######## block 1 ########
block_1/m3.png
(6 px per um)
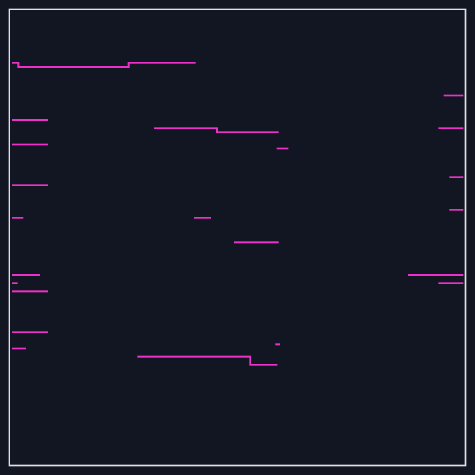

--- src/rtl/serial_add_pkg.sv ---
// serial_add_pkg
// Shared definitions for the bit-serial add controller: controller state
// encoding and the default operand width.
package serial_add_pkg;

  localparam int DEFAULT_WIDTH = 8;

  typedef enum logic [1:0] {
    IDLE = 2'd0,
    RUN  = 2'd1,
    DONE = 2'd2
  } state_t;

endpackage : serial_add_pkg

--- src/rtl/serial_add_ctrl_fa_cell.sv ---
// fa_cell
// Combinational 1-bit full adder built from gate primitives (zero delay).
// This is the single cell time-shared by serial_add_ctrl.
// Ports:
//   a, b, ci  operand bits and carry-in
//   sum, co   sum bit and carry-out
module fa_cell (
  input  logic      a,
  input  logic      b,
  input  logic      ci,
  output wire logic sum,
  output wire logic co
);

  wire w_p;
  wire w_g;
  wire w_t;

  xor g_p   (w_p, a, b);
  xor g_sum (sum, w_p, ci);
  and g_g   (w_g, a, b);
  and g_t   (w_t, w_p, ci);
  or  g_co  (co, w_g, w_t);

endmodule : fa_cell

--- src/rtl/serial_add_ctrl.sv ---
// serial_add_ctrl
// Bit-serial adder controller: adds two WIDTH-bit operands one bit per clock,
// LSB first, through a single fa_cell with a registered carry between bits.
// A start accepted while ready=1 captures the operands; done pulses for one
// cycle when {co_out,sum_out} holds a_in + b_in + ci_in.
//
// Ports:
//   clk             clock, rising edge
//   rst             synchronous active-high reset
//   start           request, only sampled while ready=1
//   sub             (SERIAL_ADD_SUB_EN only) 1 = compute a_in - b_in
//   a_in, b_in      operands, captured on the accepted start
//   ci_in           carry-in, captured on the accepted start
//   ready           idle and able to accept start
//   busy            serial add in progress
//   done            one-cycle result-valid pulse
//   sum_out, co_out registered result, held until the next done
//
// Optional feature macro: SERIAL_ADD_SUB_EN adds the sub port. With sub=1 the
// B register loads ~b_in and the carry flop loads 1 (two's complement
// subtract); co_out=1 then means no borrow.
//
// state | meaning
// ------+--------------------------------------------------------------
// IDLE  | ready=1, waiting for start
// RUN   | one operand bit per clock through fa_cell, WIDTH clocks total
// DONE  | done=1 for one cycle, then back to IDLE
module serial_add_ctrl
  import serial_add_pkg::*;
#(
  parameter int WIDTH = DEFAULT_WIDTH
) (
  input  logic             clk,
  input  logic             rst,
  input  logic             start,
`ifdef SERIAL_ADD_SUB_EN
  input  logic             sub,
`endif
  input  logic [WIDTH-1:0] a_in,
  input  logic [WIDTH-1:0] b_in,
  input  logic             ci_in,
  output logic             ready,
  output logic             busy,
  output logic             done,
  output logic [WIDTH-1:0] sum_out,
  output logic             co_out
);

  localparam int              CNT_W    = $clog2(WIDTH);
  localparam logic [CNT_W-1:0] LAST_BIT = CNT_W'(WIDTH - 1);

  state_t           r_state;
  logic [WIDTH-1:0] r_a_sr;
  logic [WIDTH-1:0] r_b_sr;
  // Only WIDTH-1 sum bits need storing: the last bit comes straight from the
  // cell on the final edge and goes directly into sum_out.
  logic [WIDTH-2:0] r_sum_sr;
  logic             r_carry;
  logic [CNT_W-1:0] r_cnt;
  logic             r_done;
  logic [WIDTH-1:0] r_sum_out;
  logic             r_co_out;

  logic             w_s;
  logic             w_c;
  logic [WIDTH-1:0] w_sum_next;
  logic [WIDTH-1:0] w_b_load;
  logic             w_c_load;

`ifdef SERIAL_ADD_SUB_EN
  assign w_b_load = sub ? ~b_in : b_in;
  assign w_c_load = sub | ci_in;
`else
  assign w_b_load = b_in;
  assign w_c_load = ci_in;
`endif

  fa_cell u_fa (
    .a   (r_a_sr[0]),
    .b   (r_b_sr[0]),
    .ci  (r_carry),
    .sum (w_s),
    .co  (w_c)
  );

  assign w_sum_next = {w_s, r_sum_sr};

  always_ff @(posedge clk) begin
    if (rst) begin
      r_state   <= IDLE;
      r_a_sr    <= '0;
      r_b_sr    <= '0;
      r_sum_sr  <= '0;
      r_carry   <= 1'b0;
      r_cnt     <= '0;
      r_done    <= 1'b0;
      r_sum_out <= '0;
      r_co_out  <= 1'b0;
    end else begin
      case (r_state)
        IDLE: begin
          r_done <= 1'b0;
          if (start) begin
            r_a_sr  <= a_in;
            r_b_sr  <= w_b_load;
            r_carry <= w_c_load;
            r_cnt   <= '0;
            r_state <= RUN;
          end
        end
        RUN: begin
          r_a_sr   <= {1'b0, r_a_sr[WIDTH-1:1]};
          r_b_sr   <= {1'b0, r_b_sr[WIDTH-1:1]};
          r_sum_sr <= w_sum_next[WIDTH-1:1];
          r_carry  <= w_c;
          if (r_cnt == LAST_BIT) begin
            // Counter stays at WIDTH-1 here; it is cleared on next acceptance.
            r_sum_out <= w_sum_next;
            r_co_out  <= w_c;
            r_done    <= 1'b1;
            r_state   <= DONE;
          end else begin
            r_cnt <= r_cnt + 1'b1;
          end
        end
        DONE: begin
          r_done  <= 1'b0;
          r_state <= IDLE;
        end
        default: begin
          r_done  <= 1'b0;
          r_state <= IDLE;
        end
      endcase
    end
  end

  assign ready   = (r_state == IDLE);
  assign busy    = (r_state == RUN);
  assign done    = r_done;
  assign sum_out = r_sum_out;
  assign co_out  = r_co_out;

endmodule : serial_add_ctrl

--- config.mk ---
export PLATFORM = sky130hd
export DESIGN_NAME = serial_add_ctrl
export DESIGN_NICKNAME = d
export VERILOG_FILES = /design/src/rtl/serial_add_pkg.sv /design/src/rtl/serial_add_ctrl_fa_cell.sv /design/src/rtl/serial_add_ctrl.sv
export SDC_FILE = /design/constraint.sdc
export NUM_CORES = 1
export LEC_CHECK = 0
export ABC_CLOCK_PERIOD_IN_PS = 1600
export CELL_PAD_IN_SITES_DETAIL_PLACEMENT = 1
export CELL_PAD_IN_SITES_GLOBAL_PLACEMENT = 2
export CORE_UTILIZATION = 31
export CTS_CLUSTER_DIAMETER = 60
export CTS_CLUSTER_SIZE = 40
export DETAILED_ROUTE_END_ITERATION = 8
export GPL_ROUTABILITY_DRIVEN = 0
export PLACE_DENSITY_LB_ADDON = 0.1
export SLEW_MARGIN = 20
export SYNTH_ARGS = -nofsm -noshare
export SYNTH_HDL_FRONTEND = slang
export SYNTH_SLANG_ARGS = --single-unit
export TNS_END_PERCENT = 30
--- constraint.sdc ---
create_clock -name clk -period 1.6 [get_ports clk]
set_input_delay 0.48 -clock clk [delete_from_list [all_inputs] [get_ports clk]]
set_output_delay 0.48 -clock clk [all_outputs]
set_load 0.005 [all_outputs]
######## block 2 ########
<file path="config.mk">
export PLATFORM = sky130hd
export DESIGN_NAME = spi_slave_regif
export DESIGN_NICKNAME = d
export VERILOG_FILES = /design/src/rtl/spi_slave_regif.sv
export SDC_FILE = /design/constraint.sdc
export NUM_CORES = 1
export LEC_CHECK = 0
export CORE_MARGIN = 2
export CORE_UTILIZATION = 44
export CTS_BUF_LIST = sky130_fd_sc_hd__clkbuf_8
export DETAILED_ROUTE_END_ITERATION = 10
export HOLD_SLACK_MARGIN = 0.1
export PLACE_DENSITY = 0.91
export SETUP_SLACK_MARGIN = 0.3
export SYNTH_ARGS = -nofsm -noshare
export SYNTH_HDL_FRONTEND = slang
export SYNTH_SLANG_ARGS = --single-unit
</file>
<file path="constraint.sdc">
create_clock -name clk -period 1.8 [get_ports clk]
set_input_delay 0.54 -clock clk [delete_from_list [all_inputs] [get_ports clk]]
set_output_delay 0.54 -clock clk [all_outputs]
set_load 0.005 [all_outputs]
</file>
<file path="src/rtl/spi_slave_regif.sv">
// Register-access protocol layer between spi_slave and an 8-bit register bus.
// The first word of a frame is a command (bit 7 = read, low bits = start address); later words stream with auto-increment.
module spi_slave_regif #(
  parameter int          ADDR_W   = 7,
  parameter logic [7:0]  RD_DUMMY = 8'hFF
) (
  input  logic              clk,
  input  logic              rst,
  input  logic              en,
  input  logic [7:0]        rx_data,
  input  logic              rx_rdy,
  output logic              rx_ack,
  input  logic              first_byte,
  input  logic              last_byte,
  output logic              last_ack,
  output logic [7:0]        tx_data,
  output logic [ADDR_W-1:0] reg_addr,
  output logic [7:0]        reg_wr_data,
  output logic              reg_wr,
  output logic              reg_rd,
  input  logic [7:0]        reg_rd_data,
  output logic              busy,
  output logic              frame_done
);

  typedef enum logic [2:0] {
    IDLE,
    WR_WAIT,
    RD_ISSUE,
    RD_LOAD,
    RD_WAIT
  } state_t;

  state_t            state, state_next;
  logic              holdoff, holdoff_next;
  logic              last_holdoff, last_holdoff_next;
  logic              rx_ack_next, last_ack_next, reg_wr_next, reg_rd_next;
  logic              busy_next, frame_done_next;
  logic [ADDR_W-1:0] addr_next;
  logic [7:0]        wr_data_next, tx_next;
  logic              accept, end_req;

  // spi_slave keeps rdy/last_byte high for one cycle after our ack, so that cycle is masked.
  assign accept  = rx_rdy && !holdoff;
  assign end_req = last_byte && !last_holdoff;

  always_ff @(posedge clk) begin
    if (rst || !en) begin
      state        <= IDLE;
      holdoff      <= 1'b0;
      last_holdoff <= 1'b0;
      rx_ack       <= 1'b0;
      last_ack     <= 1'b0;
      reg_wr       <= 1'b0;
      reg_rd       <= 1'b0;
      busy         <= 1'b0;
      frame_done   <= 1'b0;
      reg_addr     <= '0;
      reg_wr_data  <= 8'h00;
      tx_data      <= RD_DUMMY;
    end else begin
      state        <= state_next;
      holdoff      <= holdoff_next;
      last_holdoff <= last_holdoff_next;
      rx_ack       <= rx_ack_next;
      last_ack     <= last_ack_next;
      reg_wr       <= reg_wr_next;
      reg_rd       <= reg_rd_next;
      busy         <= busy_next;
      frame_done   <= frame_done_next;
      reg_addr     <= addr_next;
      reg_wr_data  <= wr_data_next;
      tx_data      <= tx_next;
    end
  end

  always_comb begin
    state_next        = state;
    holdoff_next      = 1'b0;
    last_holdoff_next = 1'b0;
    rx_ack_next       = 1'b0;
    last_ack_next     = 1'b0;
    reg_wr_next       = 1'b0;
    busy_next         = busy;
    frame_done_next   = 1'b0;
    addr_next         = reg_addr;
    wr_data_next      = reg_wr_data;
    tx_next           = tx_data;

    // Address advances in the cycle after each write strobe.
    if (reg_wr) addr_next = reg_addr + ADDR_W'(1);

    case (state)
      RD_ISSUE: state_next = RD_LOAD;
      RD_LOAD: begin
        tx_next    = reg_rd_data;
        addr_next  = reg_addr + ADDR_W'(1);
        state_next = RD_WAIT;
      end
      default: ;
    endcase

    // A received word always wins over frame end; last_byte is handled a cycle later.
    if (accept) begin
      rx_ack_next  = 1'b1;
      holdoff_next = 1'b1;
      if (first_byte || state == IDLE) begin
        addr_next  = rx_data[ADDR_W-1:0];
        busy_next  = 1'b1;
        tx_next    = RD_DUMMY;
        state_next = rx_data[7] ? RD_ISSUE : WR_WAIT;
      end else if (state == WR_WAIT) begin
        wr_data_next = rx_data;
        reg_wr_next  = 1'b1;
      end else if (state == RD_WAIT) begin
        state_next = RD_ISSUE;
      end
    end else if (end_req) begin
      last_ack_next     = 1'b1;
      last_holdoff_next = 1'b1;
      frame_done_next   = 1'b1;
      busy_next         = 1'b0;
      tx_next           = RD_DUMMY;
      state_next        = IDLE;
    end

    reg_rd_next = (state_next == RD_ISSUE);
  end

endmodule

</file>
######## block 3 ########
[config.mk]
export PLATFORM = sky130hd
export DESIGN_NAME = sbp_lookup_stage_hs_flat
export DESIGN_NICKNAME = d
export VERILOG_FILES = /design/src/rtl/sbp_lookup_stage_hs_if.sv /design/src/rtl/sbp_lookup_stage_hs.sv /design/src/flat_wrapper.sv
export SDC_FILE = /design/constraint.sdc
export NUM_CORES = 1
export LEC_CHECK = 0
export CAP_MARGIN = 20
export CORE_ASPECT_RATIO = 1.2
export CORE_UTILIZATION = 53
export DETAILED_ROUTE_END_ITERATION = 10
export GPL_TIMING_DRIVEN = 0
export PLACE_DENSITY = 0.81
export SLEW_MARGIN = 20
export SYNTH_ARGS = -nofsm -noshare
export SYNTH_HDL_FRONTEND = slang
export SYNTH_SLANG_ARGS = --single-unit
[constraint.sdc]
create_clock -name clk -period 13.8 [get_ports clk]
set_input_delay 2.76 -clock clk [delete_from_list [all_inputs] [get_ports clk]]
set_output_delay 2.76 -clock clk [all_outputs]
set_load 0.01 [all_outputs]
[src/rtl/sbp_lookup_stage_hs_if.sv]
// ---------------------------------------------------------------------------
// sbp_lookup_stage_hs_if
// Valid/ready item stream between longest-prefix-match tree stages.
//   valid / ready : handshake, transfer when both high
//   update        : 1 = node write request, 0 = lookup
//   ip_addr       : address being looked up, or prefix to write
//   bit_pos       : next bit to test, or prefix length to write
//   stage_id      : target stage (0 = lookup finished)
//   location      : target node inside the stage
//   result        : {stage, location, flags[1:0]}
// master drives the item, slave returns ready.
// ---------------------------------------------------------------------------
interface sbp_lookup_stage_hs_if #(
    parameter int STAGE_ID_BITS = 6,
    parameter int LOCATION_BITS = 11,
    parameter int IP_BITS       = 32
);
    localparam int LEN_BITS    = $clog2(IP_BITS) + 1;
    localparam int RESULT_BITS = STAGE_ID_BITS + LOCATION_BITS + 2;

    logic                     valid;
    logic                     ready;
    logic                     update;
    logic [IP_BITS-1:0]       ip_addr;
    logic [LEN_BITS-1:0]      bit_pos;
    logic [STAGE_ID_BITS-1:0] stage_id;
    logic [LOCATION_BITS-1:0] location;
    logic [RESULT_BITS-1:0]   result;

    modport master (
        output valid, update, ip_addr, bit_pos, stage_id, location, result,
        input  ready
    );

    modport slave (
        input  valid, update, ip_addr, bit_pos, stage_id, location, result,
        output ready
    );
endinterface

[src/rtl/sbp_lookup_stage_hs.sv]
// ---------------------------------------------------------------------------
// sbp_lookup_stage_hs
// One flow-controlled stage of the pipelined longest-prefix-match tree.
// Selected updates write the node word into the external RAM in the accept
// cycle; selected lookups read the node and are evaluated when the read data
// returns. Every item (selected or not) then lands in a small output FIFO.
// Ports:
//   clk, rst        : clock, asynchronous active-high reset
//   in_i  (slave)   : upstream item stream
//   out_o (master)  : downstream item stream, driven by the FIFO head
//   mem_rd_en_o     : RAM read strobe (accept cycle of a selected lookup)
//   mem_wr_en_o     : RAM write strobe (accept cycle of a selected update)
//   mem_addr_o      : RAM address (= in location)
//   mem_wdata_o     : RAM write data {prefix, prefix_len, result}
//   mem_rdata_i     : RAM read data, valid MEM_LATENCY cycles after the read
// ---------------------------------------------------------------------------
module sbp_lookup_stage_hs #(
    parameter int STAGE_ID      = 1,
    parameter int STAGE_ID_BITS = 6,
    parameter int LOCATION_BITS = 11,
    parameter int IP_BITS       = 32,
    parameter int MEM_LATENCY   = 1,
    localparam int LEN_BITS     = $clog2(IP_BITS) + 1,
    localparam int RESULT_BITS  = STAGE_ID_BITS + LOCATION_BITS + 2,
    localparam int DATA_BITS    = IP_BITS + LEN_BITS + RESULT_BITS,
    localparam int FIFO_DEPTH   = MEM_LATENCY + 2
) (
    input  logic                     clk,
    input  logic                     rst,
    sbp_lookup_stage_hs_if.slave     in_i,
    sbp_lookup_stage_hs_if.master    out_o,
    output logic                     mem_rd_en_o,
    output logic                     mem_wr_en_o,
    output logic [LOCATION_BITS-1:0] mem_addr_o,
    output logic [DATA_BITS-1:0]     mem_wdata_o,
    input  logic [DATA_BITS-1:0]     mem_rdata_i
);
    localparam int PTR_BITS = $clog2(FIFO_DEPTH);
    localparam int CNT_BITS = $clog2(FIFO_DEPTH + 1);
    localparam logic [CNT_BITS-1:0] DEPTH_C    = CNT_BITS'(FIFO_DEPTH);
    localparam logic [PTR_BITS-1:0] PTR_LAST_C = PTR_BITS'(FIFO_DEPTH - 1);
    localparam logic [LEN_BITS-1:0] IP_LEN_C   = LEN_BITS'(IP_BITS);

    typedef struct packed {
        logic                     update;
        logic [IP_BITS-1:0]       ip;
        logic [LEN_BITS-1:0]      bit_pos;
        logic [STAGE_ID_BITS-1:0] stage_id;
        logic [LOCATION_BITS-1:0] location;
        logic [RESULT_BITS-1:0]   result;
    } item_t;

    logic [MEM_LATENCY-1:0] pipe_vld_q, pipe_eval_q;
    item_t                  pipe_q [MEM_LATENCY];
    item_t                  fifo_q [FIFO_DEPTH];
    logic [PTR_BITS-1:0]    wr_ptr_q, wr_ptr_d, rd_ptr_q, rd_ptr_d;
    logic [CNT_BITS-1:0]    fifo_cnt_q, fifo_cnt_d;
    logic [CNT_BITS-1:0]    cnt_q, cnt_d;

    item_t in_item, cur, eval_item, out_item;
    logic  in_rdy, accept, sel, push, pop, out_vld;

    // Upstream side: ready only from registers, so no path from out_o.ready.
    assign in_rdy  = !rst && (cnt_q < DEPTH_C);
    assign accept  = in_i.valid && in_rdy;
    assign sel     = (in_i.stage_id == STAGE_ID_BITS'(STAGE_ID));
    assign in_item = {in_i.update, in_i.ip_addr, in_i.bit_pos, in_i.stage_id,
                      in_i.location, in_i.result};
    assign in_i.ready = in_rdy;

    assign mem_wr_en_o = accept && sel && in_i.update;
    assign mem_rd_en_o = accept && sel && !in_i.update;
    assign mem_addr_o  = in_i.location;
    assign mem_wdata_o = {in_i.ip_addr, in_i.bit_pos, in_i.result};

    // Node word as stored: {prefix, prefix_len, child_stage, child_loc, has_left, has_right}
    logic [IP_BITS-1:0]       rd_prefix, match_mask;
    logic [LEN_BITS-1:0]      rd_len, eff_len;
    logic [STAGE_ID_BITS-1:0] rd_child_stage;
    logic [LOCATION_BITS-1:0] rd_child_loc;
    logic                     rd_has_left, rd_has_right, go_right, prefix_match, has_child;

    assign {rd_prefix, rd_len, rd_child_stage, rd_child_loc, rd_has_left, rd_has_right} = mem_rdata_i;
    assign cur = pipe_q[MEM_LATENCY-1];

    always_comb begin
        eff_len    = (rd_len > IP_LEN_C) ? IP_LEN_C : rd_len;
        match_mask = '0;
        go_right   = 1'b0;
        // Mask covers the top eff_len bits; bit_pos beyond the address leaves go_right at 0.
        for (int i = 0; i < IP_BITS; i++) begin
            match_mask[IP_BITS-1-i] = (LEN_BITS'(i) < eff_len);
            if (cur.bit_pos == LEN_BITS'(i)) begin
                go_right = cur.ip[IP_BITS-1-i];
            end
        end
        prefix_match = (((cur.ip ^ rd_prefix) & match_mask) == '0);
        has_child    = (cur.bit_pos < IP_LEN_C) &&
                       ((rd_has_left && !go_right) || (rd_has_right && go_right));

        eval_item = cur;
        if (pipe_eval_q[MEM_LATENCY-1]) begin
            eval_item.stage_id = has_child ? rd_child_stage : '0;
            eval_item.location = has_child ? rd_child_loc + LOCATION_BITS'(go_right)
                                           : cur.location;
            eval_item.bit_pos  = (cur.bit_pos >= IP_LEN_C) ? IP_LEN_C
                                                           : cur.bit_pos + LEN_BITS'(1);
            eval_item.result   = prefix_match ? {STAGE_ID_BITS'(STAGE_ID), cur.location, 2'b10}
                                              : cur.result;
        end
    end

    // Output FIFO; the credit counter guarantees a free slot for every push.
    assign push    = pipe_vld_q[MEM_LATENCY-1];
    assign out_vld = (fifo_cnt_q != '0);
    assign pop     = out_vld && out_o.ready;

    always_comb begin
        wr_ptr_d   = wr_ptr_q;
        rd_ptr_d   = rd_ptr_q;
        fifo_cnt_d = fifo_cnt_q;
        cnt_d      = cnt_q;
        if (push) begin
            wr_ptr_d = (wr_ptr_q == PTR_LAST_C) ? '0 : wr_ptr_q + PTR_BITS'(1);
        end
        if (pop) begin
            rd_ptr_d = (rd_ptr_q == PTR_LAST_C) ? '0 : rd_ptr_q + PTR_BITS'(1);
        end
        case ({push, pop})
            2'b10:   fifo_cnt_d = fifo_cnt_q + CNT_BITS'(1);
            2'b01:   fifo_cnt_d = fifo_cnt_q - CNT_BITS'(1);
            default: fifo_cnt_d = fifo_cnt_q;
        endcase
        case ({accept, pop})
            2'b10:   cnt_d = cnt_q + CNT_BITS'(1);
            2'b01:   cnt_d = cnt_q - CNT_BITS'(1);
            default: cnt_d = cnt_q;
        endcase
    end

    always_ff @(posedge clk or posedge rst) begin
        if (rst) begin
            pipe_vld_q  <= '0;
            pipe_eval_q <= '0;
            for (int k = 0; k < MEM_LATENCY; k++) pipe_q[k] <= '0;
            for (int k = 0; k < FIFO_DEPTH; k++)  fifo_q[k] <= '0;
            wr_ptr_q    <= '0;
            rd_ptr_q    <= '0;
            fifo_cnt_q  <= '0;
            cnt_q       <= '0;
        end else begin
            pipe_vld_q[0]  <= accept;
            pipe_eval_q[0] <= accept && sel && !in_i.update;
            pipe_q[0]      <= in_item;
            for (int k = 1; k < MEM_LATENCY; k++) begin
                pipe_vld_q[k]  <= pipe_vld_q[k-1];
                pipe_eval_q[k] <= pipe_eval_q[k-1];
                pipe_q[k]      <= pipe_q[k-1];
            end
            if (push) begin
                fifo_q[wr_ptr_q] <= eval_item;
            end
            wr_ptr_q   <= wr_ptr_d;
            rd_ptr_q   <= rd_ptr_d;
            fifo_cnt_q <= fifo_cnt_d;
            cnt_q      <= cnt_d;
        end
    end

    // Data outputs read as zero whenever nothing is presented.
    assign out_item       = out_vld ? fifo_q[rd_ptr_q] : '0;
    assign out_o.valid    = out_vld;
    assign out_o.update   = out_item.update;
    assign out_o.ip_addr  = out_item.ip;
    assign out_o.bit_pos  = out_item.bit_pos;
    assign out_o.stage_id = out_item.stage_id;
    assign out_o.location = out_item.location;
    assign out_o.result   = out_item.result;
endmodule
[src/flat_wrapper.sv]
// flat-port wrapper written by rule: the top's interface ports become plain ports
module sbp_lookup_stage_hs_flat 
#(
    parameter int STAGE_ID      = 1,
    parameter int STAGE_ID_BITS = 6,
    parameter int LOCATION_BITS = 11,
    parameter int IP_BITS       = 32,
    parameter int MEM_LATENCY   = 1,
    localparam int LEN_BITS     = $clog2(IP_BITS) + 1,
    localparam int RESULT_BITS  = STAGE_ID_BITS + LOCATION_BITS + 2,
    localparam int DATA_BITS    = IP_BITS + LEN_BITS + RESULT_BITS,
    localparam int FIFO_DEPTH   = MEM_LATENCY + 2
)
  (clk, rst, mem_rd_en_o, mem_wr_en_o, mem_addr_o, mem_wdata_o, mem_rdata_i, in_i_valid, in_i_update, in_i_ip_addr, in_i_bit_pos, in_i_stage_id, in_i_location, in_i_result, in_i_ready, out_o_valid, out_o_update, out_o_ip_addr, out_o_bit_pos, out_o_stage_id, out_o_location, out_o_result, out_o_ready);
  sbp_lookup_stage_hs_if #(.STAGE_ID_BITS(STAGE_ID_BITS), .LOCATION_BITS(LOCATION_BITS), .IP_BITS(IP_BITS)) in_i_i ();
  sbp_lookup_stage_hs_if #(.STAGE_ID_BITS(STAGE_ID_BITS), .LOCATION_BITS(LOCATION_BITS), .IP_BITS(IP_BITS)) out_o_i ();
  input  logic clk;
  input  logic rst;
  output logic mem_rd_en_o;
  output logic mem_wr_en_o;
  output logic [LOCATION_BITS-1:0] mem_addr_o;
  output logic [DATA_BITS-1:0] mem_wdata_o;
  input  logic [DATA_BITS-1:0] mem_rdata_i;
  input wire logic [$bits(in_i_i.valid)-1:0] in_i_valid;
  input wire logic [$bits(in_i_i.update)-1:0] in_i_update;
  input wire logic [$bits(in_i_i.ip_addr)-1:0] in_i_ip_addr;
  input wire logic [$bits(in_i_i.bit_pos)-1:0] in_i_bit_pos;
  input wire logic [$bits(in_i_i.stage_id)-1:0] in_i_stage_id;
  input wire logic [$bits(in_i_i.location)-1:0] in_i_location;
  input wire logic [$bits(in_i_i.result)-1:0] in_i_result;
  output wire logic [$bits(in_i_i.ready)-1:0] in_i_ready;
  output wire logic [$bits(out_o_i.valid)-1:0] out_o_valid;
  output wire logic [$bits(out_o_i.update)-1:0] out_o_update;
  output wire logic [$bits(out_o_i.ip_addr)-1:0] out_o_ip_addr;
  output wire logic [$bits(out_o_i.bit_pos)-1:0] out_o_bit_pos;
  output wire logic [$bits(out_o_i.stage_id)-1:0] out_o_stage_id;
  output wire logic [$bits(out_o_i.location)-1:0] out_o_location;
  output wire logic [$bits(out_o_i.result)-1:0] out_o_result;
  input wire logic [$bits(out_o_i.ready)-1:0] out_o_ready;
  assign in_i_i.valid = in_i_valid;
  assign in_i_i.update = in_i_update;
  assign in_i_i.ip_addr = in_i_ip_addr;
  assign in_i_i.bit_pos = in_i_bit_pos;
  assign in_i_i.stage_id = in_i_stage_id;
  assign in_i_i.location = in_i_location;
  assign in_i_i.result = in_i_result;
  assign in_i_ready = in_i_i.ready;
  assign out_o_valid = out_o_i.valid;
  assign out_o_update = out_o_i.update;
  assign out_o_ip_addr = out_o_i.ip_addr;
  assign out_o_bit_pos = out_o_i.bit_pos;
  assign out_o_stage_id = out_o_i.stage_id;
  assign out_o_location = out_o_i.location;
  assign out_o_result = out_o_i.result;
  assign out_o_i.ready = out_o_ready;
  sbp_lookup_stage_hs #(.STAGE_ID(STAGE_ID), .STAGE_ID_BITS(STAGE_ID_BITS), .LOCATION_BITS(LOCATION_BITS), .IP_BITS(IP_BITS), .MEM_LATENCY(MEM_LATENCY)) u_core (.clk(clk), .rst(rst), .in_i(in_i_i), .out_o(out_o_i), .mem_rd_en_o(mem_rd_en_o), .mem_wr_en_o(mem_wr_en_o), .mem_addr_o(mem_addr_o), .mem_wdata_o(mem_wdata_o), .mem_rdata_i(mem_rdata_i));
endmodule
######## block 4 ########
## config.mk

```make
export PLATFORM = sky130hd
export DESIGN_NAME = id_ex_stage
export DESIGN_NICKNAME = d
export VERILOG_FILES = /design/src/rtl/id_ex_stage.sv
export SDC_FILE = /design/constraint.sdc
export NUM_CORES = 1
export LEC_CHECK = 0
export CELL_PAD_IN_SITES_DETAIL_PLACEMENT = 1
export CELL_PAD_IN_SITES_GLOBAL_PLACEMENT = 1
export CORE_MARGIN = 5
export CORE_UTILIZATION = 30
export DETAILED_ROUTE_END_ITERATION = 10
export PLACE_DENSITY = 0.78
export SLEW_MARGIN = 10
export SYNTH_ARGS = -nofsm -noshare
export SYNTH_HDL_FRONTEND = slang
export SYNTH_SLANG_ARGS = --single-unit
```

## constraint.sdc

```tcl
create_clock -name clk -period 2.78 [get_ports clk]
set_input_delay 0.417 -clock clk [delete_from_list [all_inputs] [get_ports clk]]
set_output_delay 0.417 -clock clk [all_outputs]
set_load 0.1 [all_outputs]
```

## src/rtl/id_ex_stage.sv

```systemverilog
`default_nettype none
// ============================================================================
//  Module      : id_ex_stage
//  Description : ID/EX pipeline register with load-use hazard detection,
//                bubble insertion on stall/flush, and combinational EX/MEM
//                and MEM/WB operand forwarding.
//  Revision    : 1.0 - initial release
// ============================================================================
module id_ex_stage #(
    parameter int DATA_W = 32,
    parameter int AW     = 5
) (
    input  logic              clk,
    input  logic              rst_n,
    // decode stage
    input  logic              id_valid,
    input  logic [2:0]        id_alu_op,
    input  logic [DATA_W-1:0] id_rs_data,
    input  logic [DATA_W-1:0] id_rt_data,
    input  logic [DATA_W-1:0] id_imm,
    input  logic              id_alu_src,
    input  logic [AW-1:0]     id_rs_addr,
    input  logic [AW-1:0]     id_rt_addr,
    input  logic [AW-1:0]     id_rd_addr,
    input  logic              id_reg_write,
    input  logic              id_mem_read,
    input  logic              id_mem_write,
    input  logic              flush,
    // forwarding sources
    input  logic              mem_reg_write,
    input  logic [AW-1:0]     mem_rd_addr,
    input  logic [DATA_W-1:0] mem_result,
    input  logic              wb_reg_write,
    input  logic [AW-1:0]     wb_rd_addr,
    input  logic [DATA_W-1:0] wb_result,
    // execute stage
    output logic              ex_valid,
    output logic [2:0]        ex_alu_op,
    output logic [DATA_W-1:0] ex_operand1,
    output logic [DATA_W-1:0] ex_operand2,
    output logic [DATA_W-1:0] ex_store_data,
    output logic [AW-1:0]     ex_rd_addr,
    output logic              ex_reg_write,
    output logic              ex_mem_read,
    output logic              ex_mem_write,
    output logic              stall
);

    // pipeline register contents
    logic              r_valid;
    logic [2:0]        r_alu_op;
    logic [DATA_W-1:0] r_rs_data;
    logic [DATA_W-1:0] r_rt_data;
    logic [DATA_W-1:0] r_imm;
    logic              r_alu_src;
    logic [AW-1:0]     r_rs_addr;
    logic [AW-1:0]     r_rt_addr;
    logic [AW-1:0]     r_rd_addr;
    logic              r_reg_write;
    logic              r_mem_read;
    logic              r_mem_write;

    logic              w_stall;
    logic              w_bubble;
    logic              w_rt_used;
    logic [DATA_W-1:0] w_fwd_rs;
    logic [DATA_W-1:0] w_fwd_rt;

    // rt is a true source unless it only names the destination of an
    // immediate-form instruction; stores always read it as data.
    assign w_rt_used = !id_alu_src || id_mem_write;

    // Load-use hazard: the load in EX produces its value too late for the
    // dependent instruction in ID, so hold ID one cycle. A flush wins.
    always_comb begin
        w_stall = 1'b0;
        if (id_valid && r_valid && r_mem_read && (r_rd_addr != '0) && !flush) begin
            if ((r_rd_addr == id_rs_addr) ||
                ((r_rd_addr == id_rt_addr) && w_rt_used))
                w_stall = 1'b1;
        end
    end

    assign w_bubble = flush || w_stall;
    assign stall    = w_stall;

    // Capture the decoded instruction, or load an all-zero bubble.
    always_ff @(posedge clk or negedge rst_n) begin
        if (!rst_n) begin
            r_valid     <= 1'b0;
            r_alu_op    <= 3'b000;
            r_rs_data   <= '0;
            r_rt_data   <= '0;
            r_imm       <= '0;
            r_alu_src   <= 1'b0;
            r_rs_addr   <= '0;
            r_rt_addr   <= '0;
            r_rd_addr   <= '0;
            r_reg_write <= 1'b0;
            r_mem_read  <= 1'b0;
            r_mem_write <= 1'b0;
        end else if (w_bubble) begin
            r_valid     <= 1'b0;
            r_alu_op    <= 3'b000;
            r_rs_data   <= '0;
            r_rt_data   <= '0;
            r_imm       <= '0;
            r_alu_src   <= 1'b0;
            r_rs_addr   <= '0;
            r_rt_addr   <= '0;
            r_rd_addr   <= '0;
            r_reg_write <= 1'b0;
            r_mem_read  <= 1'b0;
            r_mem_write <= 1'b0;
        end else begin
            r_valid     <= id_valid;
            r_alu_op    <= id_alu_op;
            r_rs_data   <= id_rs_data;
            r_rt_data   <= id_rt_data;
            r_imm       <= id_imm;
            r_alu_src   <= id_alu_src;
            r_rs_addr   <= id_rs_addr;
            r_rt_addr   <= id_rt_addr;
            r_rd_addr   <= id_rd_addr;
            r_reg_write <= id_reg_write;
            r_mem_read  <= id_mem_read;
            r_mem_write <= id_mem_write;
        end
    end

    // Forward rs: the youngest producer (EX/MEM) wins; r0 is never forwarded.
    always_comb begin
        w_fwd_rs = r_rs_data;
        if (r_rs_addr != '0) begin
            if (mem_reg_write && (mem_rd_addr == r_rs_addr))
                w_fwd_rs = mem_result;
            else if (wb_reg_write && (wb_rd_addr == r_rs_addr))
                w_fwd_rs = wb_result;
        end
    end

    // Forward rt with the same priority as rs.
    always_comb begin
        w_fwd_rt = r_rt_data;
        if (r_rt_addr != '0) begin
            if (mem_reg_write && (mem_rd_addr == r_rt_addr))
                w_fwd_rt = mem_result;
            else if (wb_reg_write && (wb_rd_addr == r_rt_addr))
                w_fwd_rt = wb_result;
        end
    end

    assign ex_operand1   = w_fwd_rs;
    assign ex_operand2   = r_alu_src ? r_imm : w_fwd_rt;
    assign ex_store_data = w_fwd_rt;

    // control outputs straight from flops
    assign ex_valid     = r_valid;
    assign ex_alu_op    = r_alu_op;
    assign ex_rd_addr   = r_rd_addr;
    assign ex_reg_write = r_reg_write;
    assign ex_mem_read  = r_mem_read;
    assign ex_mem_write = r_mem_write;

endmodule
`default_nettype wire

```


==> screenshots <==
Wiring heat map.
shot_01.png
(2 px per um) 31 x 31 tiles, from black (low) to pale yellow (high), scaled to the fullest tile. Values are wire area over tile area, all layers added.
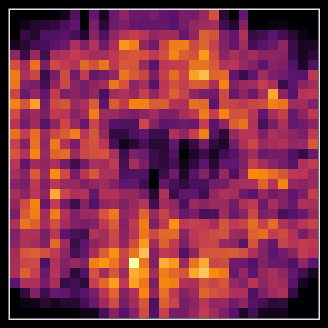
shot_02.png
(4 px per um) 15 x 15 tiles, from black (low) to pale yellow (high), scaled to the fullest tile. Values are wire area over tile area, all layers added.
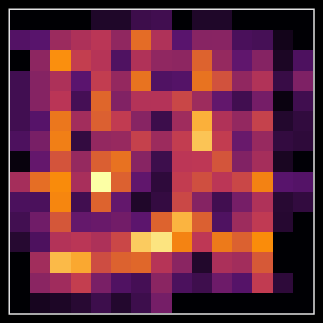
shot_03.png
(2 px per um) 31 x 37 tiles, from black (low) to pale yellow (high), scaled to the fullest tile. Values are wire area over tile area, all layers added.
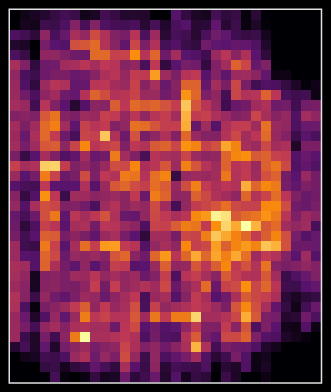
shot_04.png
(6 px per um) 12 x 12 tiles, from black (low) to pale yellow (high), scaled to the fullest tile. Values are wire area over tile area, all layers added.
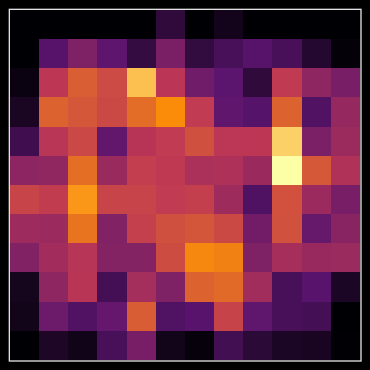
shot_03.png -> block 3
shot_01.png -> block 4
shot_02.png -> block 1
shot_04.png -> block 2
- largest die: shot_03.png
- smallest die: shot_04.png

Key to shot_04.png:
28% of the tiles are over half the peak. The mean over all tiles is 0.18. 11% of the tiles are nearly empty.

block_2/ff_map.png
(6 px per um) Other sequential cells in the stronger grey, the rest of the logic in the fainter grey.
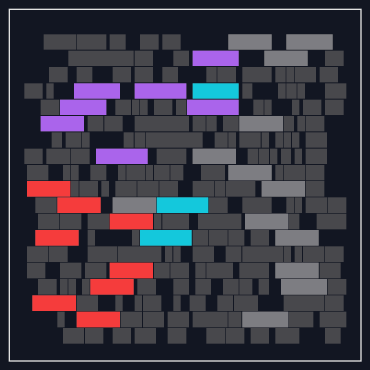
Key: cyan = `state` [placed flops 3]; red = `reg_wr_data` [placed flops 8]; purple = `reg_addr` [placed flops 7]

==> metrics.cfg, block 2 <==
[routing]
wl_met1_mm = 1.44
top_layer = met4
first_iter_violations = 30
route.met2.wl_mm = 2.04
via_per_inst = 5.29
ant_nets = 0

[timing]
period_needed_ps = 1470
period_used_pct = 81.6
slew_viol_final = 0

[worst_setup_path]
cpPeakStageDelay_ps = 400
cp.arrival_ps = 1660
rrSetupSlack_ps = 330

[grt]
grt_start_max_net_pins = 21
grt_pass1_wl_mm = 6.03
grtUsageTotal_pct = 23.9
antenna_found_initial = 0
met1_usage_pct = 24.5

[synthesis]
synthAdderAreaFrac_pct = 0.962
synth_seq_share_pct = 47.7
ys_sh_simple_pct = 23.9
netlist_area_sq_um = 1300
top_cell_area_share_pct = 47.7

[cells_and_area]
n_antenna_cell = 0

[placement]
place_congestion = 0.865

[run_status]
status = finished, final reports clean

[cts]
cts_setup_buffers = 7

[power]
p_sw_share_pct = 21.6

-- block 2: worst max path at each step --
| stage | startpoint | end | slack (ps) |
|---|---|---|---|
| 2_1_floorplan | rx_rdy | reg_rd$_SDFF_PP0_ | 270 |
| 3_3_place_gp | rx_rdy | reg_rd$_SDFF_PP0_ | -160 |
| 3_5_place_dp | rx_rdy | reg_rd$_SDFF_PP0_ | -280 |
| 4_1_cts | rst | tx_data[5]$_SDFF_PP1_ | 320 |
| 5_1_grt | state[2]$_SDFF_PP0_ | reg_addr[3]$_SDFF_PP0_ | 250 |
| 6_report | state[2]$_SDFF_PP0_ | reg_addr[6]$_SDFF_PP0_ | 330 |
-- block 2: tightest hold or removal path, cell delays in order, from the launching register on --
cell	delay, ps
dfxtp_2	320
nand2_1	40
nand3_1	70
-- block 2: layout make-up --
| cell class | count | share of cell area, % |
|---|---|---|
| clock buffers | 6 | 3.86 |
| multi-input cells | 102 | 33.3 |
| clock inverters | 2 | 1.64 |
| inverters | 1 | 0.175 |
| well taps | 31 | 1.81 |
| flip-flops and latches | 31 | 30.3 |
| repair buffers | 66 | 28.9 |
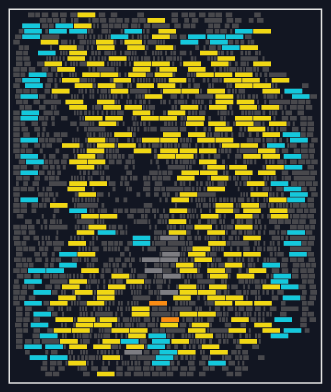
block_3/ff_map.png
(2 px per um) Other sequential cells in the stronger grey, the rest of the logic in the fainter grey.
Key: orange = `u_core.cnt_q` [placed flops 2]; yellow = `u_core.fifo_q` [placed flops 225]; cyan = `u_core.cur` [placed flops 75, where all over the die]
Another 8 sequential cells are not coloured.

block_3/sizing.png
(2 px per um)
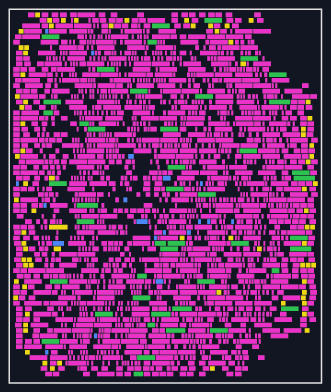
Key: blue = x2 [cells 19, share 0.94%]; yellow = x3 and x4 [cells 77, share 3.8%]; magenta = x1 and smaller [cells 1,877, share 93%]; green = x6 and larger [cells 45, share 2.2%]

==> metrics.cfg, block 3 <==
[timing]
period_needed_ps = 7410
slew_viol_final = 0
skew_ps = 25.1
period_used_pct = 53.7

[worst_setup_path]
cp.depth = 7
rrSetupSlack_ps = 9200
worstPathRequired_ps = 11040

[routing]
top_layer = met4
wl_met3_mm = 3.57
first_iter_violations = 1117

[placement]
io_buffers = 281
place_hpwl_mm = 33.4

[grt]
grt_pass1_wl_mm = 71.9
busiest_layer = met2
grt_pass1_vias = 13444
grtUsageTotal_pct = 32.5

[synthesis]
syn-instance-count = 1678
ff_type = dfrtp_1
ys_ff = 310

[cts]
clk_latency_ps = 580
htree_num_levels = 1

[min_path]
hold_class = flop to flop

[run_status]
status = finished, final reports clean

[floorplan]
rows = 67

-- block 3: final cells by class --
class                           instances  area [sq um]
Antenna cell                            1          2.50
Tap cell                              379           474
Timing Repair Buffer                  284          2900
Clock inverter                         14           191
Clock buffer                           42           846
Buffer                                175           942
Multi-Input combinational cell       1175          6200
Inverter                               18          75.1
Sequential cell                       310          7760
Fill cell                            2212          8450
-- block 3: cell families (layout without fill, tap and decap cells) --
kind of cell,after synthesis,after routing,share of synthesized area (%)
AOI/OAI and AO/OA,325,325,12.7
xor gates and xnor gates,47,47,2.75
adders and majority gates,9,9,0.736
buffers and inverters,193,533,6.75
DFF,310,310,51.8
muxes,91,91,6.10
other,0,1,0
and+or+nand+nor,703,703,19.1
-- block 3: sequential cells by signal, indices dropped and copies added (netlist names) --
register	count
u_core.cnt_q	2
u_core.cur	75
u_core.fifo_cnt_q	2
u_core.fifo_q	225
u_core.pipe_eval_q	1
u_core.pipe_vld_q	1
u_core.rd_ptr_q	2
u_core.wr_ptr_q	2
-- block 3: power by group --
group          internal [mW]  switching, mW
sequential              1.25          0.199
combinational          0.757          0.910
clock                  0.503          0.361
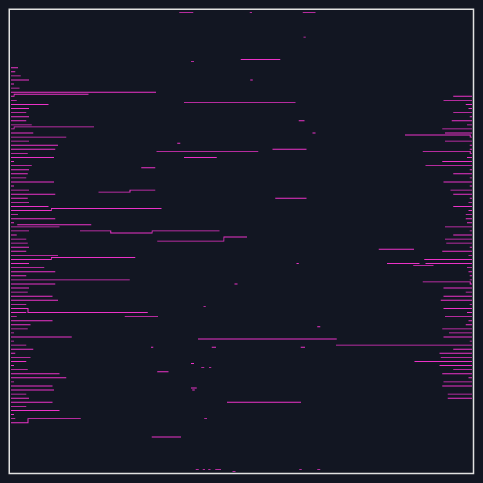
block_4/m3.png
(3 px per um)
The layer carries 1,770 um of wire. 185 nets have wire on it. The layer holds 5.8% of the routed length. The longest straight run is 48.1 um. The wires run mostly horizontal.
DR vias: 6,359
GR Layer Usage met3: 6.26%
DRT Wirelength: 30.5 mm

==> metrics.cfg, block 4 <==
[run_status]
status = complete, but fails checks
failed_checks = setup timing

[timing]
setup_viol = 96
setup_slack_ps = -314
hold_viol_final = 0

[worst_setup_path]
cpPeakStageDelay_ps = 580
r2r_end = r_rt_data[13]$_DFF_PN0_

[synthesis]
netlist_area_sq_um = 6240
ys_ff = 119
yosys_area_sq_um = 6240
ff_type = dfrtp_1

[cts]
ctsResizeCount = 91
cts_tree = yes

[flow_run]
openroad.warnings = 31

[cells_and_area]
layout_top_cell = clkdlybuf4s50_1

[min_path]
hold_class = input pin to async pin

[power]
comb_power_mw = 2.53

[placement]
dpl_cell_area_sq_um = 11900

[routing]
route.met2.wl_mm = 16.5
post-route-drc-count = 0

[block 4: registers in the layout, summed over array words and instances, names as in the netlist]
name	count
r_rt_addr	5
ex_mem_read	1
r_rs_data	32
ex_mem_write	1
ex_reg_write	1
ex_alu_op	3
r_alu_src	1
r_rt_data	32
r_imm	32
r_rs_addr	5
ex_valid	1
ex_rd_addr	5
[block 4: cells by family (layout without fill, tap and decap cells)]
family	count (synthesis)	count (layout)	synth area share [%]
simple gates	270	270	24.6
compound gates	135	135	18.8
flops	119	119	47.7
buf+inv	55	417	4.65
xor+xnor	30	30	4.21
other cells	0	1	0
[block 4: area by class of cell]
| cell class | count | area (sq um) | area share [%] |
|---|---|---|---|
| Clock buffer | 20 | 457 | 3.40 |
| Multi-Input combinational cell | 435 | 4590 | 34.1 |
| Tap cell | 270 | 338 | 2.51 |
| Antenna cell | 1 | 2.50 | 0.0186 |
| Sequential cell | 119 | 2980 | 22.1 |
| Timing Repair Buffer | 383 | 4930 | 36.7 |
| Inverter | 2 | 10.0 | 0.0744 |
| Clock inverter | 12 | 141 | 1.05 |
block_1/clock_nets.png
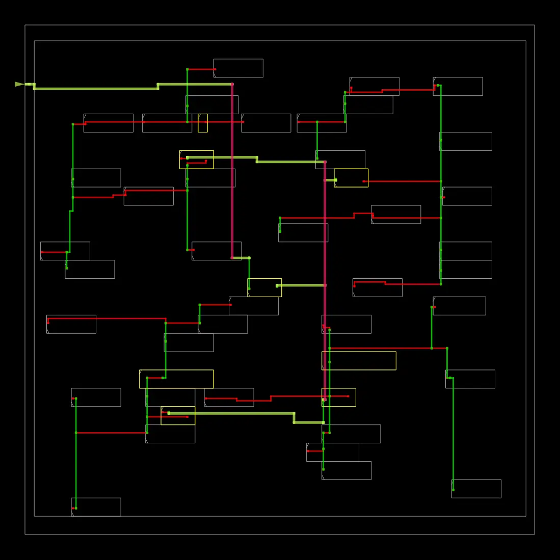
clock sink count: 39
FFs & Latches: 39
clock skew: 4.33 ps

Notes on block_1/m3.png above:
17 nets have wire on it. The layer carries 150 um of wire. The layer holds 3.9% of the routed length. The wires run mostly horizontal. The longest straight run is 18.6 um.

==> metrics.cfg, block 1 <==
[run_status]
status = finished, final reports clean

[power]
p_sw_share_pct = 22.5
power_mw = 2.27

[worst_setup_path]
endpoint = ready
cp.arrival_ps = 1020
rrSetupSlack_ps = 180

[synthesis]
post-synth-top-count-cell = dfxtp_1
aoi_share_pct = 15.9

[placement]
place_hpwl_mm = 2.59

[grt]
use_met3_pct = 4.76
grt_pass1_vias = 1376

[cells_and_area]
n_antenna_cell = 0
syn_to_final_growth_pct = 31.4

[routing]
route.met2.wl_mm = 1.94
wl_met3_um = 149

[timing]
hold_viol_final = 0
totalNegativeSetupSlack_ps = 0
period_needed_ps = 1500

[cts]
htree_num_levels = 2

## block 1: worst max-delay path, cell delays in order, from the launching register on
cell,delay (ps)
dfxtp_4,370
nor2_4,120
dlygate4sd2_1,240
## block 1: sequential cells by signal, summed over array words and instances (netlist names)
signal and cells:
sum_out 8, done 1, r_cnt 3, r_a_sr 8, r_state 2, r_b_sr 8
co_out 1, r_carry 1, r_sum_sr 7
## block 1: layout make-up
class,instances,share of cell area (%)
Tap cell,70,3.95
Clock inverter,2,2.71
Inverter,2,0.677
Multi-Input combinational cell,125,35.9
Sequential cell,39,35.7
Timing Repair Buffer,41,17.7
Clock buffer,6,3.27
## block 1: what timing repair did
action / in CTS / in global routing
cloned: 0 / 1
pin swaps: 0 / 1
setup buffers: 1 / 0
endpoints found under the setup margin: 12 / 19
endpoints found under the hold margin: 0 / 0
resized: 22 / 5
## block 1: kinds of logic after synthesis
logic type | Yosys count
AOI/OAI and AO/OA | 39
adders and majority gates | 4
buffers and inverters | 15
DFF | 39
muxes | 16
and+or+nand+nor | 65
## block 1: per-stage QoR
step	instances	cell area, sq um	hold slack, ps
floorplan	178	1690	437
global placement	275	2050	443
detailed placement	275	2050	449
CTS	284	2200	457
global route	285	2220	473
finish	285	2220	453

######## block 5 ########
block_5/m3.png
(4 px per um)
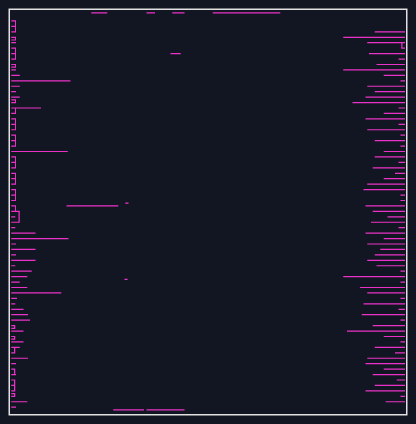

File: src/rtl/ram_arb.sv
// ram_arb: two-master arbiter onto one single-port RAM (IDLE -> ACCESS -> RESP).
// Define RAM_ARB_RR_EN for round-robin IDLE arbitration; default is fixed priority to m0.
module ram_arb #(
    parameter int XLEN         = 32,
    parameter int RAM_ADDR_LEN = 14
) (
    input  logic                    clk,
    input  logic                    rstb_in,
    input  logic                    m0_req,
    input  logic [XLEN/8-1:0]       m0_we,
    input  logic [RAM_ADDR_LEN-1:0] m0_addr,
    input  logic [XLEN-1:0]         m0_wdata,
    output logic                    m0_ready,
    output logic [XLEN-1:0]         m0_rdata,
    input  logic                    m1_req,
    input  logic [XLEN/8-1:0]       m1_we,
    input  logic [RAM_ADDR_LEN-1:0] m1_addr,
    input  logic [XLEN-1:0]         m1_wdata,
    output logic                    m1_ready,
    output logic [XLEN-1:0]         m1_rdata,
    output logic                    ram_en,
    output logic [XLEN/8-1:0]       ram_we,
    output logic [RAM_ADDR_LEN-1:0] ram_addr,
    output logic [XLEN-1:0]         ram_wr_data,
    input  logic [XLEN-1:0]         ram_rd_data
);
    localparam logic [1:0] IDLE = 2'd0, ACCESS = 2'd1, RESP = 2'd2;
    logic [1:0] state_q, state_d;
    logic       gnt_q, gnt_d, last_gnt_q, last_gnt_d;
    logic       win, other_req, access, resp;
`ifdef RAM_ARB_RR_EN
    assign win = (m0_req & m1_req) ? ~last_gnt_q : m1_req;
`else
    // last_gnt only matters with no request pending, when the grant is not taken
    assign win = ~m0_req & (m1_req | last_gnt_q);
`endif
    assign other_req = gnt_q ? m0_req : m1_req;
    assign access    = state_q == ACCESS;
    assign resp      = state_q == RESP;
    always_comb begin
        state_d    = state_q;
        gnt_d      = gnt_q;
        last_gnt_d = last_gnt_q;
        if (state_q == IDLE) begin
            state_d = (m0_req | m1_req) ? ACCESS : IDLE;
            gnt_d   = (m0_req | m1_req) ? win : gnt_q;
        end else if (access) begin
            state_d = RESP;
        end else if (resp) begin
            last_gnt_d = gnt_q;
            state_d    = other_req ? ACCESS : IDLE;
            gnt_d      = other_req ? ~gnt_q : gnt_q;
        end else begin
            state_d = IDLE;
        end
    end
    always_ff @(posedge clk or negedge rstb_in) begin
        if (!rstb_in) begin
            state_q    <= IDLE;
            gnt_q      <= 1'b0;
            last_gnt_q <= 1'b1;
        end else begin
            state_q    <= state_d;
            gnt_q      <= gnt_d;
            last_gnt_q <= last_gnt_d;
        end
    end
    assign ram_en      = access;
    assign ram_we      = access ? (gnt_q ? m1_we : m0_we) : '0;
    assign ram_addr    = access ? (gnt_q ? m1_addr : m0_addr) : '0;
    assign ram_wr_data = access ? (gnt_q ? m1_wdata : m0_wdata) : '0;
    assign m0_ready    = resp & ~gnt_q;
    assign m1_ready    = resp & gnt_q;
    assign m0_rdata    = ram_rd_data;
    assign m1_rdata    = ram_rd_data;
endmodule

File: config.mk
export PLATFORM = sky130hd
export DESIGN_NAME = ram_arb
export DESIGN_NICKNAME = d
export VERILOG_FILES = /design/src/rtl/ram_arb.sv
export SDC_FILE = /design/constraint.sdc
export NUM_CORES = 1
export LEC_CHECK = 0
export CAP_MARGIN = 10
export CORE_AREA = 4 4 95 97
export CTS_BUF_LIST = sky130_fd_sc_hd__clkbuf_4 sky130_fd_sc_hd__clkbuf_8
export DETAILED_ROUTE_END_ITERATION = 12
export DIE_AREA = 0 0 99 101
export HOLD_SLACK_MARGIN = 0.08
export PLACE_DENSITY = 0.73
export SLEW_MARGIN = 20
export SYNTH_ARGS = -nofsm -noshare
export SYNTH_HDL_FRONTEND = slang
export SYNTH_SLANG_ARGS = --single-unit
File: constraint.sdc
create_clock -name clk -period 1.3 [get_ports clk]
set_clock_uncertainty 0.2 [all_clocks]
set_input_delay 0.195 -clock clk [delete_from_list [all_inputs] [get_ports clk]]
set_output_delay 0.195 -clock clk [all_outputs]
set_load 0.03 [all_outputs]
######## block 6 ########
$ cat config.mk
export PLATFORM = sky130hd
export DESIGN_NAME = bp_index_ctrl_flat
export DESIGN_NICKNAME = d
export VERILOG_FILES = /design/src/rtl/bp_index_ctrl_if.sv /design/src/rtl/bp_index_ctrl.sv /design/src/flat_wrapper.sv
export SDC_FILE = /design/constraint.sdc
export NUM_CORES = 1
export LEC_CHECK = 0
export CAP_MARGIN = 20
export CORE_ASPECT_RATIO = 0.6
export CORE_MARGIN = 2
export CORE_UTILIZATION = 26
export CTS_CLUSTER_DIAMETER = 100
export DETAILED_ROUTE_END_ITERATION = 8
export PLACE_DENSITY = 0.58
export REMOVE_ABC_BUFFERS = 1
export SETUP_SLACK_MARGIN = 0.4
export SYNTH_ARGS = -nofsm -noshare
export SYNTH_HDL_FRONTEND = slang
export SYNTH_SLANG_ARGS = --single-unit
$ cat constraint.sdc
create_clock -name clk_i -period 2.4 [get_ports clk_i]
set_input_delay 0.48 -clock clk_i [delete_from_list [all_inputs] [get_ports clk_i]]
set_output_delay 0.48 -clock clk_i [all_outputs]
set_load 0.01 [all_outputs]
$ cat src/rtl/bp_index_ctrl_if.sv
// Fetch-side prediction and resolve-side update handshakes of the PHT index controller.
// The master side is the requester (fetch/resolve); the slave side is the controller.
interface bp_index_ctrl_if #(
    parameter int unsigned GHR_W = 10,
    parameter int unsigned PC_W  = 32
);
    logic             pred_req;
    logic [PC_W-1:0]  pred_pc;
    logic             pred_ready;
    logic             pred_valid;
    logic             pred_taken;
    logic [GHR_W-1:0] pred_ghr;

    logic             upd_req;
    logic [PC_W-1:0]  upd_pc;
    logic [GHR_W-1:0] upd_ghr;
    logic             upd_taken;
    logic             upd_ready;

    modport master (
        output pred_req, pred_pc, upd_req, upd_pc, upd_ghr, upd_taken,
        input  pred_ready, pred_valid, pred_taken, pred_ghr, upd_ready
    );

    modport slave (
        input  pred_req, pred_pc, upd_req, upd_pc, upd_ghr, upd_taken,
        output pred_ready, pred_valid, pred_taken, pred_ghr, upd_ready
    );
endinterface

$ cat src/rtl/bp_index_ctrl.sv
// gshare PHT access controller: owns the global history and serialises prediction
// lookups and 2-bit counter read-modify-write updates onto a single PHT port.
module bp_index_ctrl #(
    parameter int unsigned GHR_W = 10,
    parameter int unsigned SET_W = 2,
    parameter int unsigned PC_W  = 32
) (
    input  logic             clk_i,
    input  logic             rst_i,
    bp_index_ctrl_if.slave   bp_io,
    output logic [GHR_W-1:0] ghr_o,
    output logic             wr_en_o,
    output logic [1:0]       up_data_o,
    output logic [SET_W-1:0] set_addr_o,
    output logic [GHR_W-1:0] tab_addr_o,
    input  logic [1:0]       rd_data_i
);

    typedef enum logic [1:0] {StIdle, StRd, StCap, StWr} state_e;

    state_e           state_q, state_d;
    logic             op_upd_q, op_upd_d;
    logic             taken_q, taken_d;
    logic [SET_W-1:0] set_q, set_d;
    logic [GHR_W-1:0] tab_q, tab_d;
    logic [GHR_W-1:0] ghr_q, ghr_d;
    logic [GHR_W-1:0] pred_ghr_q, pred_ghr_d;
    logic             pred_taken_q, pred_taken_d;
    logic             pred_valid_q, pred_valid_d;
    logic [1:0]       up_data_q, up_data_d;

    logic             idle;
    logic             accept_upd;
    logic             accept_pred;
    logic [1:0]       sat_cnt;

    // PC bits outside the index fields carry no information for the PHT.
    logic unused_pc;
    assign unused_pc = ^{bp_io.pred_pc[PC_W-1:GHR_W+SET_W+2], bp_io.pred_pc[1:0],
                         bp_io.upd_pc[PC_W-1:GHR_W+SET_W+2], bp_io.upd_pc[1:0]};

    assign idle        = (state_q == StIdle);
    assign accept_upd  = idle & bp_io.upd_req;
    assign accept_pred = idle & bp_io.pred_req & ~bp_io.upd_req;

    // State register
    always_ff @(posedge clk_i or posedge rst_i) begin
        if (rst_i) begin
            state_q <= StIdle;
        end else begin
            state_q <= state_d;
        end
    end

    // Next-state logic
    always_comb begin
        state_d = state_q;
        unique case (state_q)
            StIdle:  if (accept_upd || accept_pred) state_d = StRd;
            StRd:    state_d = StCap;
            StCap:   state_d = op_upd_q ? StWr : StIdle;
            StWr:    state_d = StIdle;
            default: state_d = StIdle;
        endcase
    end

    // FSM outputs
    always_comb begin
        bp_io.upd_ready  = idle;
        bp_io.pred_ready = idle & ~bp_io.upd_req;
        wr_en_o          = (state_q == StWr);
    end

    always_comb begin
        if (taken_q) begin
            sat_cnt = (rd_data_i == 2'b11) ? 2'b11 : rd_data_i + 2'd1;
        end else begin
            sat_cnt = (rd_data_i == 2'b00) ? 2'b00 : rd_data_i - 2'd1;
        end
    end

    always_comb begin
        op_upd_d     = op_upd_q;
        taken_d      = taken_q;
        set_d        = set_q;
        tab_d        = tab_q;
        ghr_d        = ghr_q;
        pred_ghr_d   = pred_ghr_q;
        pred_taken_d = pred_taken_q;
        pred_valid_d = 1'b0;
        up_data_d    = up_data_q;

        if (accept_upd) begin
            op_upd_d = 1'b1;
            taken_d  = bp_io.upd_taken;
            set_d    = bp_io.upd_pc[GHR_W+SET_W+1:GHR_W+2];
            tab_d    = bp_io.upd_pc[GHR_W+1:2] ^ bp_io.upd_ghr;
        end else if (accept_pred) begin
            op_upd_d   = 1'b0;
            set_d      = bp_io.pred_pc[GHR_W+SET_W+1:GHR_W+2];
            tab_d      = bp_io.pred_pc[GHR_W+1:2] ^ ghr_q;
            pred_ghr_d = ghr_q;
        end

        if (state_q == StCap) begin
            if (op_upd_q) begin
                up_data_d = sat_cnt;
            end else begin
                pred_taken_d = rd_data_i[1];
                pred_valid_d = 1'b1;
            end
        end

        // History only advances once the counter write has been committed.
        if (state_q == StWr) begin
            ghr_d = {ghr_q[GHR_W-2:0], taken_q};
        end
    end

    always_ff @(posedge clk_i or posedge rst_i) begin
        if (rst_i) begin
            op_upd_q     <= 1'b0;
            taken_q      <= 1'b0;
            set_q        <= '0;
            tab_q        <= '0;
            ghr_q        <= '0;
            pred_ghr_q   <= '0;
            pred_taken_q <= 1'b0;
            pred_valid_q <= 1'b0;
            up_data_q    <= 2'b00;
        end else begin
            op_upd_q     <= op_upd_d;
            taken_q      <= taken_d;
            set_q        <= set_d;
            tab_q        <= tab_d;
            ghr_q        <= ghr_d;
            pred_ghr_q   <= pred_ghr_d;
            pred_taken_q <= pred_taken_d;
            pred_valid_q <= pred_valid_d;
            up_data_q    <= up_data_d;
        end
    end

    assign bp_io.pred_valid = pred_valid_q;
    assign bp_io.pred_taken = pred_taken_q;
    assign bp_io.pred_ghr   = pred_ghr_q;
    assign ghr_o            = ghr_q;
    assign up_data_o        = up_data_q;
    assign set_addr_o       = set_q;
    assign tab_addr_o       = tab_q;

endmodule

$ cat src/flat_wrapper.sv
// flat-port wrapper written by rule: the top's interface ports become plain ports
module bp_index_ctrl_flat 
#(
    parameter int unsigned GHR_W = 10,
    parameter int unsigned SET_W = 2,
    parameter int unsigned PC_W  = 32
)
  (clk_i, rst_i, ghr_o, wr_en_o, up_data_o, set_addr_o, tab_addr_o, rd_data_i, bp_io_pred_req, bp_io_pred_pc, bp_io_upd_req, bp_io_upd_pc, bp_io_upd_ghr, bp_io_upd_taken, bp_io_pred_ready, bp_io_pred_valid, bp_io_pred_taken, bp_io_pred_ghr, bp_io_upd_ready);
  bp_index_ctrl_if #(.GHR_W(GHR_W), .PC_W(PC_W)) bp_io_i ();
  input  logic clk_i;
  input  logic rst_i;
  output logic [GHR_W-1:0] ghr_o;
  output logic wr_en_o;
  output logic [1:0] up_data_o;
  output logic [SET_W-1:0] set_addr_o;
  output logic [GHR_W-1:0] tab_addr_o;
  input  logic [1:0] rd_data_i;
  input wire logic [$bits(bp_io_i.pred_req)-1:0] bp_io_pred_req;
  input wire logic [$bits(bp_io_i.pred_pc)-1:0] bp_io_pred_pc;
  input wire logic [$bits(bp_io_i.upd_req)-1:0] bp_io_upd_req;
  input wire logic [$bits(bp_io_i.upd_pc)-1:0] bp_io_upd_pc;
  input wire logic [$bits(bp_io_i.upd_ghr)-1:0] bp_io_upd_ghr;
  input wire logic [$bits(bp_io_i.upd_taken)-1:0] bp_io_upd_taken;
  output wire logic [$bits(bp_io_i.pred_ready)-1:0] bp_io_pred_ready;
  output wire logic [$bits(bp_io_i.pred_valid)-1:0] bp_io_pred_valid;
  output wire logic [$bits(bp_io_i.pred_taken)-1:0] bp_io_pred_taken;
  output wire logic [$bits(bp_io_i.pred_ghr)-1:0] bp_io_pred_ghr;
  output wire logic [$bits(bp_io_i.upd_ready)-1:0] bp_io_upd_ready;
  assign bp_io_i.pred_req = bp_io_pred_req;
  assign bp_io_i.pred_pc = bp_io_pred_pc;
  assign bp_io_i.upd_req = bp_io_upd_req;
  assign bp_io_i.upd_pc = bp_io_upd_pc;
  assign bp_io_i.upd_ghr = bp_io_upd_ghr;
  assign bp_io_i.upd_taken = bp_io_upd_taken;
  assign bp_io_pred_ready = bp_io_i.pred_ready;
  assign bp_io_pred_valid = bp_io_i.pred_valid;
  assign bp_io_pred_taken = bp_io_i.pred_taken;
  assign bp_io_pred_ghr = bp_io_i.pred_ghr;
  assign bp_io_upd_ready = bp_io_i.upd_ready;
  bp_index_ctrl #(.GHR_W(GHR_W), .SET_W(SET_W), .PC_W(PC_W)) u_core (.clk_i(clk_i), .rst_i(rst_i), .bp_io(bp_io_i), .ghr_o(ghr_o), .wr_en_o(wr_en_o), .up_data_o(up_data_o), .set_addr_o(set_addr_o), .tab_addr_o(tab_addr_o), .rd_data_i(rd_data_i));
endmodule
######## block 7 ########
==> src/rtl/alu_share_ctrl.sv <==
// Round-robin front end sharing one external 16-bit ALU between two requesters; accept->rsp_valid in 2 cycles.
// Throughput is one op per 3 cycles; a stalled response holds the block in RESP and blocks new accepts.
module alu_share_ctrl #(
  parameter int   DATA_W  = 16,
  parameter int   OP_W    = 4,
  parameter int   SH_W    = 4,
  parameter logic RR_INIT = 1'b0
) (
  input  logic                clk,
  input  logic                rst_n,
  input  logic [1:0]          req_valid,
  output logic [1:0]          req_ready,
  input  logic [2*OP_W-1:0]   req_op,
  input  logic [2*DATA_W-1:0] req_a,
  input  logic [2*DATA_W-1:0] req_b,
  input  logic [2*SH_W-1:0]   req_shd,
  output logic [1:0]          rsp_valid,
  input  logic [1:0]          rsp_ready,
  output logic [DATA_W-1:0]   rsp_res,
  output logic [3:0]          rsp_szcv,
  output logic                rsp_err,
  output logic [DATA_W-1:0]   alu_a,
  output logic [DATA_W-1:0]   alu_b,
  output logic [OP_W-1:0]     alu_op,
  output logic [SH_W-1:0]     alu_shd,
  input  logic [DATA_W-1:0]   alu_res,
  input  logic [3:0]          alu_szcv
);

  typedef enum logic [1:0] {
    IDLE = 2'd0,
    EXEC = 2'd1,
    RESP = 2'd2
  } state_t;

  state_t              state_q;
  logic                prio_q;
  logic                gnt_q;
  logic                gnt_d;
  logic                req_any;
  logic [1:0]          rsp_valid_q;
  logic [DATA_W-1:0]   res_q;
  logic [3:0]          szcv_q;
  logic                err_q;
  logic [DATA_W-1:0]   alu_a_q;
  logic [DATA_W-1:0]   alu_b_q;
  logic [OP_W-1:0]     alu_op_q;
  logic [SH_W-1:0]     alu_shd_q;

  // Supported opcodes: arithmetic/logic 0..6 and shifts 8..11.
  function automatic logic op_ok(input logic [OP_W-1:0] op);
    return (op <= OP_W'(6)) || ((op >= OP_W'(8)) && (op <= OP_W'(11)));
  endfunction

  always_comb begin
    req_any = |req_valid;
    if (req_valid == 2'b11) begin
      gnt_d = prio_q;
    end else begin
      gnt_d = req_valid[1];
    end
  end

  // Accept is combinational so the handshake closes in the same IDLE cycle.
  assign req_ready = (rst_n && (state_q == IDLE) && req_any) ?
                     (gnt_d ? 2'b10 : 2'b01) : 2'b00;

  always_ff @(posedge clk) begin
    if (!rst_n) begin
      state_q     <= IDLE;
      prio_q      <= RR_INIT;
      gnt_q       <= 1'b0;
      rsp_valid_q <= 2'b00;
      res_q       <= '0;
      szcv_q      <= 4'b0000;
      err_q       <= 1'b0;
      alu_a_q     <= '0;
      alu_b_q     <= '0;
      alu_op_q    <= '0;
      alu_shd_q   <= '0;
    end else begin
      case (state_q)
        IDLE: begin
          if (req_any) begin
            gnt_q     <= gnt_d;
            alu_op_q  <= gnt_d ? req_op[2*OP_W-1:OP_W]     : req_op[OP_W-1:0];
            alu_a_q   <= gnt_d ? req_a[2*DATA_W-1:DATA_W]  : req_a[DATA_W-1:0];
            alu_b_q   <= gnt_d ? req_b[2*DATA_W-1:DATA_W]  : req_b[DATA_W-1:0];
            alu_shd_q <= gnt_d ? req_shd[2*SH_W-1:SH_W]    : req_shd[SH_W-1:0];
            state_q   <= EXEC;
          end
        end
        EXEC: begin
          if (op_ok(alu_op_q)) begin
            res_q  <= alu_res;
            szcv_q <= alu_szcv;
            err_q  <= 1'b0;
          end else begin
            res_q  <= '0;
            szcv_q <= 4'b0000;
            err_q  <= 1'b1;
          end
          rsp_valid_q <= gnt_q ? 2'b10 : 2'b01;
          state_q     <= RESP;
        end
        RESP: begin
          if (rsp_ready[gnt_q]) begin
            rsp_valid_q <= 2'b00;
            prio_q      <= ~gnt_q;
            state_q     <= IDLE;
          end
        end
        default: begin
          rsp_valid_q <= 2'b00;
          state_q     <= IDLE;
        end
      endcase
    end
  end

  assign rsp_valid = rsp_valid_q;
  assign rsp_res   = res_q;
  assign rsp_szcv  = szcv_q;
  assign rsp_err   = err_q;
  assign alu_a     = alu_a_q;
  assign alu_b     = alu_b_q;
  assign alu_op    = alu_op_q;
  assign alu_shd   = alu_shd_q;

endmodule

==> config.mk <==
export PLATFORM = sky130hd
export DESIGN_NAME = alu_share_ctrl
export DESIGN_NICKNAME = d
export VERILOG_FILES = /design/src/rtl/alu_share_ctrl.sv
export SDC_FILE = /design/constraint.sdc
export NUM_CORES = 1
export LEC_CHECK = 0
export ABC_AREA = 1
export CORE_ASPECT_RATIO = 0.7
export CORE_MARGIN = 2
export CORE_UTILIZATION = 35
export DETAILED_ROUTE_END_ITERATION = 8
export DONT_BUFFER_PORTS = 1
export REMOVE_ABC_BUFFERS = 1
export SETUP_SLACK_MARGIN = 0.4
export SYNTH_ARGS = -nofsm -noshare
export SYNTH_HDL_FRONTEND = slang
export SYNTH_SLANG_ARGS = --single-unit
export TNS_END_PERCENT = 5
==> constraint.sdc <==
create_clock -name clk -period 1.7 [get_ports clk]
set_input_delay 0.34 -clock clk [delete_from_list [all_inputs] [get_ports clk]]
set_output_delay 0.34 -clock clk [all_outputs]
set_load 0.05 [all_outputs]

## Gallery

Clock nets.
picture 1
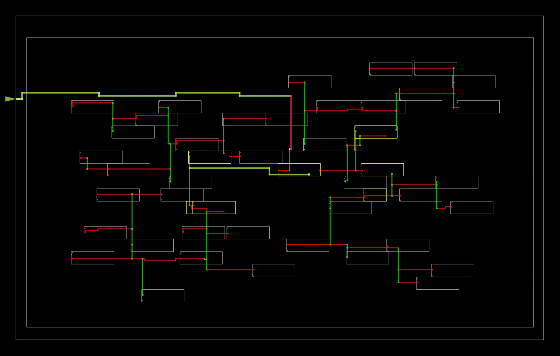
picture 2
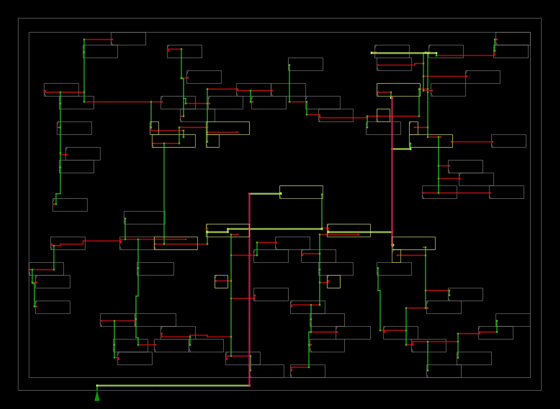
picture 3
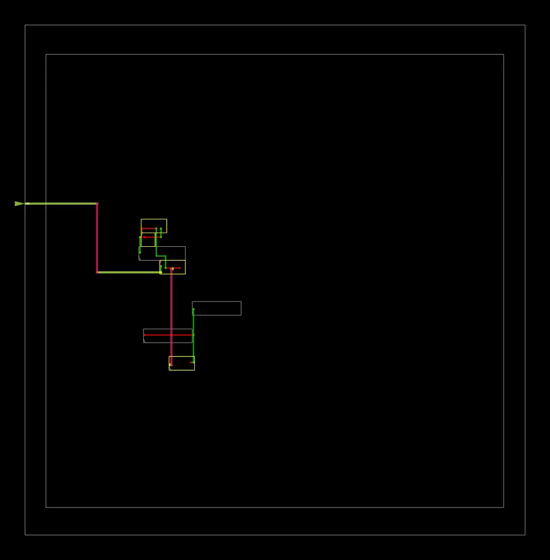
block 6 -> picture 1
block 7 -> picture 2
block 5 -> picture 3

block_6/m3.png
(6 px per um)
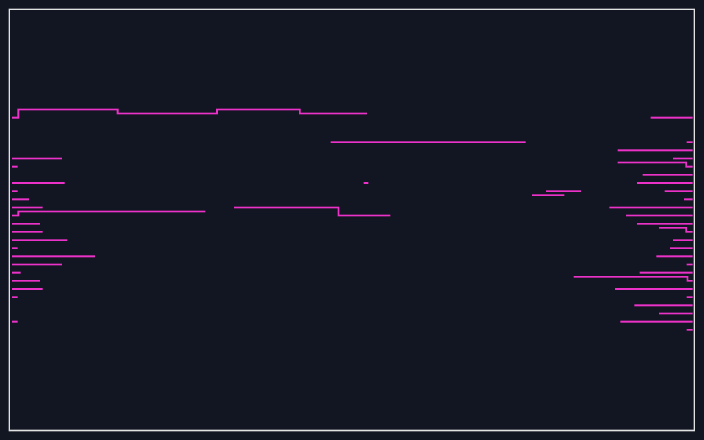
The layer carries 422 um of wire. The layer holds 8.9% of the routed length. 48 nets have wire on it. The longest straight run is 32.2 um.

==> metrics.cfg, block 6 <==
[run_status]
status = finished, final reports clean

[worst_setup_path]
r2r_start = u_core.state_q[0]$_DFFE_PP0P_
rrSetupSlack_ps = 800
critPathKind = flop to primary output

[power]
ir_drop_mv = 0.393
p_int_mw = 2.44
p_sw_share_pct = 31.7
clkPwrFrac_pct = 18.3

[floorplan]
nWellTaps = 87
fp.dieH_um = 70.0

[timing]
fin_hold_ws_ps = 486
skew_ps = 2.55
grt_setup_unrepaired = no
setup_slack_ps = 461

[cells_and_area]
finalNonFillerCells = 321
logic_area_sq_um = 811
nonClkBufAreaFrac_pct = 30.1
ff_count = 40
lay_top_cells = 78 x clkdlybuf4s50_1, 38 x dfrtp_1, 20 x xnor2_1
n_antenna_cell = 0

[routing]
wl_met3_um = 421
wl_met1_mm = 2.40
firstDrtPassIters = 4

[synthesis]
synth_seq_share_pct = 53.1
xor_share_pct = 9.29

[placement]
io_buffers = 79
place_hpwl_mm = 3.53

[grt]
grt_pass1_vias = 1492

[flow_run]
openroad.warnings = 65

[cts]
clk_latency_ps = 270

## block 6: synth_stat cells (2+ instances only)
cell type,n,area share [%]
xnor2_1,20,9.3
dfrtp_1,40,53
nand3b_1,2,0.80
a21oi_1,2,0.53
inv_1,5,1.0
o21ai_0,3,0.80
mux2_2,13,7.8
buf_4,3,1.2
nand2_1,6,1.2
mux2_4,10,8.0
o21a_1,11,4.4
a22oi_1,9,3.6
buf_6,2,1.2
## block 6: how the worst max path moves through the flow
stage,from,endpoint,slack (ps),cells after the start
floorplan,u_core.state_q[0]$_DFFE_PP0P_,u_core.bp_io.pred_ghr[0]$_DFFE_PP0P_,480,2
global placement,bp_io_upd_req,bp_io_pred_ready,280,3
CTS,u_core.state_q[1]$_DFFE_PP0P_,bp_io_upd_ready,420,2
detailed placement,bp_io_upd_req,bp_io_pred_ready,280,3
finish,u_core.state_q[0]$_DFFE_PP0P_,bp_io_upd_ready,460,2
global route,u_core.state_q[0]$_DFFE_PP0P_,bp_io_upd_ready,400,2
## block 6: what timing repair did
item,CTS,global route
endpoints found under the hold margin,0,0
setup buffers,2,3
endpoints found under the setup margin,3,2
gates resized,3,0
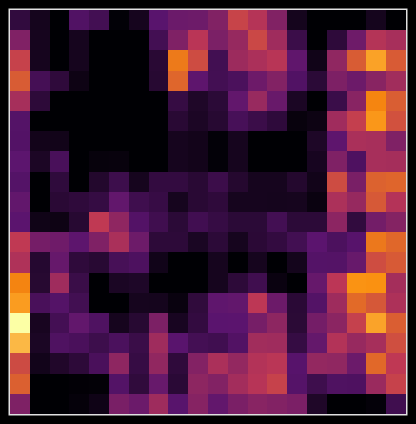
block_5/route_heat.png
(4 px per um) 20 x 20 tiles, from black (low) to pale yellow (high), scaled to the fullest tile. Values are wire area over tile area, all layers added.
The mean over all tiles is 0.10. The densest ninth of the die: south-east. 11% of the tiles are over half the peak. The fullest tile reaches 0.46. 18% of the tiles are nearly empty.
Total Routing Usage GR: 11.0%
DR vias: 1,621
DRT Wirelength: 6.10 mm
DR WL/cell: 15.2 um

Notes on block_5/m3.png above:
The longest straight run is 16.6 um. The wires run mostly horizontal. The layer holds 11% of the routed length. 111 nets have wire on it. The layer carries 696 um of wire.

==> metrics.cfg, block 5 <==
[cells_and_area]
fillers = 784
logic_area_sq_um = 1360

[synthesis]
ff_type = dfrtp_1
syn-num-nets = 329
synth_seq_share_pct = 4.74
top_cell_area_share_pct = 31.6
ys_sh_mux_pct = 31.6
synth-edff-count = 0

[routing]
first_iter_violations = 5
via_per_inst = 4.04
post-route-drc-count = 0

[run_status]
failed_checks = setup timing
status = complete, but fails checks

[timing]
setup_slack_ps = -524
fin_hold_ws_ps = 190
setup_viol = 54
hold_viol_final = 0

[cts]
clk_pin_slew_ps = 30

[floorplan]
chipArea_sq_um = 10000
num_io_pins = 253

[power]
power_mw = 6.95
clkPwrFrac_pct = 4.2

-- block 5: repair_timing --
action	4_1_cts	5_1_grt
setup endpoints to repair	55	55
hold endpoints to repair	3	0
setup buffers	3	1
gates cloned	1	1
gates resized	28	33
hold buffers	1	0
-- block 5: final timing paths --
check	start	end	slack, ps	depth (start not counted)
max	gnt_q$_DFFE_PN0P_	ram_addr[2]	-520	4
max in group asynchronous	rstb_in	state_q[0]$_DFF_PN0_	190	2
min reg2reg	state_q[0]$_DFF_PN0_	state_q[0]$_DFF_PN0_	390	2
min	ram_rd_data[17]	m0_rdata[17]	190	0
min in group asynchronous	rstb_in	gnt_q$_DFFE_PN0P_	540	2
max reg2reg	gnt_q$_DFFE_PN0P_	state_q[0]$_DFF_PN0_	-50	3
-- block 5: critical path, stage by stage (launching register included) --
cell	delay, ps
dfrtp_2	440
clkbuf_16	250
mux2i_2	300
nor2_4	60
buf_4	170
-- block 5: flip-flops by register name, summed over array words and instances, names as in the netlist --
| signal | flops |
|---|---|
| gnt_q | 1 |
| state_q | 2 |
-- block 5: layout make-up --
cell class,count,share of cell area (%)
sequential,3,2.32
tap,105,3.92
multi-input combinational,112,40.7
timing repair buffer,174,51.2
clock buffer,4,1.46
inverter,3,0.411
block_7/ff_map.png
(3 px per um) Other sequential cells in the stronger grey, the rest of the logic in the fainter grey.
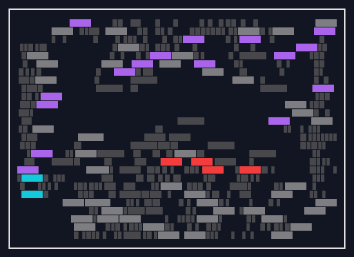
Key: purple = `alu_a` [placed flops 16]; red = `alu_op` [placed flops 4]; cyan = `rsp_valid` [placed flops 2]
Flop area: 1350 sq um
Flop+latch power: 2.27 mW
final core utilization: 43.3%

==> metrics.cfg, block 7 <==
[timing]
skew_ps = 4.82
hold_viol_final = 0
max_freq_mhz = 633

[flow_run]
drv_cap = 0

[routing]
post-route-drc-count = 0
firstDrtPassIters = 5
ant_nets = 0

[cells_and_area]
layout_top_cell = nand2_1

[worst_setup_path]
cpMostUsedCell = nand2_4
endpoint = req_ready[1]

[min_path]
min_from = req_b[29]

[synthesis]
ys_cells = 376
synth.avg_cell_area_sq_um = 7.51
xor_share_pct = 0
netlist-cell-type-count = 25
synth.logic.top_family = simple AND/OR/NAND/NOR gates
syn-instance-count = 376

[grt]
grt_start_max_net_pins = 63

[cts]
cts-root-buf = clkbuf_16

[placement]
dp_cells = 466
place_hpwl_mm = 5.22

[power]
p_sw_mw = 1.59
p_sw_share_pct = 35.3
clkPwrFrac_pct = 36.7

[floorplan]
fp_util_pct = 36.0

[run_status]
status = finished, final reports clean

## block 7: worst reg2reg max path, stage by stage, from the launching register on
cell and delay [ps]:
dfxtp_4 350, nor2_4 130, nand2_4 90, buf_4 140, buf_4 120, inv_2 140
nor2_4 60, buf_12 160, nand2_1 70, nand3_1 90
## block 7: cell usage after synthesis, types with 2 or more instances
| master | instances |
|---|---|
| buf_2 | 16 |
| nand3_1 | 90 |
| a21oi_2 | 2 |
| inv_1 | 22 |
| nor3_1 | 3 |
| nand2_1 | 115 |
| nand4_1 | 6 |
| buf_4 | 2 |
| nand3_2 | 10 |
| clkbuf_1 | 5 |
| a21oi_1 | 24 |
| dfxtp_1 | 67 |
| nor2_1 | 2 |
## block 7: area by class of cell
class,instances,area [sq um]
clock inverter,7,45.0
tap,101,126
inverter,24,95.1
timing repair buffer,24,248
multi-input combinational,259,1300
clock buffer,9,225
fill,788,4440
sequential,67,1350
## block 7: per-layer routing
| layer | up-vias | share of wire, % | global-route usage [%] |
|---|---|---|---|
| met5 | - | 0 | 0 |
| li1 | 1253 | - | - |
| met2 | 115 | 47 | 27.4 |
| met3 | 12 | 8.8 | 6.18 |
| met4 | 0 | 1.6 | 7.04 |
| met1 | 1201 | 43 | 20.0 |

######## block 8 ########
block_8/clock_nets.png
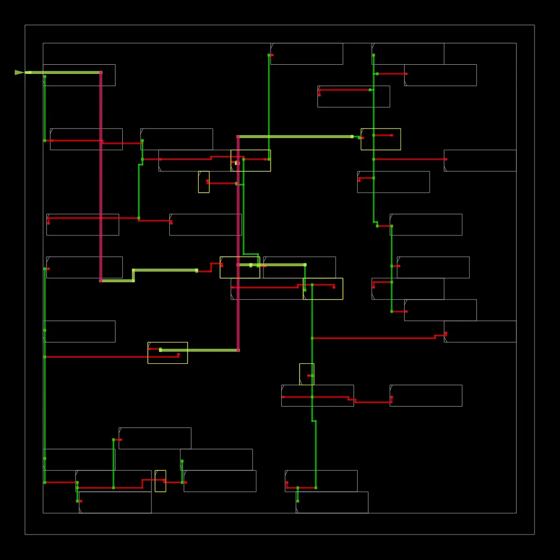

[src/rtl/d_phy_pkg.sv]
// Shared D-PHY definitions: transmitter FSM states and the HS sync byte,
// reused by the receiver-side blocks.
package d_phy_pkg;

    typedef enum logic [2:0] {
        IDLE  = 3'd0,
        ZERO  = 3'd1,
        SYNC  = 3'd2,
        DATA  = 3'd3,
        TRAIL = 3'd4
    } dphy_state_e;

    localparam logic [7:0] SYNC_BYTE = 8'hB8;

endpackage

[src/rtl/d_phy_byte_serializer.sv]
// Byte-to-DDR-pair serializer: a load presents bits [1:0] on the next clock,
// each shift presents the next LSB-first pair, otherwise both lines hold fill_level.
module d_phy_byte_serializer
    import d_phy_pkg::*;
(
    input  logic       clock,
    input  logic       reset,
    input  logic       load,
    input  logic [7:0] load_byte,
    input  logic       shift,
    input  logic       fill_level,
    output logic       data_h,
    output logic       data_l
);

    logic [5:0] rest_q, rest_d;
    logic       data_h_q, data_h_d;
    logic       data_l_q, data_l_d;

    always_comb begin
        rest_d   = rest_q;
        data_h_d = fill_level;
        data_l_d = fill_level;
        if (load) begin
            data_h_d = load_byte[0];
            data_l_d = load_byte[1];
            rest_d   = load_byte[7:2];
        end else if (shift) begin
            data_h_d = rest_q[0];
            data_l_d = rest_q[1];
            rest_d   = {2'b00, rest_q[5:2]};
        end
    end

    always_ff @(posedge clock or negedge reset) begin
        if (!reset) begin
            rest_q   <= '0;
            data_h_q <= 1'b0;
            data_l_q <= 1'b0;
        end else begin
            rest_q   <= rest_d;
            data_h_q <= data_h_d;
            data_l_q <= data_l_d;
        end
    end

    assign data_h = data_h_q;
    assign data_l = data_l_q;

endmodule

[src/rtl/d_phy_transmitter.sv]
// D-PHY HS lane transmitter: HS-zero, sync byte, back-to-back payload bytes,
// then HS-trail at the inverse of the last line bit. Two line bits per clock.
module d_phy_transmitter
    import d_phy_pkg::*;
#(
    parameter int HS_ZERO_CYCLES  = 8,
    parameter int HS_TRAIL_CYCLES = 4
) (
    input  logic       clock,
    input  logic       reset,
    input  logic [7:0] byte_data,
    input  logic       byte_valid,
    output logic       byte_ready,
    output logic       data_h,
    output logic       data_l,
    output logic       hs_enable,
    output logic       burst_end
);

    localparam logic [7:0] ZERO_LAST  = 8'(HS_ZERO_CYCLES - 1);
    localparam logic [7:0] TRAIL_LAST = 8'(HS_TRAIL_CYCLES - 1);

    dphy_state_e state_q, state_d;
    logic [7:0]  cnt_q, cnt_d;
    logic [1:0]  pair_q, pair_d;
    logic [7:0]  hold_q, hold_d;
    logic        hs_enable_q, hs_enable_d;
    logic        burst_end_q, burst_end_d;

    logic        ser_load;
    logic [7:0]  ser_byte;
    logic        ser_shift;
    logic        ser_fill;
    logic        transfer;

    // Gated by reset so the handshake stays closed while the block is held in reset.
    always_comb begin
        byte_ready = 1'b0;
        if (reset) begin
            case (state_q)
                IDLE:    byte_ready = 1'b1;
                DATA:    byte_ready = (pair_q == 2'd3);
                default: byte_ready = 1'b0;
            endcase
        end
    end

    assign transfer = byte_valid & byte_ready;

    always_comb begin
        state_d   = state_q;
        cnt_d     = cnt_q;
        pair_d    = pair_q;
        hold_d    = hold_q;
        ser_load  = 1'b0;
        ser_byte  = hold_q;
        ser_shift = 1'b0;
        ser_fill  = 1'b0;
        case (state_q)
            IDLE: begin
                if (transfer) begin
                    hold_d  = byte_data;
                    cnt_d   = '0;
                    state_d = ZERO;
                end
            end
            ZERO: begin
                if (cnt_q == ZERO_LAST) begin
                    state_d  = SYNC;
                    ser_load = 1'b1;
                    ser_byte = SYNC_BYTE;
                    pair_d   = '0;
                end else begin
                    cnt_d = cnt_q + 8'd1;
                end
            end
            SYNC: begin
                if (pair_q == 2'd3) begin
                    state_d  = DATA;
                    ser_load = 1'b1;
                    ser_byte = hold_q;
                    pair_d   = '0;
                end else begin
                    ser_shift = 1'b1;
                    pair_d    = pair_q + 2'd1;
                end
            end
            DATA: begin
                if (pair_q != 2'd3) begin
                    ser_shift = 1'b1;
                    pair_d    = pair_q + 2'd1;
                end else if (transfer) begin
                    hold_d   = byte_data;
                    ser_load = 1'b1;
                    ser_byte = byte_data;
                    pair_d   = '0;
                end else begin
                    // Missed byte slot: trail level is the inverse of the last bit on the line.
                    state_d  = TRAIL;
                    cnt_d    = '0;
                    ser_fill = ~data_l;
                end
            end
            TRAIL: begin
                ser_fill = data_h;
                if (cnt_q == TRAIL_LAST) begin
                    state_d  = IDLE;
                    ser_fill = 1'b0;
                    cnt_d    = '0;
                end else begin
                    cnt_d = cnt_q + 8'd1;
                end
            end
            default: begin
                state_d = IDLE;
            end
        endcase
        hs_enable_d = (state_d != IDLE);
        burst_end_d = (state_q == TRAIL) && (state_d == IDLE);
    end

    always_ff @(posedge clock or negedge reset) begin
        if (!reset) begin
            state_q     <= IDLE;
            cnt_q       <= '0;
            pair_q      <= '0;
            hold_q      <= '0;
            hs_enable_q <= 1'b0;
            burst_end_q <= 1'b0;
        end else begin
            state_q     <= state_d;
            cnt_q       <= cnt_d;
            pair_q      <= pair_d;
            hold_q      <= hold_d;
            hs_enable_q <= hs_enable_d;
            burst_end_q <= burst_end_d;
        end
    end

    d_phy_byte_serializer u_serializer (
        .clock      (clock),
        .reset      (reset),
        .load       (ser_load),
        .load_byte  (ser_byte),
        .shift      (ser_shift),
        .fill_level (ser_fill),
        .data_h     (data_h),
        .data_l     (data_l)
    );

    assign hs_enable = hs_enable_q;
    assign burst_end = burst_end_q;

endmodule

[config.mk]
export PLATFORM = sky130hd
export DESIGN_NAME = d_phy_transmitter
export DESIGN_NICKNAME = d
export VERILOG_FILES = /design/src/rtl/d_phy_pkg.sv /design/src/rtl/d_phy_byte_serializer.sv /design/src/rtl/d_phy_transmitter.sv
export SDC_FILE = /design/constraint.sdc
export NUM_CORES = 1
export LEC_CHECK = 0
export ABC_AREA = 1
export CORE_MARGIN = 2
export CORE_UTILIZATION = 52
export CTS_CLUSTER_SIZE = 16
export DETAILED_ROUTE_END_ITERATION = 8
export GPL_ROUTABILITY_DRIVEN = 0
export PLACE_DENSITY_LB_ADDON = 0.05
export SETUP_SLACK_MARGIN = 0.05
export SYNTH_ARGS = -nofsm -noshare
export SYNTH_HDL_FRONTEND = slang
export SYNTH_HIERARCHICAL = 1
export SYNTH_SLANG_ARGS = --single-unit
[constraint.sdc]
create_clock -name clock -period 1.6 [get_ports clock]
set_input_delay 0.32 -clock clock [delete_from_list [all_inputs] [get_ports clock]]
set_output_delay 0.32 -clock clock [all_outputs]
set_load 0.01 [all_outputs]
######## block 9 ########
**src/rtl/mul_ctrl_pkg.sv**
```systemverilog
// Shared definitions for the multiply sequencing controller:
// op encodings, FSM states, request/cache key bundles.
package mul_ctrl_pkg;

   localparam int MUL_XLEN    = 64;
   localparam int MUL_LATENCY = 34;

   localparam logic [1:0] MUL_OP_MUL    = 2'd0;
   localparam logic [1:0] MUL_OP_MULH   = 2'd1;
   localparam logic [1:0] MUL_OP_MULHSU = 2'd2;
   localparam logic [1:0] MUL_OP_MULHU  = 2'd3;

   localparam logic [1:0] IDLE  = 2'd0;
   localparam logic [1:0] BUSY  = 2'd1;
   localparam logic [1:0] DRAIN = 2'd2;
   localparam logic [1:0] DONE  = 2'd3;

   typedef struct packed {
      logic [MUL_XLEN-1:0] rs1;
      logic [MUL_XLEN-1:0] rs2;
      logic                s1;
      logic                s2;
   } mul_key_t;

   typedef struct packed {
      mul_key_t   key;
      logic [1:0] op;
      logic       word;
   } mul_req_t;

   // {rs1_sign, rs2_sign}; a word op is always a signed low multiply
   function automatic logic [1:0] op_signs(input logic [1:0] op,
                                           input logic       word);
      logic [1:0] s;
      s = 2'b11;
      if (!word) begin
         if (op == MUL_OP_MULHSU)
            s = 2'b10;
         else if (op == MUL_OP_MULHU)
            s = 2'b00;
      end
      return s;
   endfunction

endpackage

```
**src/rtl/mul_ctrl_if.sv**
```systemverilog
// Request/response handshake between execute and the
// multiply controller.
interface mul_ctrl_if;
   import mul_ctrl_pkg::*;

   logic                req_valid;
   logic                req_ready;
   logic [1:0]          req_op;
   logic                req_word;
   logic [MUL_XLEN-1:0] req_rs1;
   logic [MUL_XLEN-1:0] req_rs2;
   logic                resp_valid;
   logic                resp_ready;
   logic [MUL_XLEN-1:0] resp_data;

   modport master (
      output req_valid, req_op, req_word,
      output req_rs1, req_rs2, resp_ready,
      input  req_ready, resp_valid, resp_data
   );

   modport slave (
      input  req_valid, req_op, req_word,
      input  req_rs1, req_rs2, resp_ready,
      output req_ready, resp_valid, resp_data
   );

endinterface

```
**src/rtl/mul_result_sel.sv**
```systemverilog
// Picks the architectural result out of a 128-bit product:
// low half, high half, or sign-extended low word.
module mul_result_sel
   import mul_ctrl_pkg::*;
#(
   parameter int XLEN = 64
) (
   input  logic [2*XLEN-1:0] p,
   input  logic [1:0]        op,
   input  logic              word,
   output logic [XLEN-1:0]   res
);

   // word wins over op so an odd word/op combo behaves as MULW
   always_comb begin
      res = p[2*XLEN-1:XLEN];
      if (word)
         res = {{(XLEN-32){p[31]}}, p[31:0]};
      else if (op == MUL_OP_MUL)
         res = p[XLEN-1:0];
   end

endmodule

```
**src/rtl/mul_ctrl.sv**
```systemverilog
// Sequencer between execute and the shared Booth multiplier,
// with a one-entry product cache for MULH/MUL pairs.
module mul_ctrl
   import mul_ctrl_pkg::*;
#(
   parameter int XLEN     = 64,
   parameter bit CACHE_EN = 1'b1
) (
   input  logic              clk,
   input  logic              rst,
   input  logic              flush,
   mul_ctrl_if.slave         io,
   output logic              mul_valid,
   output logic              mul_rs1_sign,
   output logic              mul_rs2_sign,
   output logic [XLEN-1:0]   mul_rs1_data,
   output logic [XLEN-1:0]   mul_rs2_data,
   input  logic              mul_ready,
   input  logic [2*XLEN-1:0] mul_result
);

   logic [1:0]        state;
   mul_req_t          req_q;
   mul_key_t          req_key;
   mul_key_t          c_key;
   logic              c_vld;
   logic [2*XLEN-1:0] c_p;
   logic [XLEN-1:0]   resp_q;
   logic [1:0]        req_sg;
   logic              accept;
   logic              hit;
   logic              in_idle;
   logic [2*XLEN-1:0] sel_p;
   logic [1:0]        sel_op;
   logic              sel_word;
   logic [XLEN-1:0]   sel_res;

   assign in_idle      = (state == IDLE);
   assign req_sg       = op_signs(io.req_op, io.req_word);
   assign req_key      = {io.req_rs1, io.req_rs2, req_sg};
   assign io.req_ready = in_idle && !flush;
   assign accept       = io.req_valid && io.req_ready;
   assign hit          = CACHE_EN && c_vld && (c_key == req_key);

   assign io.resp_valid = (state == DONE);
   assign io.resp_data  = resp_q;

   assign mul_valid    = (state == BUSY) || (state == DRAIN);
   assign mul_rs1_sign = req_q.key.s1;
   assign mul_rs2_sign = req_q.key.s2;
   assign mul_rs1_data = req_q.key.rs1;
   assign mul_rs2_data = req_q.key.rs2;

   // hit path selects from the cache with the incoming op,
   // completion path from the live product with the latched op
   assign sel_p    = in_idle ? c_p         : mul_result;
   assign sel_op   = in_idle ? io.req_op   : req_q.op;
   assign sel_word = in_idle ? io.req_word : req_q.word;

   mul_result_sel #(
      .XLEN (XLEN)
   ) u_sel (
      .p    (sel_p),
      .op   (sel_op),
      .word (sel_word),
      .res  (sel_res)
   );

   // op sequencing; once started the multiply runs to mul_ready
   always_ff @(posedge clk) begin
      if (rst) begin
         state  <= IDLE;
         resp_q <= '0;
      end else begin
         unique case (state)
            IDLE: begin
               if (accept) begin
                  if (hit) begin
                     state  <= DONE;
                     resp_q <= sel_res;
                  end else begin
                     state <= BUSY;
                  end
               end
            end
            BUSY: begin
               if (flush) begin
                  state <= mul_ready ? IDLE : DRAIN;
               end else if (mul_ready) begin
                  state  <= DONE;
                  resp_q <= sel_res;
               end
            end
            DRAIN: begin
               if (mul_ready)
                  state <= IDLE;
            end
            DONE: begin
               if (flush || io.resp_ready)
                  state <= IDLE;
            end
            default: state <= IDLE;
         endcase
      end
   end

   // operands and op captured at accept, held for the multiplier
   always_ff @(posedge clk) begin
      if (rst)
         req_q <= '0;
      else if (accept)
         req_q <= '{key: req_key, op: io.req_op, word: io.req_word};
   end

   // every finished product is cached, even for a killed op
   always_ff @(posedge clk) begin
      if (rst) begin
         c_vld <= 1'b0;
         c_key <= '0;
         c_p   <= '0;
      end else if (mul_valid && mul_ready) begin
         c_vld <= 1'b1;
         c_key <= req_q.key;
         c_p   <= mul_result;
      end
   end

endmodule

```
**src/flat_wrapper.sv**
```systemverilog
// flat-port wrapper written by rule: the top's interface ports become plain ports
module mul_ctrl_flat import mul_ctrl_pkg::*;
#(
   parameter int XLEN     = 64,
   parameter bit CACHE_EN = 1'b1
)
  (clk, rst, flush, mul_valid, mul_rs1_sign, mul_rs2_sign, mul_rs1_data, mul_rs2_data, mul_ready, mul_result, io_req_valid, io_req_op, io_req_word, io_req_rs1, io_req_rs2, io_resp_ready, io_req_ready, io_resp_valid, io_resp_data);
  mul_ctrl_if io_i ();
  input  logic clk;
  input  logic rst;
  input  logic flush;
  output logic mul_valid;
  output logic mul_rs1_sign;
  output logic mul_rs2_sign;
  output logic [XLEN-1:0] mul_rs1_data;
  output logic [XLEN-1:0] mul_rs2_data;
  input  logic mul_ready;
  input  logic [2*XLEN-1:0] mul_result;
  input wire logic [$bits(io_i.req_valid)-1:0] io_req_valid;
  input wire logic [$bits(io_i.req_op)-1:0] io_req_op;
  input wire logic [$bits(io_i.req_word)-1:0] io_req_word;
  input wire logic [$bits(io_i.req_rs1)-1:0] io_req_rs1;
  input wire logic [$bits(io_i.req_rs2)-1:0] io_req_rs2;
  input wire logic [$bits(io_i.resp_ready)-1:0] io_resp_ready;
  output wire logic [$bits(io_i.req_ready)-1:0] io_req_ready;
  output wire logic [$bits(io_i.resp_valid)-1:0] io_resp_valid;
  output wire logic [$bits(io_i.resp_data)-1:0] io_resp_data;
  assign io_i.req_valid = io_req_valid;
  assign io_i.req_op = io_req_op;
  assign io_i.req_word = io_req_word;
  assign io_i.req_rs1 = io_req_rs1;
  assign io_i.req_rs2 = io_req_rs2;
  assign io_i.resp_ready = io_resp_ready;
  assign io_req_ready = io_i.req_ready;
  assign io_resp_valid = io_i.resp_valid;
  assign io_resp_data = io_i.resp_data;
  mul_ctrl #(.XLEN(XLEN), .CACHE_EN(CACHE_EN)) u_core (.clk(clk), .rst(rst), .flush(flush), .io(io_i), .mul_valid(mul_valid), .mul_rs1_sign(mul_rs1_sign), .mul_rs2_sign(mul_rs2_sign), .mul_rs1_data(mul_rs1_data), .mul_rs2_data(mul_rs2_data), .mul_ready(mul_ready), .mul_result(mul_result));
endmodule
```
**config.mk**
```make
export PLATFORM = sky130hd
export DESIGN_NAME = mul_ctrl_flat
export DESIGN_NICKNAME = d
export VERILOG_FILES = /design/src/rtl/mul_ctrl_pkg.sv /design/src/rtl/mul_ctrl_if.sv /design/src/rtl/mul_result_sel.sv /design/src/rtl/mul_ctrl.sv /design/src/flat_wrapper.sv
export SDC_FILE = /design/constraint.sdc
export NUM_CORES = 1
export LEC_CHECK = 0
export CAP_MARGIN = 25
export CORE_ASPECT_RATIO = 0.6
export CORE_UTILIZATION = 44
export CTS_BUF_LIST = sky130_fd_sc_hd__clkbuf_8
export DETAILED_ROUTE_END_ITERATION = 8
export PLACE_DENSITY = 0.7
export SYNTH_ARGS = -nofsm -noshare
export SYNTH_HDL_FRONTEND = slang
export SYNTH_HIERARCHICAL = 1
export SYNTH_SLANG_ARGS = --single-unit
export TNS_END_PERCENT = 30
```
**constraint.sdc**
```tcl
create_clock -name clk -period 5.1 [get_ports clk]
set_input_delay 1.02 -clock clk [delete_from_list [all_inputs] [get_ports clk]]
set_output_delay 1.02 -clock clk [all_outputs]
set_load 0.03 [all_outputs]
```
######## block 10 ########
`src/rtl/dbg_pkg.sv`:
```
// dbg_pkg: shared definitions for the debug initiator/responder pair.
// Contents: 8-bit debug command codes, the highest legal command code,
// the initiator FSM state type and a read-command helper.
package dbg_pkg;

   localparam logic [7:0] DBG_CMD_NOP    = 8'h00;
   localparam logic [7:0] DBG_CMD_HALT   = 8'h01;
   localparam logic [7:0] DBG_CMD_RESUME = 8'h02;
   localparam logic [7:0] DBG_CMD_RD_REG = 8'h03;
   localparam logic [7:0] DBG_CMD_WR_REG = 8'h04;
   localparam logic [7:0] DBG_CMD_RD_PC  = 8'h05;
   localparam logic [7:0] DBG_CMD_WR_PC  = 8'h06;
   localparam logic [7:0] DBG_CMD_MAX    = 8'h06;

   typedef enum logic [2:0] {
      ST_IDLE  = 3'd0,
      ST_ISSUE = 3'd1,
      ST_WAIT  = 3'd2,
      ST_GAP   = 3'd3,
      ST_RESP  = 3'd4
   } dbg_init_state_t;

   // Only these commands return data from the responder.
   function automatic logic dbg_cmd_is_read(input logic [7:0] cmd);
      return (cmd == DBG_CMD_RD_REG) || (cmd == DBG_CMD_RD_PC);
   endfunction

endpackage

```
`src/rtl/dbg_intf.sv`:
```
// dbg_intf: debug bus between the initiator and the core debug responder.
// Signals: cmd[7:0], addr[31:0], data_dbg_dut[31:0] (initiator -> responder);
//          dut_done, data_dut_dbg[31:0] (responder -> initiator).
// Modports: dbg (initiator side), dut (responder side).
interface dbg_intf;
   logic [7:0]  cmd;
   logic [31:0] addr;
   logic [31:0] data_dbg_dut;
   logic        dut_done;
   logic [31:0] data_dut_dbg;

   modport dbg (output cmd, output addr, output data_dbg_dut,
                input dut_done, input data_dut_dbg);
   modport dut (input cmd, input addr, input data_dbg_dut,
                output dut_done, output data_dut_dbg);
endinterface

```
`src/rtl/dbg_timeout_ctr.sv`:
```
// dbg_timeout_ctr: 16-bit WAIT-cycle counter used by core_dbg_initiator.
// Only present when DBG_TIMEOUT_EN is defined.
// Ports: clk, rstn_i (async active-low), clr (zero the count),
//        en (count this cycle), expired (en is high in the LIMIT-th counted cycle).
`ifdef DBG_TIMEOUT_EN
module dbg_timeout_ctr #(
   parameter int unsigned LIMIT = 1024
) (
   input  logic clk,
   input  logic rstn_i,
   input  logic clr,
   input  logic en,
   output logic expired
);

   // Count holds (n-1) during the n-th enabled cycle.
   localparam logic [15:0] LAST = 16'(LIMIT - 1);

   logic [15:0] cnt_reg;

   always_ff @(posedge clk or negedge rstn_i) begin
      if (!rstn_i) begin
         cnt_reg <= '0;
      end else if (clr) begin
         cnt_reg <= '0;
      end else if (en && !expired) begin
         cnt_reg <= cnt_reg + 16'd1;
      end
   end

   assign expired = en && (cnt_reg == LAST);

endmodule
`endif

```
`src/rtl/core_dbg_initiator.sv`:
```
// core_dbg_initiator: initiator end of dbg_intf. Takes one host request
// (cmd/addr/data), issues it on the debug bus, waits for dut_done, and returns
// exactly one response. Only one request is ever in flight.
// Optional feature macro: DBG_TIMEOUT_EN (adds TIMEOUT_CYCLES WAIT timeout).
// Ports:
//   clk, rstn_i (async active-low)
//   req_valid_i/req_ready_o, req_cmd_i[7:0], req_addr_i[31:0], req_data_i[31:0]
//   rsp_valid_o/rsp_ready_i, rsp_data_o[31:0], rsp_err_o
//   busy_o (not IDLE), dbg_bus (dbg_intf.dbg)
module core_dbg_initiator
    import dbg_pkg::*;
#(
    parameter int unsigned TIMEOUT_CYCLES = 1024
)
(
    input  logic        clk,
    input  logic        rstn_i,
    input  logic        req_valid_i,
    output logic        req_ready_o,
    input  logic [7:0]  req_cmd_i,
    input  logic [31:0] req_addr_i,
    input  logic [31:0] req_data_i,
    output logic        rsp_valid_o,
    input  logic        rsp_ready_i,
    output logic [31:0] rsp_data_o,
    output logic        rsp_err_o,
    output logic        busy_o,
    dbg_intf.dbg        dbg_bus
);

    dbg_init_state_t state_reg, state_next;

    logic        req_ready_reg;
    logic        rsp_valid_reg;
    logic [31:0] rsp_data_reg;
    logic        rsp_err_reg;
    logic        busy_reg;
    logic [7:0]  cmd_reg;
    logic [31:0] addr_reg;
    logic [31:0] wdata_reg;
    logic        gap_reg;     // set during the second GAP cycle

    logic accept;
    logic cmd_nop;
    logic cmd_illegal;
    logic timeout;

    assign accept      = req_valid_i && req_ready_reg;
    assign cmd_nop     = (req_cmd_i == DBG_CMD_NOP);
    assign cmd_illegal = (req_cmd_i > DBG_CMD_MAX);

`ifdef DBG_TIMEOUT_EN
    dbg_timeout_ctr #(
        .LIMIT (TIMEOUT_CYCLES)
    ) u_timeout_ctr (
        .clk     (clk),
        .rstn_i  (rstn_i),
        .clr     (state_reg == ST_ISSUE),
        .en      (state_reg == ST_WAIT),
        .expired (timeout)
    );
`else
    assign timeout = 1'b0;
`endif

    always_ff @(posedge clk or negedge rstn_i) begin
        if (!rstn_i) begin
            state_reg <= ST_IDLE;
        end else begin
            state_reg <= state_next;
        end
    end

    always_comb begin
        state_next = state_reg;
        unique case (state_reg)
            ST_IDLE: begin
                if (accept) begin
                    // NOP and illegal commands never touch the bus.
                    if (cmd_nop || cmd_illegal) state_next = ST_RESP;
                    else                        state_next = ST_ISSUE;
                end
            end
            ST_ISSUE: state_next = ST_WAIT;
            ST_WAIT: begin
                if (dbg_bus.dut_done || timeout) state_next = ST_GAP;
            end
            // dut_done is deliberately ignored here: the responder may still be
            // holding done from the request that just finished.
            ST_GAP: begin
                if (gap_reg) state_next = ST_RESP;
            end
            ST_RESP: begin
                if (rsp_ready_i) state_next = ST_IDLE;
            end
            default: state_next = ST_IDLE;
        endcase
    end

    // All outputs are registered; status flags are derived from the next state
    // so they line up with the state they describe.
    always_ff @(posedge clk or negedge rstn_i) begin
        if (!rstn_i) begin
            req_ready_reg <= 1'b0;
            rsp_valid_reg <= 1'b0;
            rsp_data_reg  <= '0;
            rsp_err_reg   <= 1'b0;
            busy_reg      <= 1'b0;
            cmd_reg       <= '0;
            addr_reg      <= '0;
            wdata_reg     <= '0;
            gap_reg       <= 1'b0;
        end else begin
            req_ready_reg <= (state_next == ST_IDLE);
            busy_reg      <= (state_next != ST_IDLE);
            rsp_valid_reg <= (state_next == ST_RESP);
            gap_reg       <= (state_reg == ST_GAP) ? ~gap_reg : 1'b0;

            if (accept) begin
                rsp_data_reg <= '0;
                rsp_err_reg  <= cmd_illegal;
                if (!cmd_nop && !cmd_illegal) begin
                    cmd_reg   <= req_cmd_i;
                    addr_reg  <= req_addr_i;
                    wdata_reg <= req_data_i;
                end
            end

            if (state_reg == ST_WAIT) begin
                // done takes priority over a timeout in the same cycle
                if (dbg_bus.dut_done) begin
                    rsp_data_reg <= dbg_cmd_is_read(cmd_reg) ? dbg_bus.data_dut_dbg : 32'd0;
                    rsp_err_reg  <= 1'b0;
                    cmd_reg      <= '0;
                end else if (timeout) begin
                    rsp_data_reg <= '0;
                    rsp_err_reg  <= 1'b1;
                    cmd_reg      <= '0;
                end
            end
        end
    end

    assign req_ready_o          = req_ready_reg;
    assign rsp_valid_o          = rsp_valid_reg;
    assign rsp_data_o           = rsp_data_reg;
    assign rsp_err_o            = rsp_err_reg;
    assign busy_o               = busy_reg;
    assign dbg_bus.cmd          = cmd_reg;
    assign dbg_bus.addr         = addr_reg;
    assign dbg_bus.data_dbg_dut = wdata_reg;

endmodule

```
`src/flat_wrapper.sv`:
```
// flat-port wrapper written by rule: the top's interface ports become plain ports
module core_dbg_initiator_flat import dbg_pkg::*;
#(
    parameter int unsigned TIMEOUT_CYCLES = 1024
)
  (clk, rstn_i, req_valid_i, req_ready_o, req_cmd_i, req_addr_i, req_data_i, rsp_valid_o, rsp_ready_i, rsp_data_o, rsp_err_o, busy_o, dbg_bus_cmd, dbg_bus_addr, dbg_bus_data_dbg_dut, dbg_bus_dut_done, dbg_bus_data_dut_dbg);
  dbg_intf dbg_bus_i ();
  input  logic clk;
  input  logic rstn_i;
  input  logic req_valid_i;
  output logic req_ready_o;
  input  logic [7:0] req_cmd_i;
  input  logic [31:0] req_addr_i;
  input  logic [31:0] req_data_i;
  output logic rsp_valid_o;
  input  logic rsp_ready_i;
  output logic [31:0] rsp_data_o;
  output logic rsp_err_o;
  output logic busy_o;
  output wire logic [$bits(dbg_bus_i.cmd)-1:0] dbg_bus_cmd;
  output wire logic [$bits(dbg_bus_i.addr)-1:0] dbg_bus_addr;
  output wire logic [$bits(dbg_bus_i.data_dbg_dut)-1:0] dbg_bus_data_dbg_dut;
  input wire logic [$bits(dbg_bus_i.dut_done)-1:0] dbg_bus_dut_done;
  input wire logic [$bits(dbg_bus_i.data_dut_dbg)-1:0] dbg_bus_data_dut_dbg;
  assign dbg_bus_cmd = dbg_bus_i.cmd;
  assign dbg_bus_addr = dbg_bus_i.addr;
  assign dbg_bus_data_dbg_dut = dbg_bus_i.data_dbg_dut;
  assign dbg_bus_i.dut_done = dbg_bus_dut_done;
  assign dbg_bus_i.data_dut_dbg = dbg_bus_data_dut_dbg;
  core_dbg_initiator #(.TIMEOUT_CYCLES(TIMEOUT_CYCLES)) u_core (.clk(clk), .rstn_i(rstn_i), .req_valid_i(req_valid_i), .req_ready_o(req_ready_o), .req_cmd_i(req_cmd_i), .req_addr_i(req_addr_i), .req_data_i(req_data_i), .rsp_valid_o(rsp_valid_o), .rsp_ready_i(rsp_ready_i), .rsp_data_o(rsp_data_o), .rsp_err_o(rsp_err_o), .busy_o(busy_o), .dbg_bus(dbg_bus_i));
endmodule
```
`config.mk`:
```
export PLATFORM = sky130hd
export DESIGN_NAME = core_dbg_initiator_flat
export DESIGN_NICKNAME = d
export VERILOG_FILES = /design/src/rtl/dbg_pkg.sv /design/src/rtl/dbg_intf.sv /design/src/rtl/dbg_timeout_ctr.sv /design/src/rtl/core_dbg_initiator.sv /design/src/flat_wrapper.sv
export SDC_FILE = /design/constraint.sdc
export NUM_CORES = 1
export LEC_CHECK = 0
export CAP_MARGIN = 15
export CORE_MARGIN = 5
export CORE_UTILIZATION = 44
export CTS_BUF_LIST = sky130_fd_sc_hd__clkbuf_8 sky130_fd_sc_hd__clkbuf_16
export CTS_CLUSTER_DIAMETER = 120
export CTS_CLUSTER_SIZE = 8
export DETAILED_ROUTE_END_ITERATION = 8
export PLACE_DENSITY = 0.83
export RECOVER_POWER = 50
export SKIP_LAST_GASP = 1
export SYNTH_ARGS = -nofsm -noshare
export SYNTH_HDL_FRONTEND = slang
export SYNTH_SLANG_ARGS = --single-unit
```
`constraint.sdc`:
```
create_clock -name clk -period 2.8 [get_ports clk]
set_input_delay 0.56 -clock clk [delete_from_list [all_inputs] [get_ports clk]]
set_output_delay 0.56 -clock clk [all_outputs]
set_load 0.05 [all_outputs]
```
block_10/route_heat.png
(3 px per um) 22 x 22 tiles, from black (low) to pale yellow (high), scaled to the fullest tile. Values are wire area over tile area, all layers added.
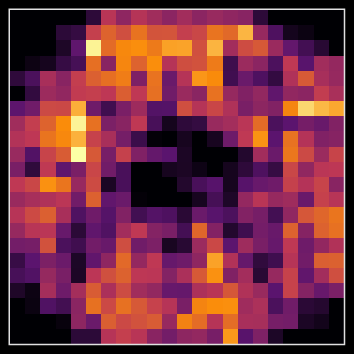
The emptiest ninth of the die: centre. The fullest tile reaches 0.43. 11% of the tiles are nearly empty. 28% of the tiles are over half the peak. The densest ninth of the die: north.
DR WL/cell: 18.7 um
Total Routing Usage GR: 19.6%
DR vias: 3,153
DRT Wirelength: 11.9 mm

==> metrics.cfg, block 10 <==
[run_status]
status = finished, final reports clean

[grt]
grt-ovfl-total = 0

[cells_and_area]
comb_share_pct = 22.3
register_area_sq_um = 2800
clkbuf_count = 10
logic_area_sq_um = 1550

[synthesis]
ys_cells = 274
ys_sh_simple_pct = 5.22
ff_type = dfrtp_1

[cts]
clockBufferDepth = 2

[power]
leakage_nw = 3.32
power_mw = 5.21

[timing]
setup_viol = 0
period_needed_ps = 2350
max-slew-margin-rel_pct = 8.64
max_freq_mhz = 425

[routing]
firstDrtPassIters = 4

[floorplan]
nWellTaps = 136

[worst_setup_path]
critical-path-slowest-cell = dlygate4sd3_1
critPathLaunch = req_cmd_i[1]

[placement]
io_buffers = 216

[block 10: cell usage in the layout (no fill, tap or decap), types with 3 or more instances in the layout]
cell type / netlist / routed
mux2_2: 4 / 4
clkinv_2: 0 / 4
o21ai_0: 3 / 3
dfrtp_1: 112 / 112
nand2_1: 7 / 7
a21oi_1: 4 / 3
a22o_1: 32 / 32
clkdlybuf4s50_1: 0 / 210
dlygate4sd3_1: 0 / 5
nand3_1: 3 / 3
mux2_1: 0 / 3
buf_4: 0 / 4
nor2_1: 6 / 6
mux2_4: 60 / 57
and3_1: 6 / 6
nand4_1: 3 / 3
clkbuf_8: 0 / 10
[block 10: power by group]
part / internal [mW] / switching, mW / total [mW]
sequential: 1.89 / 0.189 / 2.08
clock: 0.434 / 0.528 / 0.962
combinational: 0.870 / 1.30 / 2.17
total: 3.19 / 2.02 / 5.21
[block 10: layer usage]
layer / up-vias / wire length, um / GRT usage (%)
met5: - / 0 / 0
met4: 0 / 402 / 9.57
met3: 32 / 748 / 4.59
met2: 146 / 6060 / 33.1
met1: 1538 / 4730 / 23.4
li1: 1437 / - / -
[block 10: worst max-delay path: cells and delay by family]
family / cells / cell delay (ps)
mux: 1 / 350
buf+inv: 2 / 830
simple gates: 3 / 870
block_9/sizing.png
(2 px per um)
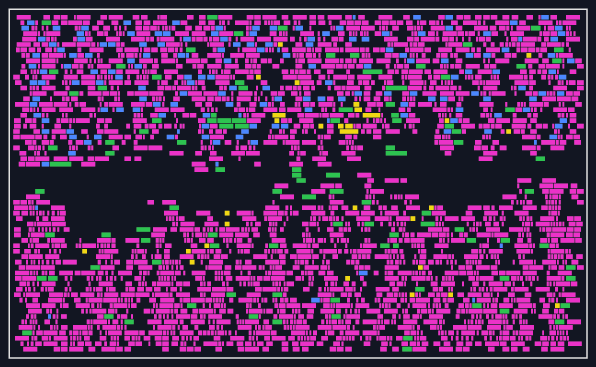
Key: green = x6 and larger [cells 102, share 3.5%]; magenta = x1 and smaller [cells 2,641, share 90%]; yellow = x3 and x4 [cells 29, share 0.99%]; blue = x2 [cells 166, share 5.7%]

==> metrics.cfg, block 9 <==
[run_status]
status = complete, but fails checks
failed_checks = DRC

[cells_and_area]
logic_area_sq_um = 10600
clockNetworkAreaShare_pct = 5.37
seq_share_pct = 33.8
ff_count = 458
layout_top_cell = nand2_1

[power]
power_mw = 12.7
p_clk_mw = 3.22
ir_drop_mv = 0.405

[routing]
post-route-drc-count = 24
vias = 19113
wl_per_cell_um = 20.1
firstDrtPassIters = 7

[worst_setup_path]
critPathKind = flop to primary output
cpPeakStageDelay_ps = 790

[cts]
clk_latency_ps = 620
cts_sinks = 458

[timing]
max-slew-margin-rel_pct = 29.2
totalNegativeSetupSlack_ps = 0
setup_viol = 0
slew_viol_final = 0

[placement]
place_congestion = 0.923

[synthesis]
ys_ff = 458

[min_path]
min_to = u_core/c_key[25]$_SDFFE_PP0P_

[grt]
grt_start_max_net_pins = 193

[flow_run]
drv_cap = 0

## block 9: how the worst max path moves through the flow
stage	end	slack (ps)	cells after the start
after floorplan	u_core/io.resp_data[0]$_SDFFE_PP0P_	2100	9
after global placement	u_core/io.resp_data[17]$_SDFFE_PP0P_	530	9
after detailed placement	u_core/io.resp_data[9]$_SDFFE_PP0P_	490	9
after CTS	io_req_ready	970	4
after global routing	io_req_ready	870	4
final	io_req_ready	1060	4
## block 9: worst min-delay path: stages, from the launching register on
cell     delay [ps]
dfxtp_1         320
nand2_1          60
a21oi_1          50
## block 9: flip-flops by register name, summed over array words and instances, names as in the netlist
register,flops
u_core/mul_rs2_data,64
u_core/req_q,3
u_core/mul_rs1_data,64
u_core/c_p,128
u_core/mul_rs2_sign,1
u_core/state,2
u_core/mul_rs1_sign,1
u_core/c_vld,1
u_core/c_key,130
u_core/io.resp_data,64
## block 9: metal layers
layer | track usage (%) | part of all wire, % | vias up
li1 | - | - | 9145
met1 | 38.1 | 44 | 9074
met2 | 41.2 | 44 | 756
met3 | 6.47 | 8.5 | 138
met4 | 11.2 | 3.6 | 0
met5 | 0 | 0 | -
block_8/route_heat.png
(6 px per um) 13 x 13 tiles, from black (low) to pale yellow (high), scaled to the fullest tile. Values are wire area over tile area, all layers added.
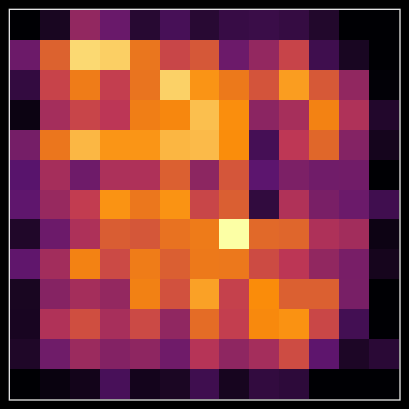
41% of the tiles are over half the peak. The mean over all tiles is 0.20. 7.1% of the tiles are nearly empty.

## Picture notes: block_8/clock_nets.png
FFs & Latches: 31
CTS buffer count: 5
clock skew: 6.69 ps

==> metrics.cfg, block 8 <==
[run_status]
status = complete, but fails checks
failed_checks = setup timing

[grt]
grt_pass1_wl_mm = 8.63

[timing]
setup_viol = 3
period_needed_ps = 1620
fin_hold_ws_ps = 259
setup_slack_ps = -15.2

[floorplan]
fp.dieH_um = 64.9

[cts]
cts_sinks = 31
cts_tree = yes
htree_num_levels = 2
clk_latency_ps = 280

[min_path]
hold_class = input pin to async pin

[synthesis]
syn-num-nets = 269
yosys_area_sq_um = 1930
synth.avg_cell_area_sq_um = 7.53
ys_cells = 256
yosysTopAreaCell = dfrtp_1

[flow_run]
drv_cap = 0

[worst_setup_path]
cp.depth = 11
critPathKind = flop to flop
r2r_start = state_q[0]$_DFF_PN0_
cp_max_fo = 6
cp_top_family = simple AND/OR/NAND/NOR gates
r2r_end = u_serializer/rest_q[0]$_DFFE_PN0P_

[cells_and_area]
layout_top_cell = nand2_1

[power]
p_clk_uw = 601
seq_power_share_pct = 26.0

[placement]
dp_cells = 352

## block 8: cell families (layout without fill, tap and decap cells)
kind of cell               Yosys count  count (layout)  synth area share, %
adders and majority gates            2               2                 1.30
xor gates and xnor gates             3               3                 1.36
and+or+nand+nor                    158             160                 39.5
DFF                                 31              31                 40.3
buffers and inverters               37             102                 8.90
AOI/OAI and AO/OA                   25              25                 8.64
## block 8: flip-flops by register name (all words and copies together), names as in the netlist
signal               flops
burst_end                1
cnt_q                    8
hold_q                   8
hs_enable                1
pair_q                   2
state_q                  3
u_serializer/data_h      1
u_serializer/data_l      1
u_serializer/rest_q      6
## block 8: area by class of cell
cell class              count  area, sq um
inverters                  31          121
well taps                  48         60.1
clock inverters             1         5.00
fillers                   238          747
clock buffers               7         76.3
repair buffers             63          591
multi-input cells         190         1230
flip-flops and latches     31          778
## block 8: through the flow
stage | util, % | setup WS, ps | cell area, sq um
floorplan | - | 50.1 | 1950
global placement | 67.1 | -431 | 2420
detailed placement | 67.1 | -449 | 2420
CTS | 73.7 | 22.5 | 2660
global route | 79.3 | -101 | 2860
finish | 79.3 | -15.2 | 2860


==> screenshots <==
Cell sizes after repair.
image #1
(3 px per um)
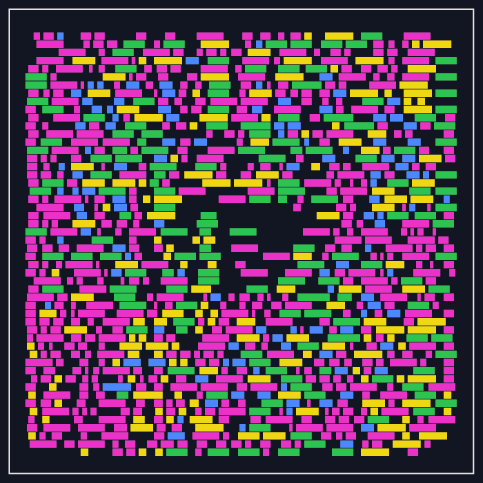
image #2
(6 px per um)
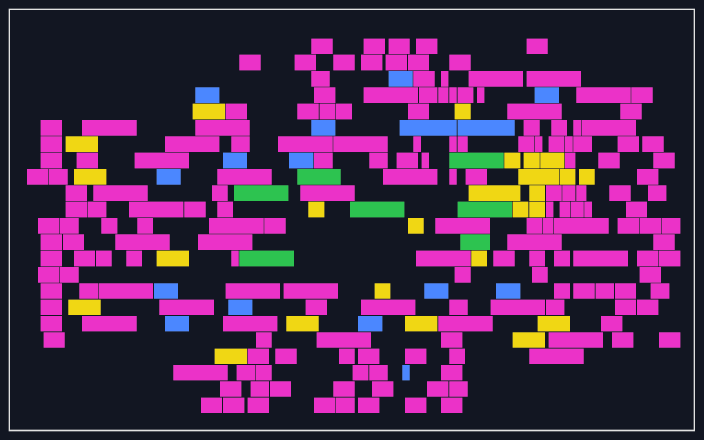
image #3
(4 px per um)
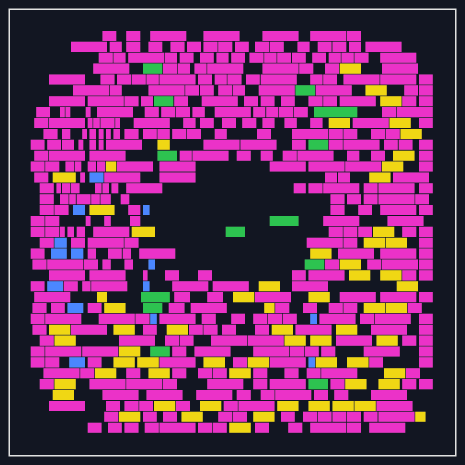
image #4
(8 px per um)
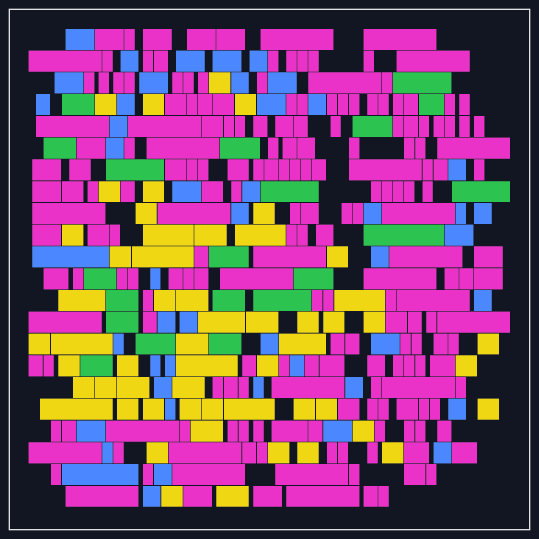
image #5
(4 px per um)
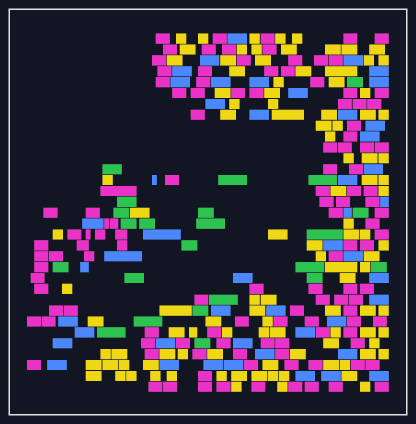
image #6
(6 px per um)
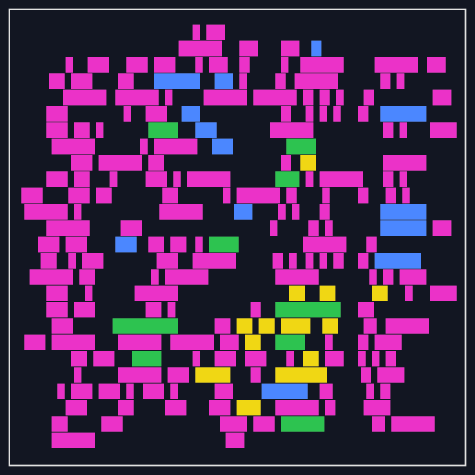
| picture | from |
|---|---|
| image #2 | block 6 |
| image #1 | block 4 |
| image #4 | block 8 |
| image #5 | block 5 |
| image #6 | block 1 |
| image #3 | block 10 |
- most cells: image #1
- largest die: image #1


==> screenshots <==
Wiring heat map.
panel A
(3 px per um) 22 x 16 tiles, from black (low) to pale yellow (high), scaled to the fullest tile. Values are wire area over tile area, all layers added.
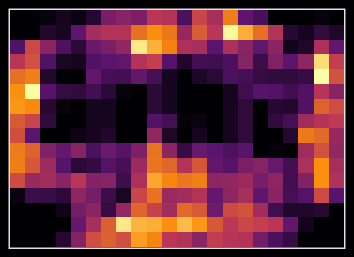
panel B
(4 px per um) 23 x 14 tiles, from black (low) to pale yellow (high), scaled to the fullest tile. Values are wire area over tile area, all layers added.
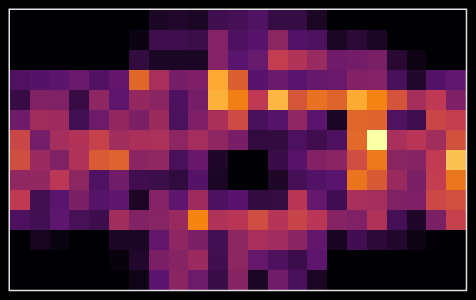
panel C
(1.5 px per um) 29 x 17 tiles, from black (low) to pale yellow (high), scaled to the fullest tile. Values are wire area over tile area, all layers added.
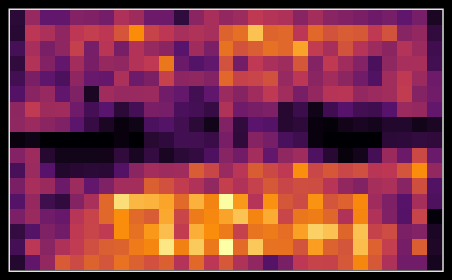
For block 9, see panel C.
For block 6, see panel B.
For block 7, see panel A.

Key to panel B:
21% of the tiles are nearly empty. The densest ninth of the die: east. 13% of the tiles are over half the peak.

Power is estimated from default activity; no workload was simulated.
